# ps2_scan_rx

### config.mk
export PLATFORM = sky130hd
export DESIGN_NAME = ps2_scan_rx
export DESIGN_NICKNAME = d
export VERILOG_FILES = /design/src/rtl/ps2_scan_rx_pkg.sv /design/src/rtl/ps2_event_fifo.sv /design/src/rtl/ps2_scan_rx.sv
export SDC_FILE = /design/constraint.sdc
export NUM_CORES = 1
export LEC_CHECK = 0
export CAP_MARGIN = 10
export CORE_ASPECT_RATIO = 1.75
export CORE_MARGIN = 5
export CORE_UTILIZATION = 54
export CTS_CLUSTER_SIZE = 14
export DETAILED_ROUTE_END_ITERATION = 7
export GPL_TIMING_DRIVEN = 0
export MAX_ROUTING_LAYER = met4
export PLACE_DENSITY = 0.78
export SKIP_LAST_GASP = 1
export SYNTH_ARGS = -nofsm -noshare
export SYNTH_HDL_FRONTEND = slang
export SYNTH_SLANG_ARGS = --single-unit
### constraint.sdc
create_clock -name clk -period 3.1 [get_ports clk]
set_clock_uncertainty 0.15 [all_clocks]
set_input_delay 0.93 -clock clk [delete_from_list [all_inputs] [get_ports clk]]
set_output_delay 0.93 -clock clk [all_outputs]
set_load 0.005 [all_outputs]
### src/rtl/ps2_scan_rx_pkg.sv
// Shared definitions for the PS/2 scan-code receiver: frame geometry,
// prefix byte values, frame FSM state encoding and the queued event layout.
package ps2_scan_rx_pkg;

    // Start + 8 data + parity + stop
    localparam int PS2_FRAME_BITS = 11;
    // Bits captured after the start bit (data, parity, stop)
    localparam int PS2_SHIFT_BITS = PS2_FRAME_BITS - 1;

    localparam logic [7:0] PS2_PREFIX_EXT = 8'hE0;
    localparam logic [7:0] PS2_PREFIX_BRK = 8'hF0;

    // Width of one queued key event: {keyup, extend, scancode}
    localparam int PS2_EVENT_W = 10;

    typedef enum logic [1:0] {
        ST_IDLE  = 2'd0,
        ST_SHIFT = 2'd1,
        ST_CHECK = 2'd2
    } frame_state_e;

    typedef struct packed {
        logic       keyup;
        logic       extend;
        logic [7:0] code;
    } key_event_t;

    // Captured shift register layout: [7:0] data, [8] parity, [9] stop.
    // A frame is good when data+parity hold an odd number of ones and stop is 1.
    function automatic logic frame_ok(input logic [PS2_SHIFT_BITS-1:0] sh);
        return (^sh[8:0]) & sh[9];
    endfunction

endpackage

### src/rtl/ps2_event_fifo.sv
// Small synchronous FIFO for decoded key events. Push while full is
// accepted only when a pop happens in the same cycle; pop while empty is
// ignored. Head data reads as zero when empty.
module ps2_event_fifo #(
    parameter int AW = 3,
    parameter int DW = 10
) (
    input  logic          clk,
    input  logic          rst,
    input  logic          push,
    input  logic          pop,
    input  logic [DW-1:0] wdata,
    output logic [DW-1:0] rdata,
    output logic          full,
    output logic          empty
);

    localparam int DEPTH = 1 << AW;

    logic [DW-1:0] mem_q [DEPTH];
    logic [AW-1:0] wr_ptr_q, wr_ptr_d;
    logic [AW-1:0] rd_ptr_q, rd_ptr_d;
    logic [AW:0]   count_q, count_d;
    logic          do_push;
    logic          do_pop;

    assign empty   = (count_q == '0);
    assign full    = (count_q == (AW+1)'(DEPTH));
    assign do_pop  = pop & ~empty;
    assign do_push = push & (~full | do_pop);
    assign rdata   = empty ? '0 : mem_q[rd_ptr_q];

    // Pointer and occupancy update; pointers wrap naturally at DEPTH
    always_comb begin
        wr_ptr_d = wr_ptr_q;
        rd_ptr_d = rd_ptr_q;
        count_d  = count_q;
        if (do_push) begin
            wr_ptr_d = wr_ptr_q + AW'(1);
        end
        if (do_pop) begin
            rd_ptr_d = rd_ptr_q + AW'(1);
        end
        case ({do_push, do_pop})
            2'b10:   count_d = count_q + (AW+1)'(1);
            2'b01:   count_d = count_q - (AW+1)'(1);
            default: count_d = count_q;
        endcase
    end

    // Pointer/occupancy registers
    always_ff @(posedge clk) begin
        if (!rst) begin
            wr_ptr_q <= '0;
            rd_ptr_q <= '0;
            count_q  <= '0;
        end else begin
            wr_ptr_q <= wr_ptr_d;
            rd_ptr_q <= rd_ptr_d;
            count_q  <= count_d;
        end
    end

    // Storage array; contents need no reset since empty masks the head
    always_ff @(posedge clk) begin
        if (do_push) begin
            mem_q[wr_ptr_q] <= wdata;
        end
    end

endmodule

### src/rtl/ps2_scan_rx.sv
// PS/2 keyboard receive front end: pin synchronizer, 11-bit frame
// deframer, E0/F0 prefix folding and a key event FIFO popped by the
// active-low nextdata_n strobe.
// Optional build macro PS2_TIMEOUT_EN adds a mid-frame watchdog that
// abandons a frame after TIMEOUT_CYC clk cycles without a PS/2 clock edge.
module ps2_scan_rx #(
    parameter int FIFO_AW     = 3,
    parameter int TIMEOUT_CYC = 50000
) (
    input  logic       clk,
    input  logic       rst,
    input  logic       ps2_clk,
    input  logic       ps2_data,
    input  logic       nextdata_n,
    output logic       keyup,
    output logic       extend,
    output logic [7:0] scancode,
    output logic       ready,
    output logic       overflow,
    output logic       frame_err
);

    import ps2_scan_rx_pkg::*;

    // Synchronizer chains: [0] first stage, [1] synchronized, [2] edge history
    logic [2:0] clk_sync_q, clk_sync_d;
    logic [1:0] data_sync_q, data_sync_d;
    logic       fall;
    logic       data_s;

    frame_state_e              state_q, state_d;
    logic [3:0]                bit_cnt_q, bit_cnt_d;
    logic [PS2_SHIFT_BITS-1:0] shift_q, shift_d;
    logic                      ext_pend_q, ext_pend_d;
    logic                      brk_pend_q, brk_pend_d;
    logic                      frame_err_q, frame_err_d;
    logic                      overflow_q, overflow_d;

    logic       push;
    key_event_t push_ev;
    key_event_t head_ev;
    logic       fifo_full;
    logic       fifo_empty;
    logic       pop;

`ifdef PS2_TIMEOUT_EN
    localparam int TO_W = $clog2(TIMEOUT_CYC + 1);
    logic [TO_W-1:0] to_cnt_q, to_cnt_d;
    logic            timeout_hit;
`endif
    logic unused_timeout_cfg;
    assign unused_timeout_cfg = (TIMEOUT_CYC != 0);

    // Pin synchronizers; idle level is high so reset to ones avoids a
    // spurious falling edge right after reset
    always_comb begin
        clk_sync_d  = {clk_sync_q[1:0], ps2_clk};
        data_sync_d = {data_sync_q[0], ps2_data};
    end

    // Synchronizer registers
    always_ff @(posedge clk) begin
        if (!rst) begin
            clk_sync_q  <= 3'b111;
            data_sync_q <= 2'b11;
        end else begin
            clk_sync_q  <= clk_sync_d;
            data_sync_q <= data_sync_d;
        end
    end

    // Falling edge of the synchronized PS/2 clock: previously high, now low
    assign fall   = clk_sync_q[2] & ~clk_sync_q[1];
    assign data_s = data_sync_q[1];

    assign pop = ~nextdata_n & ~fifo_empty;

`ifdef PS2_TIMEOUT_EN
    // Watchdog counts cycles in SHIFT since the last PS/2 clock edge
    always_comb begin
        to_cnt_d = '0;
        if ((state_q == ST_SHIFT) && !fall) begin
            to_cnt_d = to_cnt_q + TO_W'(1);
        end
    end

    // Watchdog register
    always_ff @(posedge clk) begin
        if (!rst) begin
            to_cnt_q <= '0;
        end else begin
            to_cnt_q <= to_cnt_d;
        end
    end

    assign timeout_hit = (to_cnt_q == TO_W'(TIMEOUT_CYC - 1));
`endif

    // Frame FSM next state, prefix folding and event push
    always_comb begin
        state_d     = state_q;
        bit_cnt_d   = bit_cnt_q;
        shift_d     = shift_q;
        ext_pend_d  = ext_pend_q;
        brk_pend_d  = brk_pend_q;
        frame_err_d = 1'b0;
        push        = 1'b0;
        push_ev     = '0;
        case (state_q)
            ST_IDLE: begin
                if (fall) begin
                    if (!data_s) begin
                        state_d   = ST_SHIFT;
                        bit_cnt_d = '0;
                    end else begin
                        frame_err_d = 1'b1;
                    end
                end
            end
            ST_SHIFT: begin
                if (fall) begin
                    // LSB-first: new bits enter at the top and move down
                    shift_d = {data_s, shift_q[PS2_SHIFT_BITS-1:1]};
                    if (bit_cnt_q == 4'(PS2_SHIFT_BITS - 1)) begin
                        state_d = ST_CHECK;
                    end else begin
                        bit_cnt_d = bit_cnt_q + 4'd1;
                    end
                end
`ifdef PS2_TIMEOUT_EN
                else if (timeout_hit) begin
                    state_d     = ST_IDLE;
                    ext_pend_d  = 1'b0;
                    brk_pend_d  = 1'b0;
                    frame_err_d = 1'b1;
                end
`endif
            end
            ST_CHECK: begin
                state_d = ST_IDLE;
                if (frame_ok(shift_q)) begin
                    if (shift_q[7:0] == PS2_PREFIX_EXT) begin
                        ext_pend_d = 1'b1;
                    end else if (shift_q[7:0] == PS2_PREFIX_BRK) begin
                        brk_pend_d = 1'b1;
                    end else begin
                        push           = 1'b1;
                        push_ev.keyup  = brk_pend_q;
                        push_ev.extend = ext_pend_q;
                        push_ev.code   = shift_q[7:0];
                        ext_pend_d     = 1'b0;
                        brk_pend_d     = 1'b0;
                    end
                end else begin
                    frame_err_d = 1'b1;
                    ext_pend_d  = 1'b0;
                    brk_pend_d  = 1'b0;
                end
            end
            default: begin
                state_d = ST_IDLE;
            end
        endcase
    end

    // Sticky overflow: set when an event is dropped, cleared by any pop
    always_comb begin
        overflow_d = overflow_q;
        if (pop) begin
            overflow_d = 1'b0;
        end else if (push && fifo_full) begin
            overflow_d = 1'b1;
        end
    end

    // Frame FSM, prefix flags, error pulse and overflow registers
    always_ff @(posedge clk) begin
        if (!rst) begin
            state_q     <= ST_IDLE;
            bit_cnt_q   <= '0;
            shift_q     <= '0;
            ext_pend_q  <= 1'b0;
            brk_pend_q  <= 1'b0;
            frame_err_q <= 1'b0;
            overflow_q  <= 1'b0;
        end else begin
            state_q     <= state_d;
            bit_cnt_q   <= bit_cnt_d;
            shift_q     <= shift_d;
            ext_pend_q  <= ext_pend_d;
            brk_pend_q  <= brk_pend_d;
            frame_err_q <= frame_err_d;
            overflow_q  <= overflow_d;
        end
    end

    ps2_event_fifo #(
        .AW (FIFO_AW),
        .DW (PS2_EVENT_W)
    ) u_fifo (
        .clk   (clk),
        .rst   (rst),
        .push  (push),
        .pop   (pop),
        .wdata (push_ev),
        .rdata (head_ev),
        .full  (fifo_full),
        .empty (fifo_empty)
    );

    assign ready     = ~fifo_empty;
    assign keyup     = head_ev.keyup;
    assign extend    = head_ev.extend;
    assign scancode  = head_ev.code;
    assign overflow  = overflow_q;
    assign frame_err = frame_err_q;

endmodule

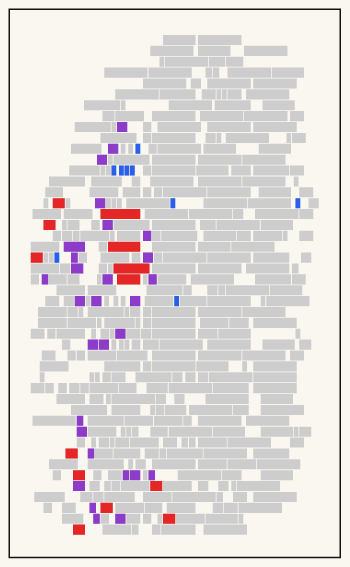
Figure 1: ps2_scan_rx, selected gate families.
Drawn at 4 px/µm.
| colour | family | cells |
|---|---|---|
| purple | aoi and oai cells | 29 |
| blue | inv cells | 9 |
| red | xor and xnor cells | 13 |
Commonest Layout Cell: edfxtp_1
final instance count without filler cells: 533

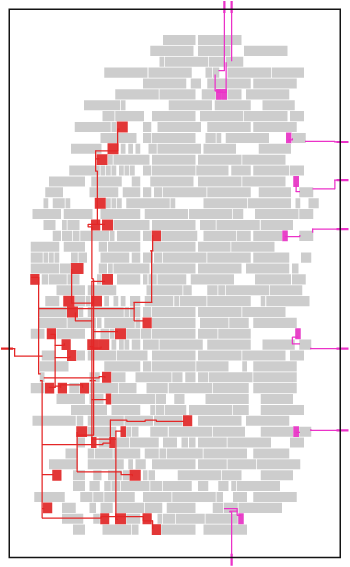
Figure 2: ps2_scan_rx, wires at chosen ports, followed through buffers.
Drawn at 4 px/µm.
| colour | port | direction | end cells | buffers | wire |
|---|---|---|---|---|---|
| magenta | scancode | output | 8 | 8 | 116 µm |
| red | rst | input | 37 | 4 | 473 µm |
number of primary I/O pins: 18
number of port buffers: 17

==> notes.md <==
The flow completed. STA reports the tightest min-delay check as being of type flip-flop to flip-flop. The cell type that accounts for the most area after synthesis is edfxtp_1. Post-route standard cell area excluding fillers landed at approximately 6400 µm².

From bottom edge to top edge, the die measures 137 µm. After global routing, the most crowded layer is met2. Detailed-route iteration 0 reported a violation count of about 210.

The slowest stage of the critical path is the mux4_2 cell. Post-synthesis async set-or-reset flop share landed at 0%. The flow ran to the end, and the final reports show no timing, DRC or antenna violations. Core area landed at approximately 9000 µm². Count of buffers added by post-CTS timing repair for setup landed at 13. Sequential cells placed in the final layout were counted as 118. STA classifies the critical path startpoint as a flip-flop. In the final report, the number of pins over their slew limit comes to 0. The number of warnings reported in the stage logs is 31.

Area of the synthesized netlist per yosys stat landed at 4950 µm². Row count landed at ~46. The switching component of the power was reported as between 0.6 and 0.7 mW. Final hold slack landed at ~0.26 ns. Setup repair after global routing could not meet its margin everywhere. Number of max-capacitance violations reported landed at 0. Across the placement rows, the number of tap cells is 120. In the final timing run, aggregate negative setup slack is 0 ns. Number of nets in the synthesized netlist landed at 356. Sequential cells make up 49.8% of the cell area. Entering global routing, the biggest net connects 17 pins. Worst slack at placement landed at -0.311 ns.

Average vias per placed instance landed at 5.56. Dividing the final minimum period by the clock period gives 99.2%. Average size of a mapped cell landed at 14.6 µm². STA classifies the critical path endpoint as an output pin.

Per the CTS log, the maximum H-tree level is 4. Internal power consumption landed at ~3.1 mW. Subtracting the final worst setup slack from the clock period gives about 3.1 ns.

Number of enable-type register cells in the synthesized netlist landed at 80. Timing-limited maximum frequency landed at 325 MHz. Endpoints with negative setup slack in the final report add up to 0.

Global-route met1 utilization landed at 21.4%.
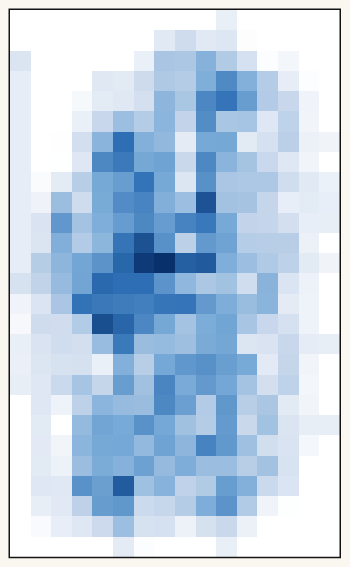
Figure 3: ps2_scan_rx, routed metal per tile.
Drawn at 4 px/µm. 16 x 27 tiles, from white (low) to dark blue (high), scaled to the fullest tile. Values are wire area over tile area, all layers added.
tiles over half the peak: 21%
densest ninth of the die: centre
emptiest ninth of the die: north-west
fullest tile: 0.52
mean over tiles: 0.14
routed via count: 2964
post-detailed-routing wire length: 10200 µm

## worst min-delay path by stage
stage / startpoint / endpoint / slack [ns] / depth (start not counted)
3_3_place_gp: data_sync_q[0]$_SDFF_PN1_ / data_sync_q[1]$_SDFF_PN1_ / 0.24 / 1
4_1_cts: clk_sync_q[0]$_SDFF_PN1_ / clk_sync_q[1]$_SDFF_PN1_ / 0.27 / 1
6_report: data_sync_q[0]$_SDFF_PN1_ / data_sync_q[1]$_SDFF_PN1_ / 0.26 / 1
3_5_place_dp: clk_sync_q[0]$_SDFF_PN1_ / clk_sync_q[1]$_SDFF_PN1_ / 0.25 / 1
5_1_grt: clk_sync_q[0]$_SDFF_PN1_ / clk_sync_q[1]$_SDFF_PN1_ / 0.30 / 1
2_1_floorplan: clk_sync_q[0]$_SDFF_PN1_ / clk_sync_q[1]$_SDFF_PN1_ / 0.24 / 1
## cell families after synthesis
family,after synthesis,share of synthesized area (%)
flops,118,63.9
simple gates,109,12.3
mux,34,11.9
compound gates,30,4.24
buf+inv,23,1.79
xor+xnor,13,2.90
fa+ha+maj,12,3.03
## critical path: cells and delay by family (launching register included)
kind,cells,cell delay (ns)
simple gates,1,0.06
mux,2,0.62
buf+inv,5,0.52
flops,1,0.37

# dragon_pursuit_unit

## config.mk

```make
export PLATFORM = sky130hd
export DESIGN_NAME = dragon_pursuit_unit
export DESIGN_NICKNAME = d
export VERILOG_FILES = /design/src/rtl/dragon_pursuit_unit.sv
export SDC_FILE = /design/constraint.sdc
export NUM_CORES = 1
export LEC_CHECK = 0
export CORE_MARGIN = 4
export CORE_UTILIZATION = 56
export CTS_BUF_LIST = sky130_fd_sc_hd__clkbuf_16
export DETAILED_ROUTE_END_ITERATION = 8
export PLACE_DENSITY_LB_ADDON = 0.1
export REMOVE_ABC_BUFFERS = 1
export SYNTH_ARGS = -nofsm -noshare
export SYNTH_HDL_FRONTEND = slang
export SYNTH_SLANG_ARGS = --single-unit
export TNS_END_PERCENT = 20
```

## constraint.sdc

```tcl
create_clock -name clk -period 5.4 [get_ports clk]
set_input_delay 0.54 -clock clk [delete_from_list [all_inputs] [get_ports clk]]
set_output_delay 0.54 -clock clk [all_outputs]
set_load 0.005 [all_outputs]
```

## src/rtl/dragon_pursuit_unit.sv

```systemverilog
// rtl/dragon_pursuit_unit.sv - grid-movement controller for an enemy head sprite
//
// Advances the head one tile every PERIOD vsync frames, according to the mode:
// hold, chase target_pos, flee target_pos, or return to home_pos.
//
// Ports:
//   clk          system clock
//   reset        synchronous, active-low reset
//   vsync        frame sync; each rising edge counts one frame
//   mode         00 HOLD, 01 CHASE, 10 FLEE, 11 HOME
//   target_pos   {x,y} chase/flee target
//   home_pos     {x,y} home tile used in HOME mode
//   pos          {x,y} current tile (registered)
//   direction    last move: 00 up (y-1), 01 right (x+1), 10 down (y+1), 11 left (x-1)
//   moved        one-cycle pulse in the cycle after pos changes
//   at_goal      goal condition of the current mode (registered)
//   frame_count  frames elapsed in the current movement period
module dragon_pursuit_unit #(
  parameter int COORD_W   = 4,
  parameter int X_MAX     = 15,
  parameter int Y_MAX     = 15,
  parameter int PERIOD    = 10,
  parameter int CNT_W     = 6,
  parameter int STOP_DIST = 1,
  parameter int START_X   = 0,
  parameter int START_Y   = 0
) (
  input  logic                   clk,
  input  logic                   reset,
  input  logic                   vsync,
  input  logic [1:0]             mode,
  input  logic [2*COORD_W-1:0]   target_pos,
  input  logic [2*COORD_W-1:0]   home_pos,
  output logic [2*COORD_W-1:0]   pos,
  output logic [1:0]             direction,
  output logic                   moved,
  output logic                   at_goal,
  output logic [CNT_W-1:0]       frame_count
);

  localparam logic [1:0] MODE_HOLD  = 2'b00;
  localparam logic [1:0] MODE_CHASE = 2'b01;
  localparam logic [1:0] MODE_FLEE  = 2'b10;
  localparam logic [1:0] MODE_HOME  = 2'b11;

  localparam logic [COORD_W-1:0] X_LIM  = COORD_W'(X_MAX);
  localparam logic [COORD_W-1:0] Y_LIM  = COORD_W'(Y_MAX);
  localparam logic [COORD_W-1:0] ONE    = COORD_W'(1);
  localparam logic [CNT_W-1:0]   CNT_LAST = CNT_W'(PERIOD - 1);
  localparam logic [CNT_W-1:0]   CNT_ONE  = CNT_W'(1);

  logic               vsync_q;
  logic               tick;
  logic [COORD_W-1:0] px, py, tx, ty, hx, hy;
  logic [COORD_W-1:0] adx, ady, hdx, hdy;
  logic               chase_far, home_far;
  logic               x_away_ok, y_away_ok;
  logic               mv_x, mv_y, mv_neg;
  logic               goal_next;
  logic [COORD_W-1:0] nx, ny;
  logic [1:0]         dir_next;

  assign tick = vsync & ~vsync_q;

  assign px = pos[2*COORD_W-1:COORD_W];
  assign py = pos[COORD_W-1:0];
  assign tx = target_pos[2*COORD_W-1:COORD_W];
  assign ty = target_pos[COORD_W-1:0];
  assign hx = home_pos[2*COORD_W-1:COORD_W];
  assign hy = home_pos[COORD_W-1:0];

  assign adx = (tx >= px) ? tx - px : px - tx;
  assign ady = (ty >= py) ? ty - py : py - ty;
  assign hdx = (hx >= px) ? hx - px : px - hx;
  assign hdy = (hy >= py) ? hy - py : py - hy;

  // Chebyshev distance above the stop distance on either axis means "keep going".
  assign chase_far = (int'(adx) > STOP_DIST) || (int'(ady) > STOP_DIST);
  assign home_far  = (hdx != '0) || (hdy != '0);

  // Fleeing along an axis is possible only if the target is offset on that
  // axis and the step away stays inside the grid.
  assign x_away_ok = (tx != px) && ((tx > px) ? (px != '0) : (px < X_LIM));
  assign y_away_ok = (ty != py) && ((ty > py) ? (py != '0) : (py < Y_LIM));

  // Move selection: one axis and a sign (mv_neg = step towards 0).
  always_comb begin
    mv_x   = 1'b0;
    mv_y   = 1'b0;
    mv_neg = 1'b0;
    case (mode)
      MODE_CHASE: begin
        if (chase_far) begin
          if (adx >= ady) begin
            mv_neg = (tx < px);
            mv_x   = mv_neg ? (px != '0) : (px < X_LIM);
          end else begin
            mv_neg = (ty < py);
            mv_y   = mv_neg ? (py != '0) : (py < Y_LIM);
          end
        end
      end
      MODE_HOME: begin
        if (home_far) begin
          if (hdx >= hdy) begin
            mv_neg = (hx < px);
            mv_x   = mv_neg ? (px != '0) : (px < X_LIM);
          end else begin
            mv_neg = (hy < py);
            mv_y   = mv_neg ? (py != '0) : (py < Y_LIM);
          end
        end
      end
      MODE_FLEE: begin
        if (adx >= ady) begin
          if (x_away_ok) begin
            mv_x   = 1'b1;
            mv_neg = (tx > px);
          end else if (y_away_ok) begin
            mv_y   = 1'b1;
            mv_neg = (ty > py);
          end
        end else begin
          if (y_away_ok) begin
            mv_y   = 1'b1;
            mv_neg = (ty > py);
          end else if (x_away_ok) begin
            mv_x   = 1'b1;
            mv_neg = (tx > px);
          end
        end
      end
      default: ;
    endcase
  end

  always_comb begin
    nx       = px;
    ny       = py;
    dir_next = direction;
    if (mv_x) begin
      nx       = mv_neg ? px - ONE : px + ONE;
      dir_next = mv_neg ? 2'b11 : 2'b01;
    end else if (mv_y) begin
      ny       = mv_neg ? py - ONE : py + ONE;
      dir_next = mv_neg ? 2'b00 : 2'b10;
    end
  end

  always_comb begin
    goal_next = 1'b0;
    case (mode)
      MODE_CHASE: goal_next = ~chase_far;
      MODE_HOME:  goal_next = (pos == home_pos);
      default:    goal_next = 1'b0;
    endcase
  end

  always_ff @(posedge clk) begin
    if (!reset) begin
      pos         <= {COORD_W'(START_X), COORD_W'(START_Y)};
      direction   <= 2'b00;
      moved       <= 1'b0;
      at_goal     <= 1'b0;
      frame_count <= '0;
      vsync_q     <= 1'b0;
    end else begin
      vsync_q <= vsync;
      at_goal <= goal_next;
      moved   <= 1'b0;
      if (tick) begin
        if (frame_count < CNT_LAST) begin
          frame_count <= frame_count + CNT_ONE;
        end else begin
          frame_count <= '0;
          if (mv_x || mv_y) begin
            pos       <= {nx, ny};
            direction <= dir_next;
            moved     <= 1'b1;
          end
        end
      end
    end
  end

endmodule
```

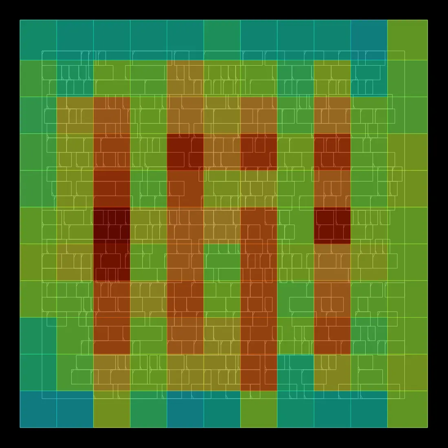
Figure 4: dragon_pursuit_unit, routing congestion.
wire per inst: 15.1 µm
most heavily used metal layer in global routing: met2

==> notes.md <==
The flow completed. TritonCTS built the clock tree. Sequential elements use about 14% of the synthesized area. Quantity of hold-fixing buffers added after cts landed at 0.

The report lists the number of standard-cell rows as 24. Number of enable-type register cells in the synthesized netlist landed at 0. The worst setup path is captured at a flip-flop. Counting instances in the post-synthesis netlist gives the leading cell types as ha_1 (42), inv_1 (38), a21oi_1 (26). The end-of-flow timing check tallies setup violations at 0. Per the post-route antenna check, the number of violating nets is 0. Final-layout setup total negative slack landed at 0 ns. Transition at the pin with the smallest max-transition slack landed at 0.593 ns. The top cell type in the final layout, fill and taps aside, is ha_1. Core area landed at ~4400 µm². Listed in order, past its start point the critical path passes clkdlybuf4s50_1 > inv_1 > ha_1 > inv_1 > fa_1 > a21o_1 > a21oi_4 > nand2_1 > mux2_4 > ha_1 > a21oi_1 > o21ai_2 > a41o_1 > a21oi_1 > a21oi_1 > nand2_1 > ha_1 > a21o_1 > a21oi_1 > a21boi_0 > o21ai_0 > mux2i_1. Clock transition at the registers of the reported paths landed at around 0.050 ns. Of the total synthesized cell area, the portion taken by full adders, half adders and majority gates is 27.6%. Cell count after synthesis landed at 321.

Static timing analysis puts the maximum clock frequency at 203 MHz. Setup clock skew after layout landed at roughly 0.0016 ns. Largest buffer count on any clock path landed at 2.

Xor/xnor cell area share of the yosys netlist landed at 2.33%. The run finished with clean final reports. On the worst path, the slowest cell contributes a delay of about 0.43 ns. First-pass GRT wire length landed at between 10000 and 15000 µm. Number of failing hold endpoints at the final stage landed at 0. Final total power landed at roughly 0.46 mW. The largest registers in the layout are pos x8, frame_count x6, direction x2.
layout make-up:
type / instances / area [µm²]
clock buffers: 3 / 75.1
multi-input cells: 260 / 2080
well taps: 52 / 65.1
flip-flops and latches: 19 / 380
repair buffers: 42 / 410
clock inverters: 1 / 5.00
fillers: 383 / 1280
inverters: 38 / 143
routing by layer:
layer  GRT usage (%)  part of all wire [%]  vias to the layer above
met5               0                     0                        -
met4            6.88                   1.3                        0
met3            2.25                   3.9                        7
met2            39.5                    50                       63
met1            28.9                    45                     1148
li1                -                     -                     1233
worst reg2reg max path, cell delays in order (launching register included):
cell      delay [ns]
dfxtp_1         0.50
ha_1            0.24
inv_1           0.05
fa_1            0.41
nand3_1         0.15
nand3b_1        0.21
a211oi_1        0.36
o21a_1          0.19
nor2_1          0.05
ha_1            0.29
a21oi_1         0.18
o21ai_2         0.12
a41o_1          0.24
a21oi_1         0.19
a21oi_1         0.09
nand2_1         0.22
ha_1            0.28
a21o_1          0.18
a21oi_1         0.17
a21boi_0        0.20
o21ai_0         0.13
mux2i_1         0.12
power breakdown:
part / total, mW / switching, mW / internal (mW)
logic: 0.165 / 0.0884 / 0.0765
registers: 0.144 / 0.00202 / 0.142
clock network: 0.152 / 0.0525 / 0.0993

# hazard_unit

Figure 5. Routed metal per tile (hazard_unit).
Drawn at 4 px/µm. 20 x 20 tiles, from white (low) to dark blue (high), scaled to the fullest tile. Values are wire area over tile area, all layers added.
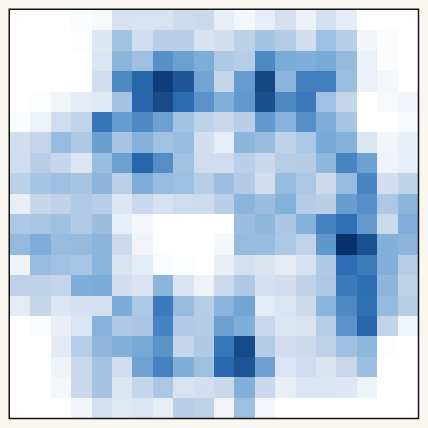
Figure 6. Routing congestion (hazard_unit).
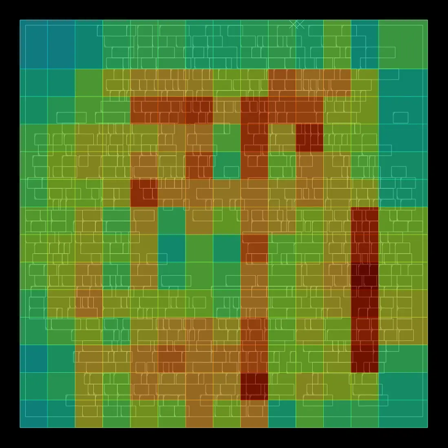
File: src/rtl/hazard_unit.sv
// hazard_unit
// Pipeline hazard/interlock controller for the RV32 core. It sits beside
// decode and tracks the destination registers of the DEPTH instructions in
// flight after decode. From that it derives the decode stall, per-operand
// forwarding selects, branch flush and stage occupancy, and it keeps two
// wrapping performance counters.
//
// Ports
//   clk, reset            clock, synchronous active-high reset
//   id_valid              decode holds a valid instruction
//   id_rs1/id_rs2         source register indices (+ *_used qualifiers)
//   id_rd/id_rd_en        destination index / writes-rd flag
//   id_is_load            decode instruction is a load
//   br_taken              taken branch/jump resolved in stage 1
//   ext_stall             memory not ready, freeze the whole pipeline
//   id_ready              decode may advance this cycle
//   issue                 decode instruction enters stage 1 at the next edge
//   flush_id              kill fetch/decode contents
//   fwd1_sel/fwd2_sel     0 = register file, k = result of stage k
//   stage_valid           bit k-1 = stage k holds a real instruction
//   stall_cycles          hazard stall cycle counter (wraps)
//   flush_count           flush event counter (wraps)
module hazard_unit #(
  parameter int REG_ADDR_W = 5,
  parameter int DEPTH      = 3,
  parameter int LOAD_STAGE = 2,
  parameter int SEL_W      = $clog2(DEPTH + 1)
) (
  input  logic                  clk,
  input  logic                  reset,
  input  logic                  id_valid,
  input  logic [REG_ADDR_W-1:0] id_rs1,
  input  logic [REG_ADDR_W-1:0] id_rs2,
  input  logic                  id_rs1_used,
  input  logic                  id_rs2_used,
  input  logic [REG_ADDR_W-1:0] id_rd,
  input  logic                  id_rd_en,
  input  logic                  id_is_load,
  input  logic                  br_taken,
  input  logic                  ext_stall,
  output logic                  id_ready,
  output logic                  issue,
  output logic                  flush_id,
  output logic [SEL_W-1:0]      fwd1_sel,
  output logic [SEL_W-1:0]      fwd2_sel,
  output logic [DEPTH-1:0]      stage_valid,
  output logic [31:0]           stall_cycles,
  output logic [31:0]           flush_count
);

  // Tracked entries; index k-1 corresponds to stage k.
  logic [DEPTH-1:0]      valid_reg, valid_next;
  logic [DEPTH-1:0]      rd_en_reg, rd_en_next;
  logic [DEPTH-1:0]      load_reg,  load_next;
  logic [REG_ADDR_W-1:0] rd_reg  [DEPTH];
  logic [REG_ADDR_W-1:0] rd_next [DEPTH];
  logic [31:0]           stall_cycles_reg, flush_count_reg;

  logic [DEPTH-1:0] match1, match2;
  logic [SEL_W-1:0] sel1, sel2;
  logic             ld1, ld2;
  logic             use1, use2;
  logic             haz1, haz2, hazard;

  genvar gi;

  // Per-stage register match against both source operands.
  generate
    for (gi = 0; gi < DEPTH; gi++) begin : g_match
      assign match1[gi] = valid_reg[gi] & rd_en_reg[gi] & (rd_reg[gi] == id_rs1);
      assign match2[gi] = valid_reg[gi] & rd_en_reg[gi] & (rd_reg[gi] == id_rs2);
    end
  endgenerate

  // Scan from the oldest stage to the youngest so the youngest match
  // (smallest k) is the one left standing.
  always_comb begin
    sel1 = '0;
    sel2 = '0;
    ld1  = 1'b0;
    ld2  = 1'b0;
    for (int k = DEPTH; k >= 1; k--) begin
      if (match1[k-1]) begin
        sel1 = SEL_W'(k);
        ld1  = load_reg[k-1] && (k < LOAD_STAGE);
      end
      if (match2[k-1]) begin
        sel2 = SEL_W'(k);
        ld2  = load_reg[k-1] && (k < LOAD_STAGE);
      end
    end
  end

  assign use1 = id_rs1_used && (id_rs1 != '0);
  assign use2 = id_rs2_used && (id_rs2 != '0);
  assign haz1 = use1 && ld1;
  assign haz2 = use2 && ld2;

  // A load that is not yet forwardable yields select 0 (no usable source).
  assign fwd1_sel = (use1 && !ld1) ? sel1 : '0;
  assign fwd2_sel = (use2 && !ld2) ? sel2 : '0;

  assign hazard   = id_valid && (haz1 || haz2);
  assign id_ready = !ext_stall && !hazard;
  assign flush_id = br_taken && !ext_stall;
  assign issue    = id_valid && id_ready && !br_taken;

  // Stage 1 receives the decode instruction or a bubble; x0 destinations are
  // stored as non-writing so they never match.
  assign valid_next[0] = issue;
  assign rd_en_next[0] = issue && id_rd_en && (id_rd != '0);
  assign load_next[0]  = issue && id_is_load;
  assign rd_next[0]    = id_rd;

  generate
    for (gi = 1; gi < DEPTH; gi++) begin : g_shift
      assign valid_next[gi] = valid_reg[gi-1];
      assign rd_en_next[gi] = rd_en_reg[gi-1];
      assign load_next[gi]  = load_reg[gi-1];
      assign rd_next[gi]    = rd_reg[gi-1];
    end
  endgenerate

  always_ff @(posedge clk) begin
    if (reset) begin
      valid_reg        <= '0;
      rd_en_reg        <= '0;
      load_reg         <= '0;
      for (int i = 0; i < DEPTH; i++) rd_reg[i] <= '0;
      stall_cycles_reg <= '0;
      flush_count_reg  <= '0;
    end else if (!ext_stall) begin
      valid_reg <= valid_next;
      rd_en_reg <= rd_en_next;
      load_reg  <= load_next;
      rd_reg    <= rd_next;
      // A taken branch overrides the stall, so it is not counted.
      if (hazard && !br_taken) stall_cycles_reg <= stall_cycles_reg + 32'd1;
      if (br_taken)            flush_count_reg  <= flush_count_reg + 32'd1;
    end
  end

  assign stage_valid  = valid_reg;
  assign stall_cycles = stall_cycles_reg;
  assign flush_count  = flush_count_reg;

endmodule

File: config.mk
export PLATFORM = sky130hd
export DESIGN_NAME = hazard_unit
export DESIGN_NICKNAME = d
export VERILOG_FILES = /design/src/rtl/hazard_unit.sv
export SDC_FILE = /design/constraint.sdc
export NUM_CORES = 1
export LEC_CHECK = 0
export ABC_AREA = 0
export CORE_UTILIZATION = 46
export CTS_CLUSTER_DIAMETER = 40
export DETAILED_ROUTE_END_ITERATION = 8
export MAX_ROUTING_LAYER = met4
export PLACE_DENSITY = 0.8
export SYNTH_ARGS = -nofsm -noshare
export SYNTH_HDL_FRONTEND = slang
export SYNTH_SLANG_ARGS = --single-unit
File: constraint.sdc
create_clock -name clk -period 5.56 [get_ports clk]
set_input_delay 1.112 -clock clk [delete_from_list [all_inputs] [get_ports clk]]
set_output_delay 1.112 -clock clk [all_outputs]
set_load 0.02 [all_outputs]
==> notes.md <==
The flow completed. The flow ran to the end, but the final reports show violations. The checks that failed: DRC. Fraction of met2 tracks used by global routing landed at 35.8%. The worst setup path is launched from an input pin. Clock transition at the registers of the reported paths landed at 0.08 ns. Core area landed at 9730 µm². Per the final layout report, the fraction of cells sized above drive strength 1 comes to between 9 and 10%. Looking at the reg2reg group, the worst path ends at stall_cycles[21]$_SDFFE_PP0P_. Per STA, the worst path is made up of clkdlybuf4s50_1 > xor2_1 > or4_1 > or4_1 > a21oi_1 > buf_4 > a21oi_1 > clkdlybuf4s50_1.

In this run, power in the clock network comes to about 0.44 mW. Ranked by total cell area, the synthesized netlist is headed by dfxtp_1 (37%), xor2_1 (9.0%), nor2_1 (7.8%). The critical path in the final layout is reported with a setup slack of approximately 0.57 ns. Per the detail_route report, DRC violations left total 2. Final-layout setup total negative slack landed at 0 ns.

Count of TritonRoute iterations in the first routing pass landed at 7.
## Picture notes: Figure 5
nearly empty tiles: 15%
tiles over half the peak: 16%
fullest tile: 0.57
mean over tiles: 0.17
wire per inst: 14.5 µm
GRT Util Overall: 21.8%

## Picture notes: Figure 6
M3 GR Usage: 2.53%
most heavily used metal layer in global routing: met2

## layout make-up
cell class	count	area share [%]
multi-input cells	408	46.8
flip-flops and latches	86	29.5
repair buffers	102	17.2
well taps	133	2.85
clock buffers	10	2.18
clock inverters	6	1.20
inverters	5	0.321
## cells in the mapped netlist (3+ instances only)
library cell	count
dfxtp_1	86
nand2_1	24
mux2i_1	21
or3_1	3
nand3_1	23
or4_1	5
and4_1	7
nand2b_1	3
inv_1	5
buf_1	3
a21oi_1	21
mux2_2	30
nor2b_1	30
buf_2	3
a211oi_1	7
nor4_1	8
a2111oi_2	3
a2111oi_0	3
xor2_1	47
nand4_1	29
o21ai_0	3
and3_1	7
clkbuf_1	24
nor2_1	95
nand3b_1	5
xnor2_1	14
## logic make-up (layout without fill, tap and decap cells)
| family | Yosys count | in the layout | synth area share (%) |
|---|---|---|---|
| compound gates | 43 | 43 | 7.13 |
| xor+xnor | 61 | 61 | 11.6 |
| fa+ha+maj | 2 | 2 | 0.544 |
| buf+inv | 36 | 123 | 3.19 |
| flops | 86 | 86 | 37.5 |
| mux | 52 | 52 | 12.2 |
| simple gates | 250 | 250 | 27.9 |

# nv_nvdla_noc_axi_wr_rsp_gen

File: config.mk
export PLATFORM = sky130hd
export DESIGN_NAME = nv_nvdla_noc_axi_wr_rsp_gen
export DESIGN_NICKNAME = d
export VERILOG_FILES = /design/src/rtl/nv_nvdla_noc_axi_wr_rsp_gen.sv
export SDC_FILE = /design/constraint.sdc
export NUM_CORES = 1
export LEC_CHECK = 0
export ABC_CLOCK_PERIOD_IN_PS = 3350
export CORE_MARGIN = 5
export CORE_UTILIZATION = 39
export DETAILED_ROUTE_END_ITERATION = 7
export DONT_BUFFER_PORTS = 1
export GPL_ROUTABILITY_DRIVEN = 0
export SETUP_SLACK_MARGIN = 0.02
export SLEW_MARGIN = 25
export SYNTH_ARGS = -nofsm -noshare
export SYNTH_HDL_FRONTEND = slang
export SYNTH_SLANG_ARGS = --single-unit
File: constraint.sdc
create_clock -name nvdla_core_clk -period 3.35 [get_ports nvdla_core_clk]
set_input_delay 1.005 -clock nvdla_core_clk [delete_from_list [all_inputs] [get_ports nvdla_core_clk]]
set_output_delay 1.005 -clock nvdla_core_clk [all_outputs]
set_load 0.03 [all_outputs]
File: src/rtl/nv_nvdla_noc_axi_wr_rsp_gen.sv
// Purpose: memory-side AXI write responder; counts W beats per AW burst, returns one in-order B per burst.
// Latency: last W handshake in cycle t -> bvalid no earlier than t+1+B_LAT (B queue empty before).
// Backpressure: awready drops when the AW queue is full; wready drops when no AW is queued or the B queue is full.

// Generic synchronous FIFO: registered storage, head visible combinationally, no bypass.
module nv_nvdla_noc_axi_wr_rsp_gen_fifo #(
  parameter int DEPTH = 4,
  parameter int WIDTH = 8
) (
  input  logic             clk,
  input  logic             rst_n,
  input  logic             push,
  input  logic [WIDTH-1:0] push_dat,
  input  logic             pop,
  output logic [WIDTH-1:0] head_dat,
  output logic             empty,
  output logic             full
);

  localparam int PW = $clog2(DEPTH);
  localparam logic [PW:0] PTR_ONE = {{PW{1'b0}}, 1'b1};

  logic [PW:0]      wr_ptr_q, wr_ptr_d;
  logic [PW:0]      rd_ptr_q, rd_ptr_d;
  logic [WIDTH-1:0] mem_q [DEPTH];
  logic [WIDTH-1:0] mem_d [DEPTH];

  // Pointer advance and storage write; callers never push when full or pop when empty.
  always_comb begin
    wr_ptr_d = wr_ptr_q;
    rd_ptr_d = rd_ptr_q;
    mem_d    = mem_q;
    if (push) begin
      mem_d[wr_ptr_q[PW-1:0]] = push_dat;
      wr_ptr_d                = wr_ptr_q + PTR_ONE;
    end
    if (pop) begin
      rd_ptr_d = rd_ptr_q + PTR_ONE;
    end
  end

  // State registers; storage cleared so the head reads zero out of reset.
  always_ff @(posedge clk or negedge rst_n) begin
    if (!rst_n) begin
      wr_ptr_q <= '0;
      rd_ptr_q <= '0;
      for (int i = 0; i < DEPTH; i++) begin
        mem_q[i] <= '0;
      end
    end else begin
      wr_ptr_q <= wr_ptr_d;
      rd_ptr_q <= rd_ptr_d;
      mem_q    <= mem_d;
    end
  end

  assign head_dat = mem_q[rd_ptr_q[PW-1:0]];
  assign empty    = (wr_ptr_q == rd_ptr_q);
  assign full     = (wr_ptr_q[PW] != rd_ptr_q[PW]) &&
                    (wr_ptr_q[PW-1:0] == rd_ptr_q[PW-1:0]);

endmodule

// Purpose: AXI write-response generator endpoint for the MCIF write path.
// Latency: B for a burst ends B_LAT+1 cycles after its last W beat at the earliest.
// Backpressure: AW held off when AW queue full; W held off until its AW is queued and a B slot is free.
module nv_nvdla_noc_axi_wr_rsp_gen #(
  parameter int AW_DEPTH = 4,
  parameter int B_DEPTH  = 4,
  parameter int B_LAT    = 2
) (
  input  logic       nvdla_core_clk,
  input  logic       nvdla_core_rstn,
  input  logic       mcif2noc_axi_aw_awvalid,
  output logic       mcif2noc_axi_aw_awready,
  input  logic [7:0] mcif2noc_axi_aw_awid,
  input  logic [3:0] mcif2noc_axi_aw_awlen,
  input  logic       mcif2noc_axi_w_wvalid,
  output logic       mcif2noc_axi_w_wready,
  input  logic       mcif2noc_axi_w_wlast,
  output logic       noc2mcif_axi_b_bvalid,
  input  logic       noc2mcif_axi_b_bready,
  output logic [7:0] noc2mcif_axi_b_bid,
  output logic [7:0] rsp_outstanding,
  output logic       wlast_err
);

  typedef struct packed {
    logic [7:0] id;
    logic [3:0] len;
  } aw_ent_t;

  localparam logic [3:0] B_LAT_C = 4'(B_LAT);

  aw_ent_t    aw_push_ent;
  aw_ent_t    aw_head;
  logic       aw_empty, aw_full;
  logic       b_empty, b_full;
  logic [7:0] b_head_id;

  logic       aw_hs, w_hs, b_pop, b_push, last_beat;

  logic [3:0] beat_cnt_q, beat_cnt_d;
  logic [3:0] age_q, age_d;
  logic [7:0] outstanding_q, outstanding_d;
  logic       wlast_err_q, wlast_err_d;

  assign aw_push_ent.id  = mcif2noc_axi_aw_awid;
  assign aw_push_ent.len = mcif2noc_axi_aw_awlen;

  // Handshakes and burst-end detection; burst length comes from awlen alone.
  assign mcif2noc_axi_aw_awready = !aw_full;
  assign mcif2noc_axi_w_wready   = !aw_empty && !b_full;
  assign aw_hs     = mcif2noc_axi_aw_awvalid && mcif2noc_axi_aw_awready;
  assign w_hs      = mcif2noc_axi_w_wvalid && mcif2noc_axi_w_wready;
  assign last_beat = (beat_cnt_q == aw_head.len);
  assign b_push    = w_hs && last_beat;

  assign noc2mcif_axi_b_bvalid = !b_empty && (age_q >= B_LAT_C);
  assign noc2mcif_axi_b_bid    = b_empty ? 8'h00 : b_head_id;
  assign b_pop                 = noc2mcif_axi_b_bvalid && noc2mcif_axi_b_bready;

  assign rsp_outstanding = outstanding_q;
  assign wlast_err       = wlast_err_q;

  // Queue of accepted AW commands awaiting their W beats.
  nv_nvdla_noc_axi_wr_rsp_gen_fifo #(
    .DEPTH (AW_DEPTH),
    .WIDTH ($bits(aw_ent_t))
  ) u_aw_fifo (
    .clk      (nvdla_core_clk),
    .rst_n    (nvdla_core_rstn),
    .push     (aw_hs),
    .push_dat (aw_push_ent),
    .pop      (b_push),
    .head_dat (aw_head),
    .empty    (aw_empty),
    .full     (aw_full)
  );

  // Queue of completed bursts awaiting their B handshake, in AW order.
  nv_nvdla_noc_axi_wr_rsp_gen_fifo #(
    .DEPTH (B_DEPTH),
    .WIDTH (8)
  ) u_b_fifo (
    .clk      (nvdla_core_clk),
    .rst_n    (nvdla_core_rstn),
    .push     (b_push),
    .push_dat (aw_head.id),
    .pop      (b_pop),
    .head_dat (b_head_id),
    .empty    (b_empty),
    .full     (b_full)
  );

  // Beat counter within the head burst and the sticky wlast consistency flag.
  always_comb begin
    beat_cnt_d  = beat_cnt_q;
    wlast_err_d = wlast_err_q;
    if (w_hs) begin
      beat_cnt_d = last_beat ? 4'd0 : beat_cnt_q + 4'd1;
      if (mcif2noc_axi_w_wlast != last_beat) begin
        wlast_err_d = 1'b1;
      end
    end
  end

  // Head age: restarts whenever a new entry becomes the B head, saturates at 15, frozen once valid.
  always_comb begin
    age_d = age_q;
    if (b_pop || (b_push && b_empty)) begin
      age_d = 4'd0;
    end else if (!noc2mcif_axi_b_bvalid && (age_q != 4'hF)) begin
      age_d = age_q + 4'd1;
    end
  end

  // Bursts in flight from AW acceptance to B handshake; bounded by the two queue depths.
  always_comb begin
    outstanding_d = outstanding_q;
    unique case ({aw_hs, b_pop})
      2'b10:   outstanding_d = outstanding_q + 8'd1;
      2'b01:   outstanding_d = outstanding_q - 8'd1;
      default: outstanding_d = outstanding_q;
    endcase
  end

  // Control state registers.
  always_ff @(posedge nvdla_core_clk or negedge nvdla_core_rstn) begin
    if (!nvdla_core_rstn) begin
      beat_cnt_q    <= 4'd0;
      age_q         <= 4'd0;
      outstanding_q <= 8'd0;
      wlast_err_q   <= 1'b0;
    end else begin
      beat_cnt_q    <= beat_cnt_d;
      age_q         <= age_d;
      outstanding_q <= outstanding_d;
      wlast_err_q   <= wlast_err_d;
    end
  end

endmodule
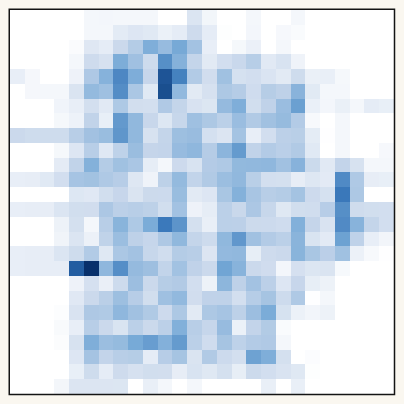
Figure 7: nv_nvdla_noc_axi_wr_rsp_gen, routed metal per tile.
Drawn at 3 px/µm. 26 x 26 tiles, from white (low) to dark blue (high), scaled to the fullest tile. Values are wire area over tile area, all layers added.
nearly empty tiles: 27%
tiles over half the peak: 4.0%
mean over tiles: 0.10
emptiest ninth of the die: south-east
densest ninth of the die: centre
wire per inst: 17.9 µm
post-detailed-routing wire length: 10700 µm
routed via count: 3162
GRT Util Overall: 14.0%

## worst max-delay path: stages, from the launching register on
cell	delay, ns
dfrtp_1	0.45
ha_1	0.23
nor4_2	0.34
nor3b_2	0.08
buf_4	0.16
ha_4	0.17
buf_4	0.16
ha_1	0.31
o21ai_0	0.09
o21ai_0	0.13
a2111o_1	0.45
a2111o_1	0.38
o211ai_1	0.10
## stage by stage
step | utilization (%) | power [mW] | hold WS [ns]
finish | 44.4 | 6.71 | 0.347
floorplan | - | 4.68 | 0.452
detailed placement | 41.8 | 5.47 | 0.471
global route | 44.4 | 7.18 | 0.327
global placement | 41.8 | 5.34 | 0.468
CTS | 44.4 | 6.78 | 0.332
## per-layer routing
metal	vias up	wire length, µm
li1	1474	-
met1	1637	4920
met2	37	5280
met3	12	367
met4	2	150
met5	-	7
## what timing repair did
action,CTS,global route
endpoints found under the setup margin,0,1
endpoints found under the hold margin,0,0
gates resized,0,1
hold buffers,0,0
==> notes.md <==
The flow completed. Averaged over all synthesized cells, the footprint is 13.6 µm². For this run, the leading register cell type out of synthesis is dfrtp_1. Headroom to the max-slew limit landed at between 50 and 60%. For the pin with the worst max-slew slack, the measured transition is 0.668 ns. Endpoints failing hold in the final report were tallied at 0. The routed design shows a via density per instance of 5.26. The report counts max-capacitance violations totalling 0. Post-layout period usage of the worst path landed at a little over nine tenths. Clock tree buffers and inverters occupy 5.93% of the routed design's cell area. Worst endpoint required time landed at 3.60 ns.

Looking at the clock tree report, the root buffer type is clkbuf_16. The cell area that synthesis handed to floorplanning was around 5400 µm². Total area of sequential cells landed at ~2700 µm².

Die span in y landed at roughly 130 µm. Floorplan die area landed at 16400 µm². The flow reports power dissipated in the clock network as 1.29 mW. Synthesized-area fraction occupied by adder cells landed at ~5%. Summing all multi-input logic gate instances after layout gives 2560 µm². Number of nets in the synthesized netlist landed at around 440. Final tally of max-slew violations landed at 0. Path depth of the worst reg2reg path landed at 12. Number of global-route vias before repair landed at 3409. Counting plain and timing-repair buffers in the layout gives 22. During synthesis, Yosys emitted a total of 0 warnings.

The worst setup path is launched from a flip-flop. Setup repair after global routing left no endpoint under its margin. Global routing used 18.4% of the available met1 tracks. According to the timing report, the critical path is launched from age_q[1]$_DFFE_PN0P_.

Setup clock skew after layout landed at between 0.004 and 0.005 ns. In the synthesis report, Yosys lists the chip area as 5430 µm². The synthesis run shows the most used standard cells to be dfrtp_1 (109), mux2_2 (83), inv_1 (21). The clock passes through at most 2 buffers.

Once detailed placement completed, the half-perimeter wirelength came to approximately 7400 µm. The routed design could run at a clock period as short as between 3 and 4 ns. The flow ran to the end, and the final reports show no timing, DRC or antenna violations. First-pass GRT wire length landed at 18000 µm.

Number of distinct library cells after synthesis landed at around 47. Combinational logic is responsible for 45.3% of the overall power. Number of fill cells in the layout landed at about 1300. Register share after synthesis landed at 50.3%.

Non-clock inverter instance count of the final layout landed at 21. In the CTS report, the clock slew at the register clock pins of the worst setup and hold paths is listed as 0.07 ns.

# arith_op_scheduler

Figure 8. Wires at chosen ports, followed through buffers (arith_op_scheduler).
Drawn at 1.5 px/µm.
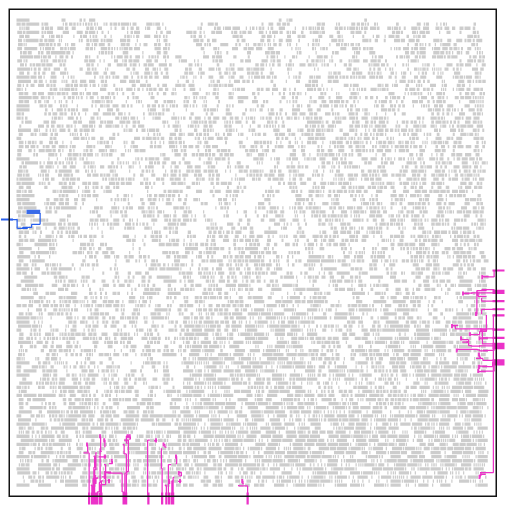
Figure 9. Routed clock nets over the placement (arith_op_scheduler).
Drawn at 1.5 px/µm.
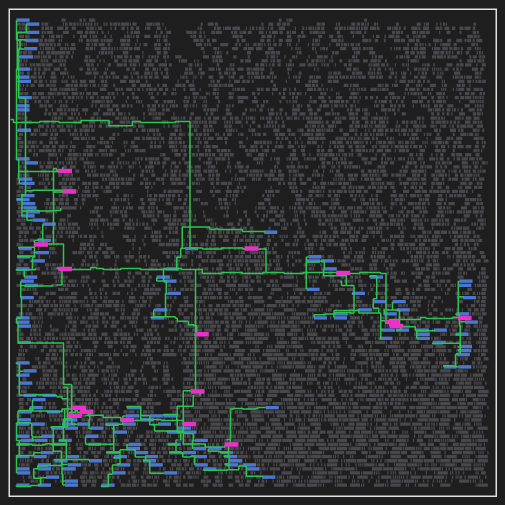
[config.mk]
export PLATFORM = sky130hd
export DESIGN_NAME = arith_op_scheduler
export DESIGN_NICKNAME = d
export VERILOG_FILES = /design/src/rtl/arith_pkg.sv /design/src/rtl/arith_unit.sv /design/src/rtl/arith_op_scheduler.sv
export SDC_FILE = /design/constraint.sdc
export NUM_CORES = 2
export LEC_CHECK = 0
export CORE_MARGIN = 4
export CORE_UTILIZATION = 55
export CTS_CLUSTER_DIAMETER = 30
export DETAILED_ROUTE_END_ITERATION = 8
export GPL_TIMING_DRIVEN = 1
export PLACE_DENSITY = 0.74
export SYNTH_ARGS = -nofsm -noshare
export SYNTH_HDL_FRONTEND = slang
export SYNTH_SLANG_ARGS = --single-unit
[constraint.sdc]
create_clock -name clk -period 85 [get_ports clk]
set_input_delay 17 -clock clk [delete_from_list [all_inputs] [get_ports clk]]
set_output_delay 17 -clock clk [all_outputs]
set_load 0.02 [all_outputs]
[src/rtl/arith_pkg.sv]
`default_nettype none
// ============================================================================
//  Module   : arith_pkg
//  Purpose  : Shared encodings for the arithmetic operation scheduler:
//             operation codes, scheduler FSM states and default latencies.
//  Revision : 1.0 - initial release
// ============================================================================
package arith_pkg;

    // Operation encodings presented on reqN_op
    localparam logic [1:0] OP_SUM  = 2'd0;
    localparam logic [1:0] OP_SUB  = 2'd1;
    localparam logic [1:0] OP_MULT = 2'd2;
    localparam logic [1:0] OP_DIV  = 2'd3;

    // Scheduler FSM state encodings
    localparam logic [1:0] S_IDLE = 2'd0;
    localparam logic [1:0] S_EXEC = 2'd1;
    localparam logic [1:0] S_RESP = 2'd2;

    // Default execute latencies (cycles) for the multi-cycle operations
    localparam int DEF_MUL_LAT = 2;
    localparam int DEF_DIV_LAT = 4;

endpackage : arith_pkg
`default_nettype wire

[src/rtl/arith_unit.sv]
`default_nettype none
// ============================================================================
//  Module   : arith_unit
//  Purpose  : Purely combinational unsigned arithmetic core shared by the
//             scheduler. All results are truncated to WIDTH bits.
//  Ports    : op     - operation select (OP_SUM/OP_SUB/OP_MULT/OP_DIV)
//             a, b   - unsigned operands
//             result - operation result
//             div0   - set only for a divide by zero (result is all ones)
//  Revision : 1.0 - initial release
// ============================================================================
module arith_unit
    import arith_pkg::*;
#(
    parameter int WIDTH = 32
) (
    input  logic [1:0]       op,
    input  logic [WIDTH-1:0] a,
    input  logic [WIDTH-1:0] b,
    output logic [WIDTH-1:0] result,
    output logic             div0
);

    always_comb begin
        result = '0;
        div0   = 1'b0;
        case (op)
            OP_SUM:  result = a + b;
            OP_SUB:  result = a - b;
            OP_MULT: result = a * b;   // low WIDTH bits of the product
            OP_DIV: begin
                // Divide by zero saturates to all ones and raises the flag
                if (b == '0) begin
                    result = '1;
                    div0   = 1'b1;
                end else begin
                    result = a / b;
                end
            end
            default: result = '0;
        endcase
    end

endmodule : arith_unit
`default_nettype wire

[src/rtl/arith_op_scheduler.sv]
`default_nettype none
// ============================================================================
//  Module   : arith_op_scheduler
//  Purpose  : Shares one multi-cycle arithmetic unit between two requesters.
//             Round-robin arbitration in IDLE, fixed per-op execute latency
//             in EXEC, one-cycle one-hot response pulse in RESP.
//  Ports    : clk, rst_n                 - clock, async active-low reset
//             reqN_valid/op/a/b/ready    - requester N handshake (N = 0,1)
//             rsp_valid[1:0]             - one-hot result pulse per requester
//             rsp_data, rsp_err          - result and divide-by-zero flag
//             busy                       - scheduler not idle
//             ops_done                   - completed operation count (wraps)
//  Revision : 1.0 - initial release
// ============================================================================
module arith_op_scheduler
    import arith_pkg::*;
#(
    parameter int WIDTH   = 32,
    parameter int MUL_LAT = DEF_MUL_LAT,
    parameter int DIV_LAT = DEF_DIV_LAT
) (
    input  logic             clk,
    input  logic             rst_n,
    input  logic             req0_valid,
    input  logic [1:0]       req0_op,
    input  logic [WIDTH-1:0] req0_a,
    input  logic [WIDTH-1:0] req0_b,
    output logic             req0_ready,
    input  logic             req1_valid,
    input  logic [1:0]       req1_op,
    input  logic [WIDTH-1:0] req1_a,
    input  logic [WIDTH-1:0] req1_b,
    output logic             req1_ready,
    output logic [1:0]       rsp_valid,
    output logic [WIDTH-1:0] rsp_data,
    output logic             rsp_err,
    output logic             busy,
    output logic [31:0]      ops_done
);

    logic [1:0]       r_state;
    logic [31:0]      r_cnt;
    logic [1:0]       r_op;
    logic [WIDTH-1:0] r_a;
    logic [WIDTH-1:0] r_b;
    logic             r_grant;
    logic             r_last_grant;
    logic [WIDTH-1:0] r_rsp_data;
    logic             r_rsp_err;
    logic [31:0]      r_ops_done;

    logic             w_idle;
    logic             w_pick1;
    logic             w_hs;
    logic [1:0]       w_sel_op;
    logic [31:0]      w_lat_m1;
    logic [WIDTH-1:0] w_result;
    logic             w_div0;

    assign w_idle = (r_state == S_IDLE);

    // Requester 1 wins when it is the only one asking, or when both ask and
    // requester 0 was served last.
    assign w_pick1 = req1_valid && (!req0_valid || !r_last_grant);
    assign w_hs    = w_idle && (req0_valid || req1_valid);

    assign req0_ready = w_idle && req0_valid && !w_pick1;
    assign req1_ready = w_idle && w_pick1;

    assign w_sel_op = w_pick1 ? req1_op : req0_op;

    // Counter preload is latency minus one: EXEC runs lat(op) cycles
    always_comb begin
        w_lat_m1 = '0;
        case (w_sel_op)
            OP_MULT: w_lat_m1 = 32'(MUL_LAT - 1);
            OP_DIV:  w_lat_m1 = 32'(DIV_LAT - 1);
            default: w_lat_m1 = '0;
        endcase
    end

    arith_unit #(
        .WIDTH (WIDTH)
    ) u_arith_unit (
        .op     (r_op),
        .a      (r_a),
        .b      (r_b),
        .result (w_result),
        .div0   (w_div0)
    );

    always_ff @(posedge clk or negedge rst_n) begin
        if (!rst_n) begin
            r_state      <= S_IDLE;
            r_cnt        <= '0;
            r_op         <= OP_SUM;
            r_a          <= '0;
            r_b          <= '0;
            r_grant      <= 1'b0;
            r_last_grant <= 1'b1;   // requester 0 gets first priority
            r_rsp_data   <= '0;
            r_rsp_err    <= 1'b0;
            r_ops_done   <= '0;
        end else begin
            case (r_state)
                S_IDLE: begin
                    if (w_hs) begin
                        r_op    <= w_sel_op;
                        r_a     <= w_pick1 ? req1_a : req0_a;
                        r_b     <= w_pick1 ? req1_b : req0_b;
                        r_grant <= w_pick1;
                        r_cnt   <= w_lat_m1;
                        r_state <= S_EXEC;
                    end
                end
                S_EXEC: begin
                    if (r_cnt != '0) begin
                        r_cnt <= r_cnt - 32'd1;
                    end else begin
                        r_rsp_data <= w_result;
                        r_rsp_err  <= w_div0;
                        r_state    <= S_RESP;
                    end
                end
                S_RESP: begin
                    r_ops_done   <= r_ops_done + 32'd1;
                    r_last_grant <= r_grant;
                    r_state      <= S_IDLE;
                end
                default: r_state <= S_IDLE;
            endcase
        end
    end

    assign rsp_valid = (r_state == S_RESP) ? {r_grant, ~r_grant} : 2'b00;
    assign rsp_data  = r_rsp_data;
    assign rsp_err   = r_rsp_err;
    assign busy      = !w_idle;
    assign ops_done  = r_ops_done;

endmodule : arith_op_scheduler
`default_nettype wire
==> notes.md <==
The flow completed. The flow ran to the end, and the final reports show no timing, DRC or antenna violations. Per the STA report, the cell with the highest stage delay on the worst path is o21ai_0. Clock net sink count landed at 167.

The layout report lists the multi-input gate area as between 40000 and 50000 µm². Area of the synthesized netlist per yosys stat landed at 54800 µm². Across all stage logs, warnings added up to 31. Number of well-tap cells placed landed at roughly 1300. Worst endpoint required time landed at roughly 85 ns.

The top cell types in the final layout, fill and taps aside, are nand2_1 (1079), nor2_1 (733), ha_1 (689), inv_1 (638), a21oi_1 (480). Largest fanout of any net on the critical path landed at approximately 41. Proportion of netlist area held by the largest area contributor landed at between 15 and 20%.

Share of cell area taken by flip-flops and latches landed at approximately 7.1%. Core area landed at 98600 µm².
About Figure 8:
| colour | port | direction | end cells | buffers | wire |
|---|---|---|---|---|---|
| magenta | req0_a | input | 32 | 32 | 927 µm |
| blue | rsp_err | output | 1 | 1 | 38.6 µm |
number of primary I/O pins: 206
number of port buffers: 205

About Figure 9:
[blue] flip-flops | count: 167
[green] clock wires | length: 3220 µm
[magenta] clock-net drivers | count: 17
routed clock nets: 18
largest clock skew in the final design: 0.0255 ns
later-pin clock latency in the skew report: 0.51 ns

-- per-stage QoR --
| step | util (%) | worst slack (ns) | std cells |
|---|---|---|---|
| 4_1_cts | 59.7 | 2.75 | 8747 |
| 5_1_grt | 59.9 | 0.0662 | 8748 |
| 3_5_place_dp | 59.1 | 3.06 | 8715 |
| 2_1_floorplan | - | 16.42 | 7394 |
| 6_report | 59.9 | 4.01 | 8758 |
| 3_3_place_gp | 59.1 | 4.52 | 8715 |
-- cells by family after synthesis --
group	after synthesis	synth area share, %
flip-flops	167	7.63
XOR/XNOR	518	8.28
multiplexers	98	1.92
adder cells (fa/ha/maj)	1098	30.7
AND/OR/NAND/NOR	2703	22.3
AND-OR/OR-AND	1843	22.2
buffers and inverters	967	7.05
-- state kept, by name, indices dropped and copies added (netlist names) --
register and count:
r_op 2, rsp_data 32, r_b 32, r_grant 1, ops_done 32, r_state 2
rsp_err 1, r_last_grant 1, r_cnt 32, r_a 32

# sram_b_reader

$ cat config.mk
export PLATFORM = sky130hd
export DESIGN_NAME = sram_b_reader
export DESIGN_NICKNAME = d
export VERILOG_FILES = /design/src/rtl/sram_b_reader.sv
export SDC_FILE = /design/constraint.sdc
export NUM_CORES = 1
export LEC_CHECK = 0
export CORE_MARGIN = 2
export CORE_UTILIZATION = 43
export DETAILED_ROUTE_END_ITERATION = 10
export PLACE_DENSITY = 0.66
export SLEW_MARGIN = 20
export SYNTH_ARGS = -nofsm -noshare
export SYNTH_HDL_FRONTEND = slang
export SYNTH_SLANG_ARGS = --single-unit
$ cat constraint.sdc
create_clock -name clk -period 19.4 [get_ports clk]
set_clock_uncertainty 0.1 [all_clocks]
set_input_delay 3.88 -clock clk [delete_from_list [all_inputs] [get_ports clk]]
set_output_delay 3.88 -clock clk [all_outputs]
set_load 0.01 [all_outputs]
$ cat src/rtl/sram_b_reader.sv
// sram_b_reader: streams a wrapping burst of words from a 1-cycle-latency SRAM through a 3-entry FIFO.
// Optional out_last output is enabled by defining SRAM_B_READER_LAST_EN.
module sram_b_reader #(
  parameter int WORD_AMOUNT = 56,
  parameter int DATA_W = 129,
  parameter int AW = $clog2(WORD_AMOUNT)
) (
  input  logic              clk,
  input  logic              rst,
  input  logic              start,
  input  logic [AW-1:0]     base_addr,
  input  logic [AW:0]       len,
  output logic              busy,
  output logic              done,
  output logic              sram_we,
  output logic [AW-1:0]     sram_addr,
  input  logic [DATA_W-1:0] sram_dout,
  output logic [DATA_W-1:0] out_data,
  output logic              out_valid,
  input  logic              out_ready
`ifdef SRAM_B_READER_LAST_EN
  ,
  output logic              out_last
`endif
);
  localparam logic [1:0] IDLE = 2'd0, RUN = 2'd1, DRAIN = 2'd2;
  logic [1:0] state;
  logic [AW:0] rd_left, out_left;
  logic addr_v, data_v, zero_done;
  logic [DATA_W-1:0] fifo [3];
  logic [1:0] wr_ptr, rd_ptr, count;
  logic accept, issue, pop, last_xfer;
  logic [2:0] pending;
  assign accept = state == IDLE && start && len != '0;
  assign pop = out_valid && out_ready;
  // A slot vacated by this cycle's transfer is already free, which keeps one word per cycle.
  assign pending = 3'(count) - 3'(pop) + 3'(addr_v) + 3'(data_v);
  assign issue = state == RUN && rd_left != '0 && pending < 3'd3;
  assign out_valid = count != 2'd0;
  assign out_data = fifo[rd_ptr];
  assign last_xfer = state == DRAIN && pop && out_left == (AW+1)'(1);
  assign done = last_xfer || zero_done;
  assign busy = state != IDLE;
  assign sram_we = 1'b0;
`ifdef SRAM_B_READER_LAST_EN
  assign out_last = out_valid && state == DRAIN && out_left == (AW+1)'(1);
`endif
  always_ff @(posedge clk or posedge rst) begin
    if (rst) begin
      state <= IDLE;
      rd_left <= '0;
      out_left <= '0;
      addr_v <= 1'b0;
      data_v <= 1'b0;
      zero_done <= 1'b0;
      sram_addr <= '0;
      wr_ptr <= '0;
      rd_ptr <= '0;
      count <= '0;
      for (int i = 0; i < 3; i++) fifo[i] <= '0;
    end else begin
      zero_done <= state == IDLE && start && len == '0;
      addr_v <= accept || issue;
      data_v <= addr_v;
      if (accept) begin
        state <= RUN;
        sram_addr <= base_addr;
        rd_left <= len - (AW+1)'(1);
        out_left <= len;
      end
      if (issue) begin
        sram_addr <= sram_addr == AW'(WORD_AMOUNT-1) ? '0 : sram_addr + 1'b1;
        rd_left <= rd_left - (AW+1)'(1);
      end
      if (state == RUN && rd_left == '0) state <= DRAIN;
      if (last_xfer) state <= IDLE;
      if (pop) begin
        rd_ptr <= rd_ptr == 2'd2 ? 2'd0 : rd_ptr + 2'd1;
        out_left <= out_left - (AW+1)'(1);
      end
      if (data_v) begin
        fifo[wr_ptr] <= sram_dout;
        wr_ptr <= wr_ptr == 2'd2 ? 2'd0 : wr_ptr + 2'd1;
      end
      count <= count + {1'b0, data_v} - {1'b0, pop};
    end
  end
endmodule

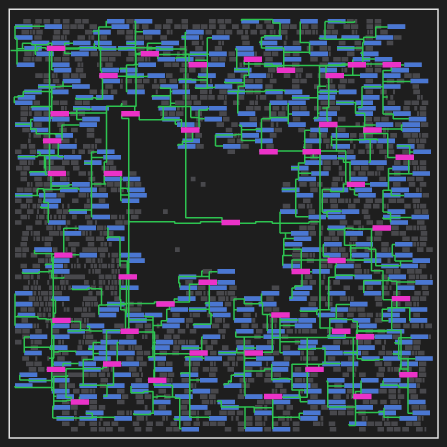
Figure 10: sram_b_reader, routed clock nets over the placement.
Drawn at 2 px/µm.
[blue] flip-flops | count: 418
[magenta] clock-net drivers | count: 45
[green] clock wires | length: 5370 µm
routed clock nets: 46
Clk power: 0.884 mW
later-pin clock latency in the skew report: 0.56 ns

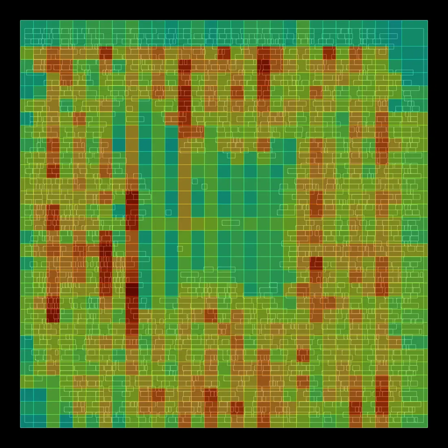
Figure 11: sram_b_reader, routing congestion.
M3 GR Usage: 4.69%
most heavily used metal layer in global routing: met2
met2 track utilization from global routing: 33.5%
met1 usage: 24.7%

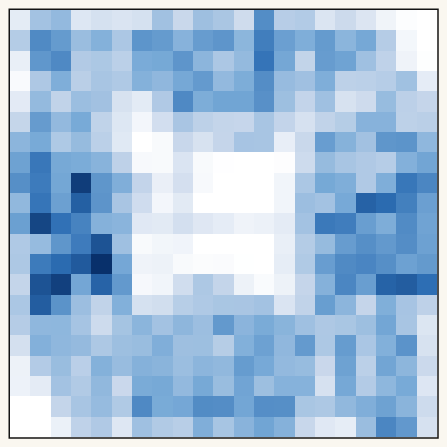
Figure 12: sram_b_reader, routed metal per tile.
Drawn at 2 px/µm. 21 x 21 tiles, from white (low) to dark blue (high), scaled to the fullest tile. Values are wire area over tile area, all layers added.
tiles over half the peak: 27%
mean over tiles: 0.16
fullest tile: 0.43
nearly empty tiles: 6.1%
emptiest ninth of the die: centre
GRT Util Overall: 19.6%
post-detailed-routing wire length: 44600 µm
wire per inst: 19.0 µm
routed via count: 12400

==> notes.md <==
The flow completed. Critical path arrival landed at 6.14 ns. Cell count after synthesis landed at 1470. The number of clock sinks came to 418. In this run, the synthesized area fraction spent on and/or/nand/nor cells is recorded as 4.93%. Sum of overflow across all layers after global routing landed at 0. The flow ran to the end, and the final reports show no timing, DRC or antenna violations. Post-detailed-placement half-perimeter wirelength landed at between 20000 and 30000 µm. On the critical path, the stage with the largest delay is an instance of clkdlybuf4s50_1.

Core area landed at approximately 43000 µm². In this run the deepest clock path goes through 3 buffers. Share of layout cells above drive strength 1 landed at 28.1%. Per report_power, the sequential group accounts for 37.4% of the total. Leaving out fill and tap cells, the most frequent cells in the layout are dfrtp_1 (416), mux2_2 (387), clkdlybuf4s50_1 (283), nand2_1 (157), o21ai_0 (143). Yosys mapped a number of flops with a built-in enable equal to 0. Proportion of power drawn by the clock network landed at about 33%. Number of cells in Yosys stat landed at around 1500. Summing the areas of all compound-gate instances in the mapped netlist gives 5.68% of the synthesized area. Area of the synthesized netlist per yosys stat landed at 18900 µm². Clock tree synthesis selected as its root buffer the cell clkbuf_16. Endpoints failing hold in the final report were tallied at 0. For this run, asynchronously set or reset flops after synthesis account for 100%. For reference, the critical path cell chain is clkdlybuf4s50_1 > nand2_2 > inv_1 > nand3b_1 > nor4b_1 > a31o_2 > clkdlybuf4s50_1.

On the final layout, the worst hold slack is 0.286 ns. Number of max-capacitance violations reported landed at 0. Routed wire length on met3 landed at 2550 µm.

Final tally of max-slew violations landed at 0. Power spent charging and discharging nets landed at 0.791 mW. Number of synthesized register bits landed at between 400 and 500. Pin count of the biggest net entering global routing landed at 132. Looking at the cell usage after synthesis, the top flip-flop cell is dfrtp_1. DRC violation total after the first TritonRoute iteration landed at between 700 and 800.

After the last flow step, the layout net total stands at 1879. Switching part of the total landed at 29.8%. Summing over the stages, the warning tally comes to 33.

Power spread over the standard cell area amounts to 112 nW/µm². Synthesized-area fraction occupied by adder cells landed at less than 1%. Per STA, the highest per-stage delay on the worst path measures 0.53 ns. Clock transition at the registers of the reported paths landed at 0.06 ns. For reference, the top logic cell family by area is multiplexers. The smallest clock period supported by the final layout is computed as between 10 and 15 ns. Looking at the clock tree report, the H-tree level count equals 2. Fraction of power consumed by combinational cells landed at 29.3%.

Xor/xnor cell area share of the yosys netlist landed at less than 1%.
==> layout make-up <==
type | count | area, µm² | area share (%)
antenna | 1 | 2.50 | 0.0106
clock buffer | 73 | 1380 | 5.84
clock inverter | 11 | 159 | 0.670
inverter | 21 | 86.3 | 0.364
multi-input combinational | 940 | 7900 | 33.3
sequential | 418 | 10500 | 44.2
tap | 585 | 732 | 3.09
timing repair buffer | 298 | 2970 | 12.5
==> registers in the layout, indices dropped and copies added, names as in the netlist, 2 cells and up <==
register,flops
fifo,387
out_left,7
rd_left,7
sram_addr,6
count,2
rd_ptr,2
state,2
wr_ptr,2
==> path summary, 6_finish.rpt <==
| path | start | to | slack, ns | cells after the start |
|---|---|---|---|---|
| max in group asynchronous | rst | fifo[120]$_DFFE_PP0P_ | 13.30 | 4 |
| min reg2reg | addr_v$_DFF_PP0_ | data_v$_DFF_PP0_ | 0.29 | 0 |
| min in group asynchronous | rst | fifo[133]$_DFFE_PP0P_ | 3.76 | 2 |
| max | out_ready | done | 9.28 | 7 |
| min | addr_v$_DFF_PP0_ | data_v$_DFF_PP0_ | 0.29 | 0 |
| max reg2reg | count[1]$_DFF_PP0_ | rd_left[4]$_DFFE_PP0P_ | 15.01 | 16 |

# life_host_ctrl

Figure 13. Wires at chosen ports, followed through buffers (life_host_ctrl).
Drawn at 3 px/µm.
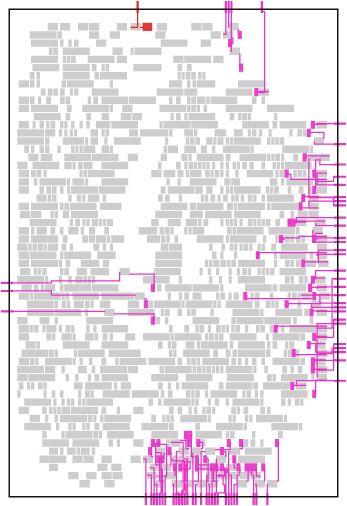
Figure 14. Routing congestion (life_host_ctrl).
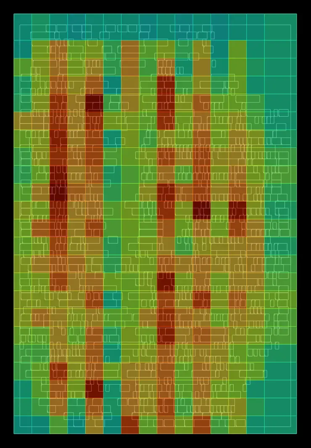
Figure 15. Selected gate families (life_host_ctrl).
Drawn at 2 px/µm.
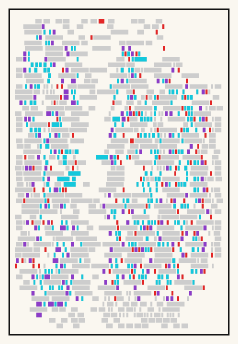
==> config.mk <==
export PLATFORM = sky130hd
export DESIGN_NAME = life_host_ctrl
export DESIGN_NICKNAME = d
export VERILOG_FILES = /design/src/rtl/life_host_ctrl.sv
export SDC_FILE = /design/constraint.sdc
export NUM_CORES = 1
export LEC_CHECK = 0
export ABC_AREA = 1
export CORE_AREA = 2 2 107 160
export DETAILED_ROUTE_END_ITERATION = 8
export DIE_AREA = 0 0 109 162
export PLACE_DENSITY = 0.74
export SLEW_MARGIN = 20
export SYNTH_ARGS = -nofsm -noshare
export SYNTH_HDL_FRONTEND = slang
export SYNTH_SLANG_ARGS = --single-unit
==> constraint.sdc <==
create_clock -name clk -period 7.4 [get_ports clk]
set_clock_uncertainty 0.2 [all_clocks]
set_input_delay 1.85 -clock clk [delete_from_list [all_inputs] [get_ports clk]]
set_output_delay 1.85 -clock clk [all_outputs]
set_load 0.02 [all_outputs]
==> src/rtl/life_host_ctrl.sv <==
// life_host_ctrl: host-side controller for the 8x8 Game of Life grid.
// Loads an 8-byte seed over a valid/ready stream and presents it to the grid
// on `seeds` while holding `grid_rst`. It then lets the grid evolve for GENS
// generations, captures `cells`, and streams the snapshot back as 8 row bytes.
//
// Ports
//   clk, rst            : clock, asynchronous active-high reset
//   in_valid/in_ready   : seed byte handshake (in_ready high only in LOAD)
//   in_data[7:0]        : seed row byte; byte k is row k, bit c is column c
//   seeds[63:0]         : registered seed bus to grid (bit r*8+c)
//   grid_rst            : registered active-high grid reset (grid holds seeds)
//   cells[63:0]         : current grid state from the grid
//   out_valid/out_ready : result byte handshake (out_valid high only in SEND)
//   out_data[7:0]       : snapshot row row_idx
//   out_last            : marks row 7
//   busy                : high in PRIME, RUN and SEND
module life_host_ctrl #(
  parameter int unsigned GENS = 16
) (
  input  logic        clk,
  input  logic        rst,
  input  logic        in_valid,
  output logic        in_ready,
  input  logic [7:0]  in_data,
  output logic [63:0] seeds,
  output logic        grid_rst,
  input  logic [63:0] cells,
  output logic        out_valid,
  input  logic        out_ready,
  output logic [7:0]  out_data,
  output logic        out_last,
  output logic        busy
);

  localparam int unsigned CW = (GENS == 0) ? 1 : $clog2(GENS + 1);
  localparam int unsigned RW = 3;
  localparam int unsigned BW = 8;
  localparam int unsigned GW = 64;

  typedef enum logic [1:0] {
    S_LOAD  = 2'd0,
    S_PRIME = 2'd1,
    S_RUN   = 2'd2,
    S_SEND  = 2'd3
  } state_t;

  state_t          state, state_d;
  logic [RW-1:0]   row_idx, row_idx_d, row_nxt;
  logic [CW-1:0]   gen_cnt, gen_cnt_d;
  logic [GW-1:0]   seeds_d;
  logic [GW-1:0]   snap, snap_d;
  logic            grid_rst_d;
  logic            in_ready_d;
  logic            out_valid_d;
  logic            out_last_d;
  logic            busy_d;
  logic [BW-1:0]   out_data_d;

  // State and output registers
  always_ff @(posedge clk or posedge rst) begin
    if (rst) begin
      state     <= S_LOAD;
      row_idx   <= '0;
      gen_cnt   <= '0;
      seeds     <= '0;
      snap      <= '0;
      grid_rst  <= 1'b1;
      in_ready  <= 1'b1;
      out_valid <= 1'b0;
      out_last  <= 1'b0;
      out_data  <= '0;
      busy      <= 1'b0;
    end else begin
      state     <= state_d;
      row_idx   <= row_idx_d;
      gen_cnt   <= gen_cnt_d;
      seeds     <= seeds_d;
      snap      <= snap_d;
      grid_rst  <= grid_rst_d;
      in_ready  <= in_ready_d;
      out_valid <= out_valid_d;
      out_last  <= out_last_d;
      out_data  <= out_data_d;
      busy      <= busy_d;
    end
  end

  // Next-state and next-output decode
  always_comb begin
    state_d    = state;
    row_idx_d  = row_idx;
    gen_cnt_d  = gen_cnt;
    seeds_d    = seeds;
    snap_d     = snap;
    grid_rst_d = grid_rst;
    out_data_d = out_data;
    out_last_d = out_last;
    row_nxt    = row_idx + RW'(1);

    case (state)
      S_LOAD: begin
        // in_ready is registered high for the whole of LOAD
        if (in_valid) begin
          seeds_d[{row_idx, 3'b000} +: BW] = in_data;
          if (row_idx == RW'(7)) begin
            row_idx_d = '0;
            state_d   = S_PRIME;
          end else begin
            row_idx_d = row_nxt;
          end
        end
      end

      S_PRIME: begin
        // grid has seen the complete seed under reset for one edge
        grid_rst_d = 1'b0;
        gen_cnt_d  = '0;
        state_d    = S_RUN;
      end

      S_RUN: begin
        if (gen_cnt != CW'(GENS)) begin
          gen_cnt_d = gen_cnt + CW'(1);
        end else begin
          // pre-edge cells hold generation GENS; the grid's extra step is
          // wiped by its reset rising on this same edge
          snap_d     = cells;
          grid_rst_d = 1'b1;
          out_data_d = cells[BW-1:0];
          out_last_d = 1'b0;
          state_d    = S_SEND;
        end
      end

      S_SEND: begin
        if (out_ready) begin
          if (row_idx == RW'(7)) begin
            row_idx_d  = '0;
            out_data_d = '0;
            out_last_d = 1'b0;
            state_d    = S_LOAD;
          end else begin
            row_idx_d  = row_nxt;
            out_data_d = snap[{row_nxt, 3'b000} +: BW];
            out_last_d = (row_nxt == RW'(7));
          end
        end
      end

      default: begin
        state_d = S_LOAD;
      end
    endcase

    // Handshake/status outputs follow the next state so they stay registered
    in_ready_d  = (state_d == S_LOAD);
    out_valid_d = (state_d == S_SEND);
    busy_d      = (state_d != S_LOAD);
  end

endmodule

==> notes.md <==
The flow completed. The highest layer touched by signal routing is met4. The power report lists the sequential group at 1.23 mW. Final tally of max-slew violations landed at 0. Clock group power landed at 0.882 mW. The number of antenna diodes in the final layout is 0. The core region is 16200 µm².

Summing all placed instances gives a cell area of 8790 µm². Multi-input combinational cell area landed at 2720 µm². Summed over all nets, wire length on met3 after detailed routing comes to 910 µm. Post-detailed-placement half-perimeter wirelength landed at approximately 13000 µm. Total area of sequential cells landed at 3780 µm². Remaining routing DRC violations landed at 0.

Number of cells after detailed placement landed at 1210. In the power breakdown, the internal column shows 2.18 mW. Hold is met by roughly 0.28 ns. Grouping stages by cell kind, the critical path spends the most delay in buffers and inverters. Synthesis inferred 151 register bits. Transition at the pin with the smallest max-transition slack landed at just over 0.9 ns. For flop-to-flop paths, the worst setup slack is 3.98 ns. The flow ran to the end, and the final reports show no timing, DRC or antenna violations. Before placement the cells fill between 40% and 50% of the core.

STA classifies the critical path startpoint as a flip-flop.
About Figure 13:
| colour | port | direction | end cells | buffers | wire |
|---|---|---|---|---|---|
| magenta | cells | input | 64 | 64 | 1230 µm |
| red | rst | input | 1 | 1 | 8.70 µm |
number of port buffers: 152
number of primary I/O pins: 153

About Figure 14:
GRT Util Overall: 21.8%
M3 GR Usage: 4.98%

About Figure 15:
| colour | family | cells |
|---|---|---|
| cyan | nand cells | 290 |
| purple | aoi and oai cells | 142 |
| red | inv cells | 127 |
Commonest Layout Cell: nand2_1
logic gate fraction of the total cell area: 28.9%
final instance count without filler cells: 1242

synthesized netlist by cell type (2+ instances only):
library cell / n
a21oi_1: 70
buf_2: 16
buf_4: 5
buf_6: 5
clkbuf_1: 10
dfrtp_1: 149
dfstp_2: 2
ha_1: 7
inv_1: 117
inv_2: 9
nand2_1: 214
nand2_2: 5
nand2_4: 2
nand3_1: 63
nand3_4: 4
nor2_1: 108
nor2_2: 3
nor2_4: 5
nor2_8: 2
o21ai_0: 28
o21ai_1: 29
o21ai_2: 8
o31ai_1: 6
or2_1: 9
cells by family (layout without fill, tap and decap cells):
group	after synthesis	count (layout)
compound gates	142	142
xor+xnor	2	2
flops	151	151
simple gates	419	419
buf+inv	164	315
fa+ha+maj	7	7
flip-flops by register name (all words and copies together), names as in the netlist:
name       cells
busy           1
gen_cnt        5
grid_rst       1
in_ready       1
out_data       8
out_last       1
out_valid      1
row_idx        3
seeds         64
snap          64
state          2
worst register-to-register path, cell delays in order, from the launching register on:
cell and delay (ns):
dfrtp_1 0.32, buf_4 0.44, inv_4 0.30, ha_1 0.31, ha_1 0.77, inv_2 0.26, nor2_4 0.27, nand3_4 0.24
nand2_1 0.16, o21ai_2 0.06

# stw_sequencer

<file path="src/rtl/stw_sequencer.sv">
// Array-level self-test-while-working controller: broadcasts four fixed test
// vectors to every PE, waits for all completions and accumulates a fault map.
module stw_sequencer #(
  parameter int WORD_SIZE   = 16,
  parameter int NUM_PE      = 4,
  parameter int TIMEOUT_CYC = 15
) (
  input  logic                 clk,
  input  logic                 rst,
  input  logic                 start_test,
  output logic                 stw_test_load_en,
  output logic [WORD_SIZE-1:0] stw_mult_op1,
  output logic [WORD_SIZE-1:0] stw_mult_op2,
  output logic [WORD_SIZE-1:0] stw_add_op,
  output logic [WORD_SIZE-1:0] stw_expected,
  output logic                 stw_start,
  input  logic [NUM_PE-1:0]    stw_complete,
  input  logic [NUM_PE-1:0]    stw_result,
  output logic                 sa_stall,
  output logic                 busy,
  output logic                 done,
  output logic [NUM_PE-1:0]    fault_map,
  output logic                 any_fault,
  output logic                 timeout_err,
  output logic [1:0]           vec_idx
);

  localparam int CNT_W = $clog2(TIMEOUT_CYC + 1);
  localparam logic [CNT_W-1:0] CNT_LAST = CNT_W'(TIMEOUT_CYC - 1);

  function automatic logic [WORD_SIZE-1:0] alt_ones();
    logic [WORD_SIZE-1:0] v;
    v = '0;
    for (int unsigned i = 0; i < WORD_SIZE; i += 2) v[i] = 1'b1;
    return v;
  endfunction

  localparam logic [WORD_SIZE-1:0] ALT     = alt_ones();
  localparam logic [WORD_SIZE-1:0] ALT_X2  = {ALT[WORD_SIZE-2:0], 1'b0};
  localparam logic [WORD_SIZE-1:0] W_ONE   = WORD_SIZE'(1);
  localparam logic [WORD_SIZE-1:0] W_TWO   = WORD_SIZE'(2);

  typedef enum logic [2:0] {
    IDLE, LOAD, START, WAIT_ACK, WAIT_DONE, CHECK, FINISH
  } state_t;

  state_t              state, state_nx;
  logic [1:0]          vec_nx;
  logic [CNT_W-1:0]    cnt, cnt_nx;
  logic [NUM_PE-1:0]   fault_nx;
  logic                tmo_nx;
  logic [WORD_SIZE-1:0] op1_nx, op2_nx, add_nx, exp_nx;

  always_ff @(posedge clk or posedge rst) begin
    if (rst) begin
      state        <= IDLE;
      vec_idx      <= '0;
      cnt          <= '0;
      fault_map    <= '0;
      timeout_err  <= 1'b0;
      stw_mult_op1 <= '0;
      stw_mult_op2 <= '0;
      stw_add_op   <= '0;
      stw_expected <= '0;
    end else begin
      state       <= state_nx;
      vec_idx     <= vec_nx;
      cnt         <= cnt_nx;
      fault_map   <= fault_nx;
      timeout_err <= tmo_nx;
      // Buses are loaded on the edge entering LOAD so the PEs see them during the strobe
      if (state_nx == LOAD) begin
        stw_mult_op1 <= op1_nx;
        stw_mult_op2 <= op2_nx;
        stw_add_op   <= add_nx;
        stw_expected <= exp_nx;
      end
    end
  end

  always_comb begin
    state_nx = state;
    vec_nx   = vec_idx;
    cnt_nx   = cnt;
    fault_nx = fault_map;
    tmo_nx   = timeout_err;
    unique case (state)
      IDLE: begin
        if (start_test) begin
          fault_nx = '0;
          tmo_nx   = 1'b0;
          vec_nx   = '0;
          state_nx = LOAD;
        end
      end
      LOAD:  state_nx = START;
      START: begin
        cnt_nx   = '0;
        state_nx = WAIT_ACK;
      end
      WAIT_ACK: begin
        if (stw_complete == '0) begin
          cnt_nx   = '0;
          state_nx = WAIT_DONE;
        end else if (cnt == CNT_LAST) begin
          tmo_nx   = 1'b1;
          fault_nx = fault_map | stw_complete;
          state_nx = FINISH;
        end else begin
          cnt_nx = cnt + 1'b1;
        end
      end
      WAIT_DONE: begin
        if (stw_complete == '1) begin
          state_nx = CHECK;
        end else if (cnt == CNT_LAST) begin
          tmo_nx   = 1'b1;
          fault_nx = fault_map | ~stw_complete;
          state_nx = FINISH;
        end else begin
          cnt_nx = cnt + 1'b1;
        end
      end
      CHECK: begin
        fault_nx = fault_map | ~stw_result;
        if (vec_idx == 2'd3) begin
          state_nx = FINISH;
        end else begin
          vec_nx   = vec_idx + 2'd1;
          state_nx = LOAD;
        end
      end
      FINISH:  state_nx = IDLE;
      default: state_nx = IDLE;
    endcase
  end

  always_comb begin
    op1_nx = '0;
    op2_nx = '0;
    add_nx = '0;
    exp_nx = '0;
    unique case (vec_nx)
      2'd0: begin op1_nx = W_ONE; op2_nx = W_ONE; exp_nx = W_ONE; end
      2'd1: begin op1_nx = '1;    op2_nx = '1;    exp_nx = W_ONE; end
      2'd2: begin op1_nx = ALT;   op2_nx = W_TWO; exp_nx = ALT_X2; end
      default: begin add_nx = '1; exp_nx = '1; end
    endcase
  end

  assign stw_test_load_en = (state == LOAD);
  assign stw_start        = (state == START);
  assign done             = (state == FINISH);
  assign busy             = (state != IDLE);
  assign sa_stall         = (state != IDLE);
  assign any_fault        = |fault_map;

endmodule
</file>
<file path="config.mk">
export PLATFORM = sky130hd
export DESIGN_NAME = stw_sequencer
export DESIGN_NICKNAME = d
export VERILOG_FILES = /design/src/rtl/stw_sequencer.sv
export SDC_FILE = /design/constraint.sdc
export NUM_CORES = 1
export LEC_CHECK = 0
export ABC_AREA = 1
export CAP_MARGIN = 20
export CORE_MARGIN = 4
export CORE_UTILIZATION = 28
export DETAILED_ROUTE_END_ITERATION = 10
export GPL_TIMING_DRIVEN = 1
export PLACE_DENSITY = 0.68
export SLEW_MARGIN = 20
export SYNTH_ARGS = -nofsm -noshare
export SYNTH_HDL_FRONTEND = slang
export SYNTH_SLANG_ARGS = --single-unit
</file>
<file path="constraint.sdc">
create_clock -name clk -period 2.6 [get_ports clk]
set_clock_uncertainty 0.15 [all_clocks]
set_input_delay 0.78 -clock clk [delete_from_list [all_inputs] [get_ports clk]]
set_output_delay 0.78 -clock clk [all_outputs]
set_load 0.02 [all_outputs]
</file>
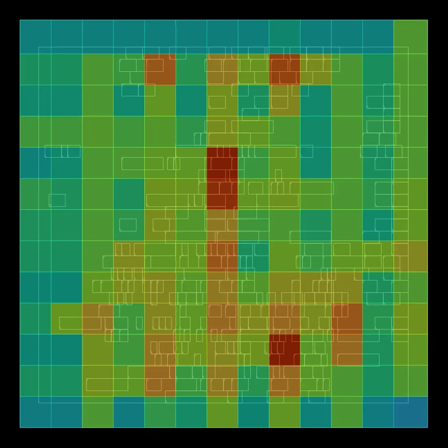
Figure 16: stw_sequencer, routing congestion.
M3 GR Usage: 3.67%
GRT Util Overall: 10.8%
most heavily used metal layer in global routing: met2
wire per inst: 12.6 µm
met1 usage: 12.6%

==> notes.md <==
The flow completed. For this run, the slowest stage of the critical path takes 0.65 ns. Number of antenna-violating nets in the routed design landed at 0. TritonCTS buffer count landed at 3. The worst setup path is captured at an output pin. Hold analysis shows the worst path with a depth of 1. The capture point of the critical path was reported as stw_mult_op2[13].

The largest registers in the layout are cnt x4, fault_map x4. The number of global-route vias before repair came to 1519. Post-synthesis async set-or-reset flop share landed at 100%. 0 antenna diodes ended up in the layout. Final hold analysis gives a worst-case slack of 0.354 ns.

The die is 90.3 µm tall. Per the detail_route report, vias per standard cell equal 4.43. The number of antenna violations at the first check in global routing came to 0. In this run the static leakage power is roughly 1.2 nW. Number of fill cells in the layout landed at 642. The flow ran to the end, and the final reports show no timing, DRC or antenna violations. Final tally of max-slew violations landed at 0. After synthesis, the most frequently instantiated cells are buf_4 (58), nand2_1 (39), inv_1 (24). The clock drives 22 sinks. Entering global routing, the biggest net connects 24 pins. Cell count after synthesis landed at approximately 240. Detailed-route iteration 0 reported a violation count of 66.

Per STA, the startpoint of the critical path is stw_mult_op1[13]$_DFFE_PP0N_. Measured on the final layout, buffering overhead outside the clock network stands at about 37%. Per the placement log, port buffering inserted 87 buffers. Number of max-capacitance violations reported landed at 0.

Final critical path time including I/O delays and setup landed at around 2.4 ns. Counting the inverters off the clock network in the layout gives 29. Routed wire length on met3 landed at 356 µm.

By instance count after routing, the leading logic cell type is clkdlybuf4s50_1. Number of vias in the routed layout landed at roughly 1600. After routing the design area is 2540 µm². STA classifies the critical path startpoint as a flip-flop. The timing report notes that buffer and inverter cells on the critical path total 2. The first global-routing pass estimated approximately 7400 µm of wire. The largest cell class by area is non-clock buffers. Once detailed placement completed, the half-perimeter wirelength came to 3580 µm.

Looking at the worst setup and hold paths, the clock pins of their registers show a slew of ~0.09 ns. Synthesis produced a netlist with a net count of 261. The layout summary lists the proportion of cells stronger than drive strength 1 as 12.1%.
==> power by group through the flow <==
stage / Combinational [mW] / Clock (mW) / Sequential (mW)
finish: 1.62 / 0.328 / 0.524
global route: 1.74 / 0.347 / 0.541
CTS: 1.64 / 0.341 / 0.526
detailed placement: 1.65 / 0 / 0.532
global placement: 1.63 / 0 / 0.528
floorplan: 1.10 / 0 / 0.611
==> metrics by stage <==
stage	worst slack, ns	utilization (%)	std cells
2_1_floorplan	0.520	-	241
3_3_place_gp	0.136	38.2	353
3_5_place_dp	0.0551	38.2	353
4_1_cts	0.0237	39.2	357
5_1_grt	0.116	39.3	357
6_report	0.201	39.3	357
==> cell families (layout without fill, tap and decap cells) <==
family | after synthesis | in the layout | share of synthesized area (%)
flip-flops | 22 | 22 | 29.0
adder cells (fa/ha/maj) | 9 | 9 | 5.94
XOR/XNOR | 1 | 1 | 0.462
buffers and inverters | 89 | 128 | 30.0
AND-OR/OR-AND | 21 | 21 | 6.60
AND/OR/NAND/NOR | 99 | 99 | 28.0
==> timing repair <==
item | 4_1_cts | 5_1_grt
hold buffers | 0 | 0
endpoints found under the setup margin | 4 | 17
resized | 4 | 2

# fetch_unit

Figure 17. Routing congestion (fetch_unit).
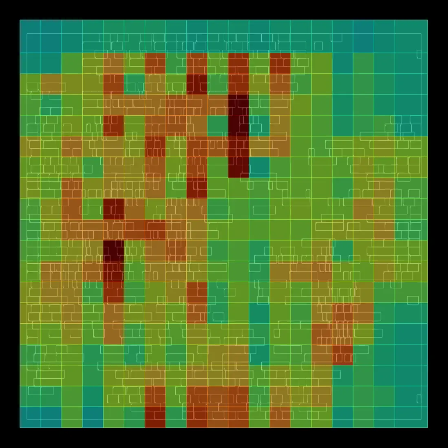
Figure 18. Routed metal per tile (fetch_unit).
Drawn at 3 px/µm. 27 x 27 tiles, from white (low) to dark blue (high), scaled to the fullest tile. Values are wire area over tile area, all layers added.
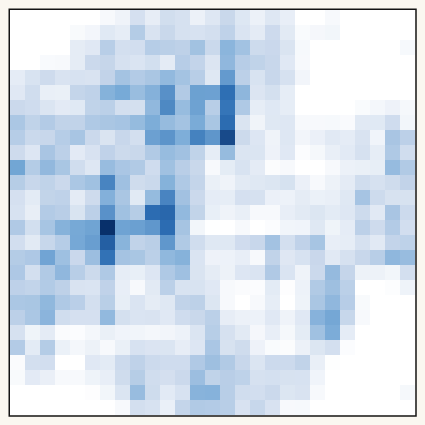
Figure 19. Routed clock nets over the placement (fetch_unit).
Drawn at 3 px/µm.
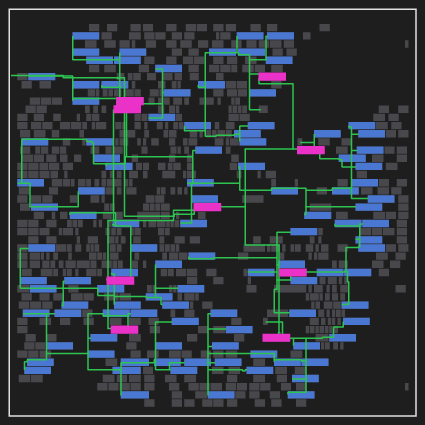
<file path="src/rtl/riscv_pkg.sv">
// Shared fetch-stage definitions: datapath width, the NOP encoding and fetch FSM states.
package riscv_pkg;

  localparam int unsigned XLEN      = 32;
  localparam logic [31:0] NOP_INSTR = 32'h00000013;

  typedef enum logic [1:0] {
    StIdle  = 2'd0,
    StFetch = 2'd1,
    StHold  = 2'd2
  } fetch_state_e;

endpackage

</file>
<file path="src/rtl/next_pc_mux.sv">
// Next-PC selection on decode accept: jump beats branch beats sequential pc+4.
module next_pc_mux #(
  parameter int unsigned XLEN = 32
) (
  input  logic [XLEN-1:0] pc_i,
  input  logic            sel_branch_i,
  input  logic            jump_i,
  input  logic [XLEN-1:0] branch_target_i,
  input  logic [XLEN-1:0] jump_target_i,
  output logic [XLEN-1:0] next_pc_o,
  output logic            misalign_raw_o
);

  logic [XLEN-1:0] target;

  always_comb begin
    target         = jump_i ? jump_target_i : branch_target_i;
    misalign_raw_o = 1'b0;
    if (jump_i || sel_branch_i) begin
      // Redirects are forced word-aligned; the dropped bits are reported instead.
      next_pc_o      = {target[XLEN-1:2], 2'b00};
      misalign_raw_o = (target[1:0] != 2'b00);
    end else begin
      next_pc_o = pc_i + XLEN'(4);
    end
  end

endmodule

</file>
<file path="src/rtl/fetch_unit.sv">
// Instruction fetch stage: one imem request/response per instruction, handed to decode
// over valid/ready, with next-PC redirect and a sticky imem wait timeout.
module fetch_unit
  import riscv_pkg::*;
#(
  parameter int unsigned XLEN     = 32,
  parameter logic [31:0] RESET_PC = 32'h00000000,
  parameter int unsigned TIMEOUT  = 255
) (
  input  logic            clk,
  input  logic            reset,
  input  logic            sel_branch,
  input  logic            jump,
  input  logic [XLEN-1:0] branch_target,
  input  logic [XLEN-1:0] jump_target,
  output logic            imem_req,
  output logic [XLEN-1:0] imem_addr,
  input  logic [31:0]     imem_rdata,
  input  logic            imem_ready,
  output logic [31:0]     instr,
  output logic [XLEN-1:0] instr_pc,
  output logic            instr_valid,
  input  logic            instr_ready,
  output logic            misalign,
  output logic            imem_timeout
);

  localparam logic [7:0] TimeoutCnt = 8'(TIMEOUT);

  fetch_state_e    state_q, state_d;
  logic [XLEN-1:0] pc_q, pc_d;
  logic            req_q, req_d;
  logic [31:0]     instr_q, instr_d;
  logic [XLEN-1:0] instr_pc_q, instr_pc_d;
  logic            valid_q, valid_d;
  logic            misalign_q, misalign_d;
  logic            timeout_q, timeout_d;
  logic [7:0]      wait_q, wait_d;

  logic [XLEN-1:0] next_pc;
  logic            misalign_raw;

  next_pc_mux #(
    .XLEN (XLEN)
  ) u_next_pc_mux (
    .pc_i            (pc_q),
    .sel_branch_i    (sel_branch),
    .jump_i          (jump),
    .branch_target_i (branch_target),
    .jump_target_i   (jump_target),
    .next_pc_o       (next_pc),
    .misalign_raw_o  (misalign_raw)
  );

  always_comb begin
    state_d    = state_q;
    pc_d       = pc_q;
    req_d      = req_q;
    instr_d    = instr_q;
    instr_pc_d = instr_pc_q;
    valid_d    = valid_q;
    misalign_d = 1'b0;
    timeout_d  = timeout_q;
    wait_d     = 8'd0;
    unique case (state_q)
      StIdle: begin
        state_d = StFetch;
        req_d   = 1'b1;
      end
      StFetch: begin
        if (imem_ready) begin
          instr_d    = imem_rdata;
          instr_pc_d = pc_q;
          valid_d    = 1'b1;
          req_d      = 1'b0;
          state_d    = StHold;
        end else begin
          // Saturate so the sticky flag cannot be re-armed by wraparound.
          wait_d = (wait_q == TimeoutCnt) ? wait_q : wait_q + 8'd1;
          if (wait_d == TimeoutCnt) begin
            timeout_d = 1'b1;
          end
        end
      end
      StHold: begin
        if (valid_q && instr_ready) begin
          valid_d    = 1'b0;
          pc_d       = next_pc;
          req_d      = 1'b1;
          misalign_d = misalign_raw;
          state_d    = StFetch;
        end
      end
      default: state_d = StIdle;
    endcase
  end

  always_ff @(posedge clk or negedge reset) begin
    if (!reset) begin
      state_q    <= StIdle;
      pc_q       <= RESET_PC[XLEN-1:0];
      req_q      <= 1'b0;
      instr_q    <= NOP_INSTR;
      instr_pc_q <= RESET_PC[XLEN-1:0];
      valid_q    <= 1'b0;
      misalign_q <= 1'b0;
      timeout_q  <= 1'b0;
      wait_q     <= 8'd0;
    end else begin
      state_q    <= state_d;
      pc_q       <= pc_d;
      req_q      <= req_d;
      instr_q    <= instr_d;
      instr_pc_q <= instr_pc_d;
      valid_q    <= valid_d;
      misalign_q <= misalign_d;
      timeout_q  <= timeout_d;
      wait_q     <= wait_d;
    end
  end

  assign imem_req     = req_q;
  assign imem_addr    = pc_q;
  assign instr        = instr_q;
  assign instr_pc     = instr_pc_q;
  assign instr_valid  = valid_q;
  assign misalign     = misalign_q;
  assign imem_timeout = timeout_q;

endmodule
</file>
<file path="config.mk">
export PLATFORM = sky130hd
export DESIGN_NAME = fetch_unit
export DESIGN_NICKNAME = d
export VERILOG_FILES = /design/src/rtl/riscv_pkg.sv /design/src/rtl/next_pc_mux.sv /design/src/rtl/fetch_unit.sv
export SDC_FILE = /design/constraint.sdc
export NUM_CORES = 1
export LEC_CHECK = 0
export CAP_MARGIN = 20
export CORE_MARGIN = 2
export CORE_UTILIZATION = 30
export DETAILED_ROUTE_END_ITERATION = 10
export MAX_ROUTING_LAYER = met4
export PLACE_DENSITY = 0.68
export SYNTH_ARGS = -nofsm -noshare
export SYNTH_HDL_FRONTEND = slang
export SYNTH_SLANG_ARGS = --single-unit
</file>
<file path="constraint.sdc">
create_clock -name clk -period 2.3 [get_ports clk]
set_input_delay 0.345 -clock clk [delete_from_list [all_inputs] [get_ports clk]]
set_output_delay 0.345 -clock clk [all_outputs]
set_load 0.005 [all_outputs]
</file>
==> notes.md <==
The flow completed. Total area of sequential cells landed at 2660 µm². The longest incremental delay of any stage on the critical path is reported as about 0.44 ns. Layout overhead on the synthesized area landed at 51.1%. In the final layout, the multi-input gates occupy approximately 2300 µm².

The synthesis stats list as the most numerous cell dfrtp_1. Post-detailed-placement cell area landed at between 7000 and 8000 µm². Die span in y landed at 135 µm. The library cells used most frequently in the layout, excluding fill and tap cells, are clkdlybuf4s50_1 (196), dfrtp_1 (103), mux2_2 (57), o21ai_0 (46), nor2_1 (41).

By startpoint and endpoint, the worst setup path is classified as flip-flop to flip-flop. Entering global routing, the biggest net connects 56 pins. Number of antenna-violating nets in the routed design landed at 0. Proportion of netlist area held by the largest area contributor landed at 50.0%. The fraction of cell area in sequential cells is reported as around a third. Counting only logic cells after layout, the most numerous master is clkdlybuf4s50_1. By area the synthesized netlist is led by dfrtp_1 (50%), mux2_2 (12%), o21ai_0 (4.5%).

Per the OpenROAD power report, switching power amounts to 2.77 mW. In the final layout, excluding clock inverters the inverter count is 10. Summed over all sequential cells, the power is 3.41 mW. Net total in the final layout landed at about 790. Worst endpoint required time landed at between 2 and 3 ns. CTS placed an instance of clkbuf_16 at the clock tree root. Global-route met1 utilization landed at between 20% and 30%.

The run finished with clean final reports. Yosys mapped a number of flops with a built-in enable equal to 0. In the detailed route, the total length drawn on met3 is 1090 µm. DRC violation total after the first TritonRoute iteration landed at between 300 and 400. Number of synthesized register bits landed at 106.

In this run, the synthesized area fraction spent on adder and majority cells is recorded as less than 1%. Buffers inserted to repair hold after CTS numbered 1. Number of failing setup endpoints in the final timing report landed at 0. Post-synthesis instance area landed at 5150 µm². Power per cell area landed at 1110 nW/µm². VDD sags by at most 579 µV.

The final layout contains a sequential cell count of 106. After layout, the buffer instance count without clock buffers stands at 219. Number of synthesis warnings landed at 0. Per the breakdown, switching nets consume 32.0% of all power.

Average size of a mapped cell landed at roughly 11 µm². TritonCTS built the clock tree. By area, the class that comes first in the final layout consists of sequential cells.

The post-route report lists met1 wire length as 7010 µm. The global route stage reports its total congestion overflow as 0.
Notes on Figure 17 above:
Post-Route Utilization: 46.6%
M3 GR Usage: 3.27%
GRT Util Overall: 18.6%
met2 track utilization from global routing: 28.7%

Notes on Figure 18 above:
fullest tile: 0.76
nearly empty tiles: 18%
mean over tiles: 0.15
post-detailed-routing wire length: 16300 µm
routed via count: 4787
wire per inst: 17.9 µm

Notes on Figure 19 above:
[green] clock wires | length: 1550 µm
[magenta] clock-net drivers | count: 9
[blue] flip-flops | count: 106
routed clock nets: 10
flops lie: widely spread
later-pin clock latency in the skew report: 0.36 ns
proportion of power drawn by the clock network: 18.6%
largest clock skew in the final design: 0.00694 ns

[per-stage QoR]
stage	std cells	setup WS (ns)	power, mW	hold WS, ns
6_report	914	0.237	8.65	0.480
5_1_grt	914	0.0546	9.26	0.520
4_1_cts	914	0.189	8.76	0.489
3_5_place_dp	897	0.231	7.11	0.343
3_3_place_gp	897	0.280	6.98	0.337
2_1_floorplan	492	0.533	4.72	0.0494
[worst paths after layout]
kind / to / depth (start not counted) / from
min reg2reg: instr_pc[11]$_DFFE_PN0P_ / 2 / instr_pc[11]$_DFFE_PN0P_
max reg2reg: imem_addr[26]$_DFFE_PN0P_ / 6 / imem_addr[2]$_DFFE_PN0P_
min in group asynchronous: imem_addr[17]$_DFFE_PN0P_ / 2 / reset
max in group asynchronous: imem_addr[26]$_DFFE_PN0P_ / 3 / reset
max: imem_addr[26]$_DFFE_PN0P_ / 6 / imem_addr[2]$_DFFE_PN0P_
min: instr_pc[11]$_DFFE_PN0P_ / 2 / instr_pc[11]$_DFFE_PN0P_
[state kept, by name, indices dropped and copies added (netlist names)]
register,flops
instr_valid,1
instr_pc,30
state_q,2
misalign,1
imem_timeout,1
instr,32
imem_req,1
imem_addr,30
wait_q,8

# fetch_stage

Figure 20. Routing congestion (fetch_stage).
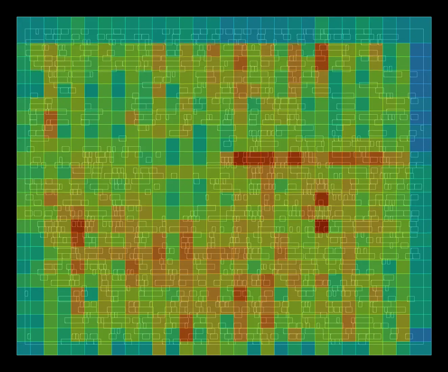
Figure 21. Routed clock nets over the placement (fetch_stage).
Drawn at 2 px/µm.
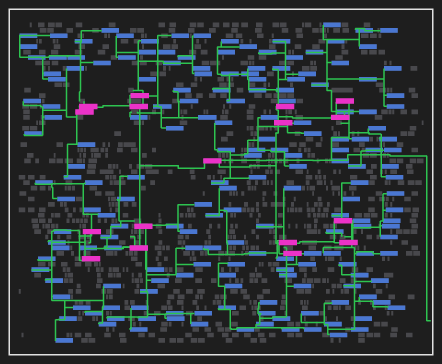
==> config.mk <==
export PLATFORM = sky130hd
export DESIGN_NAME = fetch_stage
export DESIGN_NICKNAME = d
export VERILOG_FILES = /design/src/rtl/fetch_stage_pkg.sv /design/src/rtl/fetch_stage.sv
export SDC_FILE = /design/constraint.sdc
export NUM_CORES = 1
export LEC_CHECK = 0
export CAP_MARGIN = 20
export CORE_AREA = 4 4 207 168
export DETAILED_ROUTE_END_ITERATION = 10
export DIE_AREA = 0 0 211 172
export PLACE_DENSITY = 0.46
export SETUP_SLACK_MARGIN = 0.3
export SLEW_MARGIN = 20
export SYNTH_ARGS = -nofsm -noshare
export SYNTH_HDL_FRONTEND = slang
export SYNTH_SLANG_ARGS = --single-unit
export TNS_END_PERCENT = 1
==> constraint.sdc <==
create_clock -name clk -period 4.25 [get_ports clk]
set_input_delay 0.425 -clock clk [delete_from_list [all_inputs] [get_ports clk]]
set_output_delay 0.425 -clock clk [all_outputs]
set_load 0.03 [all_outputs]
==> src/rtl/fetch_stage_pkg.sv <==
// ---------------------------------------------------------------------------
// fetch_stage_pkg
//   Shared types and helpers for the instruction fetch stage.
//   - fetch_state_e : fetch controller state encoding (2 bits)
//   - fetch_entry_t : one fetched instruction paired with its PC
//   - INSTR_NOP     : bubble encoding (addi x0,x0,0)
//   - pc_align      : clears the two low PC bits (word-aligned fetch)
//   - pc_next       : sequential successor PC, 32-bit wrap-around
// ---------------------------------------------------------------------------
package fetch_stage_pkg;

  typedef enum logic [1:0] {
    FETCH_REQ  = 2'd0,  // presenting a request to instruction memory
    FETCH_WAIT = 2'd1,  // request granted, waiting for its response
    FETCH_HOLD = 2'd2,  // response captured in the skid buffer while stalled
    FETCH_DROP = 2'd3   // waiting for a response that must be thrown away
  } fetch_state_e;

  localparam logic [31:0] INSTR_NOP = 32'h0000_0013;

  typedef struct packed {
    logic [31:0] pc;
    logic [31:0] instr;
  } fetch_entry_t;

  function automatic logic [31:0] pc_align(input logic [31:0] pc);
    return {pc[31:2], 2'b00};
  endfunction

  // Plain 32-bit add: 0xFFFF_FFFC wraps to 0x0000_0000 with no flag.
  function automatic logic [31:0] pc_next(input logic [31:0] pc);
    return pc + 32'd4;
  endfunction

endpackage

==> src/rtl/fetch_stage.sv <==
// ---------------------------------------------------------------------------
// fetch_stage
//   IF stage. Owns the PC, fetches one instruction per request over a
//   req/gnt/rvalid instruction-memory handshake and drives the IF/ID
//   registers consumed by decode. At most one request is outstanding.
//
//   Handshake: imem_req is a valid that is held, with imem_addr stable, until
//   the cycle imem_gnt is seen high; req&gnt on one posedge is the transfer.
//   Exactly one imem_rvalid pulse follows each granted request, no earlier
//   than the cycle after the grant. rvalid is never back-pressured: a
//   response arriving during a stall is parked in a one-entry skid buffer.
//
// Ports
//   clk              : clock, all state on posedge
//   rst              : asynchronous active-low reset
//   keep             : stall from hazard unit, holds IF/ID outputs and PC
//   redirect         : taken branch/jump, overrides keep
//   redirect_pc      : new fetch PC (low two bits ignored)
//   imem_req         : fetch request valid
//   imem_addr        : fetch address (current PC)
//   imem_gnt         : request accepted this cycle
//   imem_rvalid      : response valid
//   imem_rdata       : response instruction word
//   PC_pype0         : PC of delivered instruction
//   PCp4_pype0       : PC_pype0 + 4
//   Instraction_pype : delivered instruction, NOP_INSTR on a bubble
//   fetch_nop        : 1 = bubble (feeds decode's nop input)
//   dbg_state        : current fetch controller state
// ---------------------------------------------------------------------------
module fetch_stage
  import fetch_stage_pkg::*;
#(
  parameter logic [31:0] RESET_PC  = 32'h0000_0000,
  parameter logic [31:0] NOP_INSTR = INSTR_NOP
) (
  input  logic        clk,
  input  logic        rst,
  input  logic        keep,
  input  logic        redirect,
  input  logic [31:0] redirect_pc,
  output logic        imem_req,
  output logic [31:0] imem_addr,
  input  logic        imem_gnt,
  input  logic        imem_rvalid,
  input  logic [31:0] imem_rdata,
  output logic [31:0] PC_pype0,
  output logic [31:0] PCp4_pype0,
  output logic [31:0] Instraction_pype,
  output logic        fetch_nop,
  output logic [1:0]  dbg_state
);

  fetch_state_e state_q;
  fetch_state_e state_d;
  logic [31:0]  pc_q;
  logic [31:0]  pc_d;
  logic [31:0]  redirect_target;

  // Skid buffer: its contents are only meaningful while state_q == FETCH_HOLD.
  fetch_entry_t skid_q;
  logic         skid_load;

  // One-cycle delivery strobe into the IF/ID registers.
  logic         deliver;
  fetch_entry_t deliver_entry;

  assign redirect_target = pc_align(redirect_pc);

  // -------------------------------------------------------------------------
  // State register (state, PC, skid buffer)
  // -------------------------------------------------------------------------
  always_ff @(posedge clk or negedge rst) begin
    if (!rst) begin
      state_q <= FETCH_REQ;
      pc_q    <= RESET_PC;
    end else begin
      state_q <= state_d;
      pc_q    <= pc_d;
    end
  end

  always_ff @(posedge clk or negedge rst) begin
    if (!rst) begin
      skid_q <= '0;
    end else if (skid_load) begin
      skid_q <= '{pc: pc_q, instr: imem_rdata};
    end
  end

  // -------------------------------------------------------------------------
  // Next-state logic
  //   A redirect always wins. If it lands while a response is still owed
  //   (grant taken this cycle, or waiting without rvalid) we go to DROP so the
  //   stale word is swallowed instead of being mistaken for the new target.
  // -------------------------------------------------------------------------
  always_comb begin
    state_d       = state_q;
    pc_d          = pc_q;
    skid_load     = 1'b0;
    deliver       = 1'b0;
    deliver_entry = '{pc: pc_q, instr: imem_rdata};

    unique case (state_q)
      FETCH_REQ: begin
        if (redirect) begin
          pc_d = redirect_target;
          if (imem_gnt) begin
            state_d = FETCH_DROP;
          end
        end else if (imem_gnt) begin
          state_d = FETCH_WAIT;
        end
      end

      FETCH_WAIT: begin
        if (redirect) begin
          pc_d    = redirect_target;
          state_d = imem_rvalid ? FETCH_REQ : FETCH_DROP;
        end else if (imem_rvalid) begin
          if (!keep) begin
            deliver       = 1'b1;
            deliver_entry = '{pc: pc_q, instr: imem_rdata};
            pc_d          = pc_next(pc_q);
            state_d       = FETCH_REQ;
          end else begin
            skid_load = 1'b1;
            state_d   = FETCH_HOLD;
          end
        end
      end

      FETCH_HOLD: begin
        if (redirect) begin
          pc_d    = redirect_target;
          state_d = FETCH_REQ;
        end else if (!keep) begin
          deliver       = 1'b1;
          deliver_entry = skid_q;
          pc_d          = pc_next(pc_q);
          state_d       = FETCH_REQ;
        end
      end

      FETCH_DROP: begin
        if (redirect) begin
          pc_d = redirect_target;
        end
        if (imem_rvalid) begin
          state_d = FETCH_REQ;
        end
      end

      default: begin
        state_d = FETCH_REQ;
      end
    endcase
  end

  // -------------------------------------------------------------------------
  // Output logic
  // -------------------------------------------------------------------------
  always_comb begin
    imem_req  = (state_q == FETCH_REQ) && rst;
    imem_addr = pc_q;
    dbg_state = state_q;
  end

  // -------------------------------------------------------------------------
  // IF/ID registers. Priority: redirect > keep > deliver > bubble.
  // PC outputs are left untouched on bubbles so decode sees a stable value.
  // -------------------------------------------------------------------------
  always_ff @(posedge clk or negedge rst) begin
    if (!rst) begin
      PC_pype0         <= '0;
      PCp4_pype0       <= '0;
      Instraction_pype <= NOP_INSTR;
      fetch_nop        <= 1'b1;
    end else if (redirect) begin
      Instraction_pype <= NOP_INSTR;
      fetch_nop        <= 1'b1;
    end else if (!keep) begin
      if (deliver) begin
        PC_pype0         <= deliver_entry.pc;
        PCp4_pype0       <= pc_next(deliver_entry.pc);
        Instraction_pype <= deliver_entry.instr;
        fetch_nop        <= 1'b0;
      end else begin
        Instraction_pype <= NOP_INSTR;
        fetch_nop        <= 1'b1;
      end
    end
  end

endmodule

==> notes.md <==
The flow completed. DRC violation total after the first TritonRoute iteration landed at approximately 390. Of the total power, registers draw a little under two fifths. Overall routing resource usage landed at 16.7%. Clock net sink count landed at roughly 190. Proportion of netlist area held by the largest area contributor landed at 48.8%. The path with the worst hold slack has its endpoint at PCp4_pype0[8]$_DFFE_PN0P_.

The biggest area contributor in the post-synthesis netlist is dfrtp_1. Pins over their slew limit in the final report were tallied at 0. The startpoint identified for the worst hold timing path is PCp4_pype0[8]$_DFFE_PN0P_.

The worst setup path is captured at a flip-flop. Number of antenna violations at the first check in global routing landed at 1. The die covers 36300 µm².

Clock transition at the registers of the reported paths landed at ~0.080 ns. The synthesis run shows the most used standard cells to be dfrtp_1 (183), nand2_1 (129), o21ai_0 (100). The run finished with clean final reports. For this run, the script counts the antenna cells in the layout as 0. Switching part of the total landed at 43.1%.

TritonCTS buffer count landed at 17. Synthesized-area fraction occupied by adder cells landed at 0.933%. Number of antenna-violating nets in the routed design landed at 0. Looking at the clock tree report, the H-tree level count equals 4.

Critical path arrival landed at 3.68 ns. STA classifies the critical path startpoint as a flip-flop. Per report_power, the Combinational row totals just under 4 mW. Net total in the final layout landed at between 1000 and 1500.

Area of the synthesized netlist per yosys stat landed at 9390 µm². Per the detailed-route log, wirelength across all metal layers totals 30300 µm. Post-detailed-placement half-perimeter wirelength landed at 21500 µm. Number of buffer and inverter instances along the worst setup path landed at 3.

In this run the critical register-to-register path is launched from dbg_state[0]$_DFFE_PN0P_. The main area contributors are dfrtp_1 (49%), mux2_2 (7.2%), mux2i_1 (5.8%). Core area landed at 32600 µm². The die is 172 µm tall. For reference, the final report shows the hold violation count at 0.

For this block, the via count after detailed routing is approximately 7800. Number of enable-type register cells in the synthesized netlist landed at 0. Average size of a mapped cell landed at 9.93 µm².

Final total power landed at 8.83 mW. In the power breakdown, the biggest contributor is combinational logic. Number of distinct library cells after synthesis landed at 57. The worst-case reg-to-reg setup slack stands at 0.90 ns. Subtracting the final worst setup slack from the clock period gives approximately 3.3 ns. Row count landed at between 50 and 60.
## Picture notes: Figure 20
met1 usage: 24.9%
met2 track utilization from global routing: 25.4%
wire per inst: 19.6 µm
most heavily used metal layer in global routing: met2
Post-Route Utilization: 37.9%

## Picture notes: Figure 21
[blue] flip-flops | count: 187
[green] clock wires | length: 2870 µm
[magenta] clock-net drivers | count: 17
routed clock nets: 18
later-pin clock latency in the skew report: 0.44 ns
largest clock skew in the final design: 0.0118 ns
proportion of power drawn by the clock network: 18.9%
Clk power: 1.67 mW

[routing by layer]
| metal | vias up | GRT usage (%) | part of all wire [%] |
|---|---|---|---|
| met5 | - | 0 | 0.036 |
| met4 | 2 | 3.16 | 0.70 |
| met3 | 11 | 3.28 | 4.5 |
| met2 | 165 | 25.4 | 45 |
| met1 | 3881 | 24.9 | 50 |
| li1 | 3752 | - | - |
[final cells by class]
cell class                 instances  area, µm²
sequential                       187       4680
tap                              427        534
multi-input combinational        679       4380
clock buffer                      19        453
fill                            3291      20200
clock inverter                    13        145
inverter                          11       41.3
timing repair buffer             211       2100
[state kept, by name (all words and copies together), names as in the netlist]
signal            cells
imem_addr            30
Instraction_pype     32
fetch_nop             1
PCp4_pype0           30
PC_pype0             30
skid_q               62
dbg_state             2
[metrics by stage]
stage | instances | utilization (%) | instance area, µm²
after detailed placement | 1514 | 36.0 | 11700
final | 1547 | 37.9 | 12300
after global placement | 1514 | 36.0 | 11700
after CTS | 1547 | 37.9 | 12300
after floorplan | 951 | - | 9410
after global routing | 1547 | 37.9 | 12300
[repair_timing]
action | 4_1_cts | 5_1_grt
hold endpoints to repair | 48 | 0
hold buffers | 1 | 0
gates resized | 0 | 0
setup buffers | 0 | 0

# decimal_key_bcd_accumulator

**src/rtl/decimal_key_bcd_accumulator.sv**
```systemverilog
// Debounces ten one-hot decimal key lines and shifts each accepted digit into a
// multi-digit BCD entry register, calculator style, flagging multi-hot presses and overflow.
module decimal_key_bcd_accumulator #(
    parameter int NUM_DIGITS = 4,
    parameter int DEBOUNCE   = 4,
    parameter int CNT_W      = 8
) (
    input  logic                    clk,
    input  logic                    rst_n,
    input  logic [9:0]              d,
    input  logic                    clr,
    output logic [4*NUM_DIGITS-1:0] bcd,
    output logic [3:0]              digit_count,
    output logic [3:0]              key_code,
    output logic                    key_valid,
    output logic                    err,
    output logic                    ovf,
    output logic                    full
);

    localparam int BCD_W = 4 * NUM_DIGITS;
    localparam logic [3:0]       MAX_DIGITS = 4'(NUM_DIGITS);
    localparam logic [CNT_W-1:0] DEB_LAST   = CNT_W'(DEBOUNCE - 1);

    typedef enum logic [1:0] {IDLE, DEB_PRESS, HELD, DEB_REL} state_t;

    state_t             state, state_n;
    logic [CNT_W-1:0]   cnt, cnt_n;
    logic [9:0]         sample, sample_n;
    logic [BCD_W-1:0]   bcd_n;
    logic [3:0]         digit_count_n, key_code_n;
    logic               key_valid_n, err_n, ovf_n, full_n;
    logic               one_hot;
    logic [3:0]         code;

    always_comb begin
        one_hot = (sample != 10'd0) && ((sample & (sample - 10'd1)) == 10'd0);
        code    = 4'd0;
        for (int i = 0; i < 10; i++) begin
            if (sample[i]) code = 4'(i);
        end
    end

    // The accept event fires on the edge where the counter would reach DEBOUNCE.
    always_comb begin
        state_n       = state;
        cnt_n         = cnt;
        sample_n      = sample;
        bcd_n         = bcd;
        digit_count_n = digit_count;
        key_code_n    = key_code;
        key_valid_n   = 1'b0;
        err_n         = 1'b0;
        ovf_n         = 1'b0;

        case (state)
            IDLE: begin
                if (d != 10'd0) begin
                    sample_n = d;
                    cnt_n    = CNT_W'(1);
                    state_n  = DEB_PRESS;
                end
            end
            DEB_PRESS: begin
                if (d == 10'd0) begin
                    cnt_n   = '0;
                    state_n = IDLE;
                end else if (d != sample) begin
                    sample_n = d;
                    cnt_n    = CNT_W'(1);
                end else if (cnt == DEB_LAST) begin
                    cnt_n   = '0;
                    state_n = HELD;
                    if (one_hot) begin
                        key_code_n  = code;
                        key_valid_n = 1'b1;
                        if (digit_count == MAX_DIGITS) begin
                            ovf_n = 1'b1;
                        end else if (!(code == 4'd0 && digit_count == 4'd0)) begin
                            bcd_n         = bcd << 4;
                            bcd_n[3:0]    = code;
                            digit_count_n = digit_count + 4'd1;
                        end
                    end else begin
                        err_n = 1'b1;
                    end
                end else begin
                    cnt_n = cnt + 1'b1;
                end
            end
            HELD: begin
                if (d == 10'd0) begin
                    cnt_n   = CNT_W'(1);
                    state_n = DEB_REL;
                end
            end
            DEB_REL: begin
                if (d != 10'd0) begin
                    cnt_n   = '0;
                    state_n = HELD;
                end else if (cnt == DEB_LAST) begin
                    cnt_n   = '0;
                    state_n = IDLE;
                end else begin
                    cnt_n = cnt + 1'b1;
                end
            end
            default: begin
                cnt_n   = '0;
                state_n = IDLE;
            end
        endcase

        // Clear beats a simultaneous accept: the digit is dropped but key_code still updates.
        if (clr) begin
            bcd_n         = '0;
            digit_count_n = 4'd0;
            ovf_n         = 1'b0;
        end

        full_n = (digit_count_n == MAX_DIGITS);
    end

    always_ff @(posedge clk or negedge rst_n) begin
        if (!rst_n) begin
            state       <= IDLE;
            cnt         <= '0;
            sample      <= 10'd0;
            bcd         <= '0;
            digit_count <= 4'd0;
            key_code    <= 4'd0;
            key_valid   <= 1'b0;
            err         <= 1'b0;
            ovf         <= 1'b0;
            full        <= 1'b0;
        end else begin
            state       <= state_n;
            cnt         <= cnt_n;
            sample      <= sample_n;
            bcd         <= bcd_n;
            digit_count <= digit_count_n;
            key_code    <= key_code_n;
            key_valid   <= key_valid_n;
            err         <= err_n;
            ovf         <= ovf_n;
            full        <= full_n;
        end
    end

endmodule

```
**config.mk**
```make
export PLATFORM = sky130hd
export DESIGN_NAME = decimal_key_bcd_accumulator
export DESIGN_NICKNAME = d
export VERILOG_FILES = /design/src/rtl/decimal_key_bcd_accumulator.sv
export SDC_FILE = /design/constraint.sdc
export NUM_CORES = 1
export LEC_CHECK = 0
export CAP_MARGIN = 5
export CORE_ASPECT_RATIO = 0.8
export CORE_UTILIZATION = 57
export DETAILED_ROUTE_END_ITERATION = 7
export GPL_TIMING_DRIVEN = 0
export PLACE_DENSITY = 0.82
export SYNTH_ARGS = -nofsm -noshare
export SYNTH_HDL_FRONTEND = slang
export SYNTH_SLANG_ARGS = --single-unit
```
**constraint.sdc**
```tcl
create_clock -name clk -period 6.5 [get_ports clk]
set_input_delay 1.3 -clock clk [delete_from_list [all_inputs] [get_ports clk]]
set_output_delay 1.3 -clock clk [all_outputs]
set_load 0.005 [all_outputs]
```
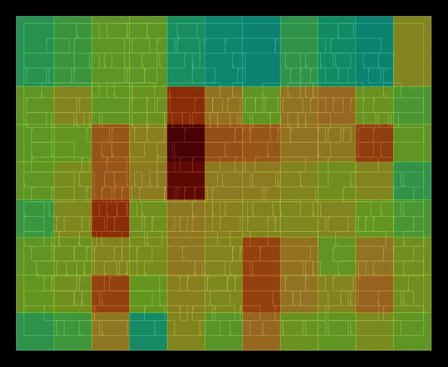
Figure 22: decimal_key_bcd_accumulator, routing congestion.
met2 track utilization from global routing: 40.3%
most heavily used metal layer in global routing: met2

==> notes.md <==
The flow completed. The run finished with clean final reports. For this run, the register share of the synthesized area comes to ~48%. The post-synth register bit count is ~48.

After floorplanning, the die was sized to cover 4640 µm². Wire segments on met2 add up to 2410 µm in the final route. met3 track demand over resource after global routing is roughly 4.0%. The min-delay analysis places its worst path in the category flip-flop to flip-flop. Number of distinct library cells after synthesis landed at 45.

Summed over all routing layers, the global router reports a total usage of ~24%. Global-route met1 utilization landed at 33.2%. In the final layout, flip-flops and latches occupy 1200 µm². Smallest setup slack after layout landed at around 2.4 ns. DRC violation total after the first TritonRoute iteration landed at 87.

Timing-limited maximum frequency landed at 244 MHz. Final tally of max-slew violations landed at 0. Pin placement for this block handled between 40 and 50 I/O pins.

Number of H-tree branching levels landed at 2. The post-synth count of flops with an enable pin is 0. The critical path is of the input pin to flip-flop type. Pin count of the biggest net entering global routing landed at 39. Cells fill 73.5% of the core in the end. The finished design was reported to have a net count of 301. The startpoint identified for the worst register-to-register timing path is cnt[5]$_DFFE_PN0P_. Hold analysis lists the worst path endpoint as key_code[1]$_DFFE_PN0P_. Floorplan die width landed at 75.9 µm. AND-OR/OR-AND share of the synthesized area landed at a little under a tenth. CTS saw between 40 and 50 sinks. The worst setup path is launched from an input pin. Transition at the pin with the smallest max-transition slack landed at about 0.77 ns. Of the available clock period, the critical path in the final layout requires 63.1%. Number of max-capacitance violations reported landed at 0. Xor/xnor cell area share of the yosys netlist landed at 4.57%. For reference, the critical path is launched at d[5]. For the worst reg-to-reg path, the endpoint reported by OpenROAD is bcd[15]$_DFFE_PN0P_.
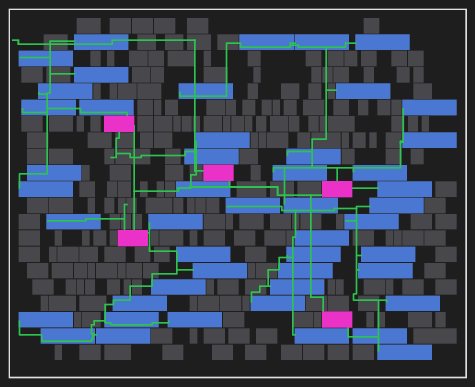
Figure 23: decimal_key_bcd_accumulator, routed clock nets over the placement.
Drawn at 6 px/µm.
[blue] flip-flops | count: 48
[green] clock wires | length: 561 µm
[magenta] clock-net drivers | count: 5
routed clock nets: 6
proportion of power drawn by the clock network: 34.8%
later-pin clock latency in the skew report: 0.30 ns
Clk power: 0.185 mW

==> state kept, by name, summed over array words and instances (netlist names), named ones only <==
name / cells
bcd: 16
cnt: 8
digit_count: 4
err: 1
full: 1
key_code: 4
key_valid: 1
ovf: 1
sample: 10
state: 1
==> power breakdown <==
group | leakage, nW | switching (mW) | internal [mW]
clock network | 0.0510 | 0.100 | 0.0851
logic | 0.635 | 0.0233 | 0.0184
registers | 0.637 | 0.00430 | 0.302
==> final cells by class <==
| type | count | area share, % |
|---|---|---|
| plain buffers | 11 | 1.96 |
| flip-flops and latches | 48 | 39.1 |
| well taps | 57 | 2.32 |
| repair buffers | 41 | 13.5 |
| clock buffers | 6 | 2.69 |
| multi-input cells | 167 | 38.7 |
| clock inverters | 2 | 0.326 |
| inverters | 11 | 1.34 |
==> Yosys cell counts (3+ instances only) <==
master	count
a211oi_1	3
a21o_1	5
a21oi_1	6
and3_1	4
clkbuf_1	8
dfrtp_1	48
ha_1	3
inv_1	11
mux2_2	12
mux2i_1	20
nand2_1	5
nand3_1	6
nand4_1	3
nor2_1	31
nor3_1	5
nor3b_1	5
nor4_1	4
o21ai_0	11
or2_2	3
or4_1	3
xnor2_1	12


## Gallery

Selected gate families.
(a)
Drawn at 4 px/µm.
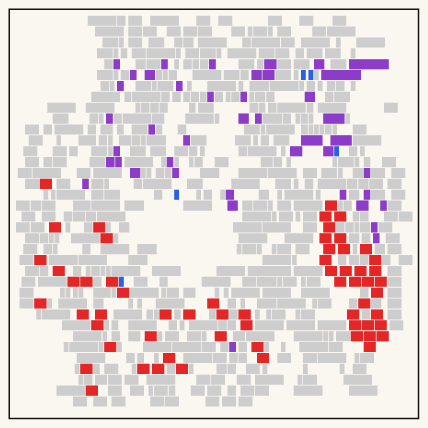
(b)
Drawn at 4 px/µm.
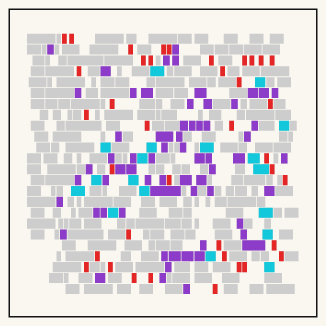
(c)
Drawn at 3 px/µm.
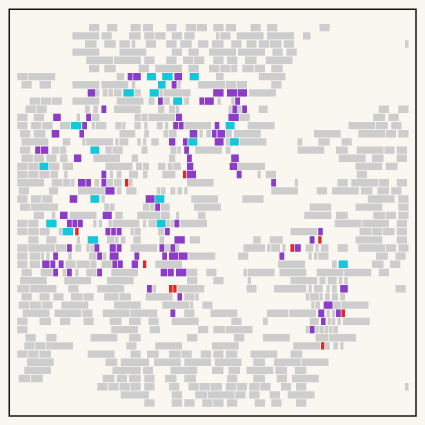
(d)
Drawn at 2 px/µm.
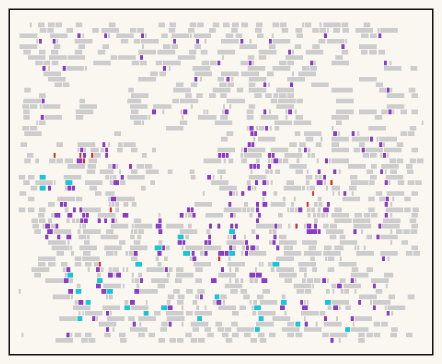
(e)
Drawn at 4 px/µm.
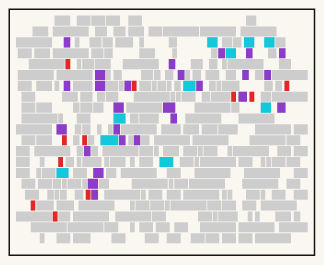
(f)
Drawn at 3 px/µm.
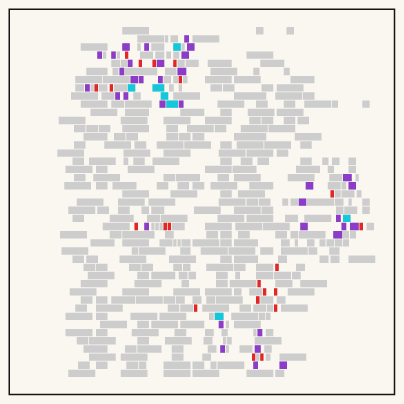
dragon_pursuit_unit -> (b)
hazard_unit -> (a)
decimal_key_bcd_accumulator -> (e)
nv_nvdla_noc_axi_wr_rsp_gen -> (f)
fetch_stage -> (d)
fetch_unit -> (c)
The one with the smallest die is (e).
The one with the fewest cells is (e).


==> layout pictures side by side <==
Routing congestion.
picture 1
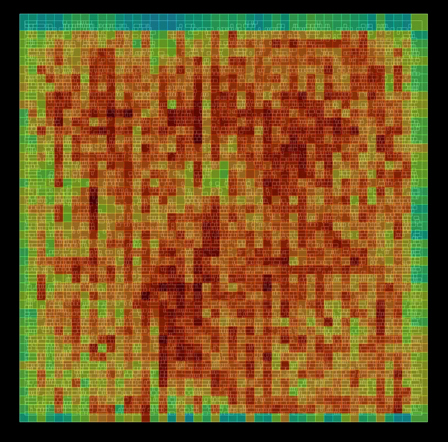
picture 2
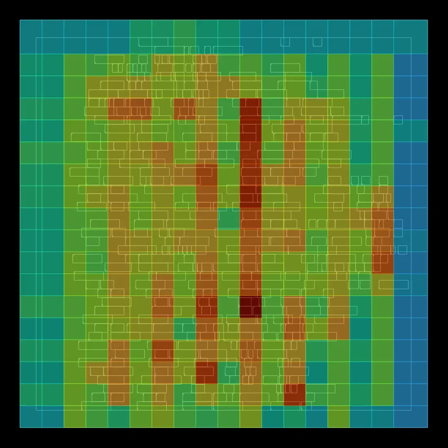
picture 3
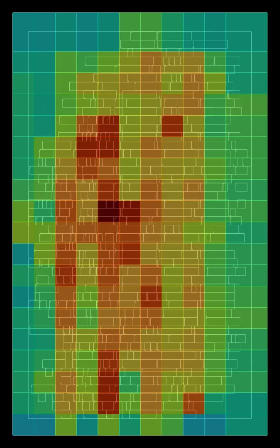
picture 3: ps2_scan_rx
picture 1: arith_op_scheduler
picture 2: nv_nvdla_noc_axi_wr_rsp_gen

No activity file was given, so power comes from the tool's default toggle rates.
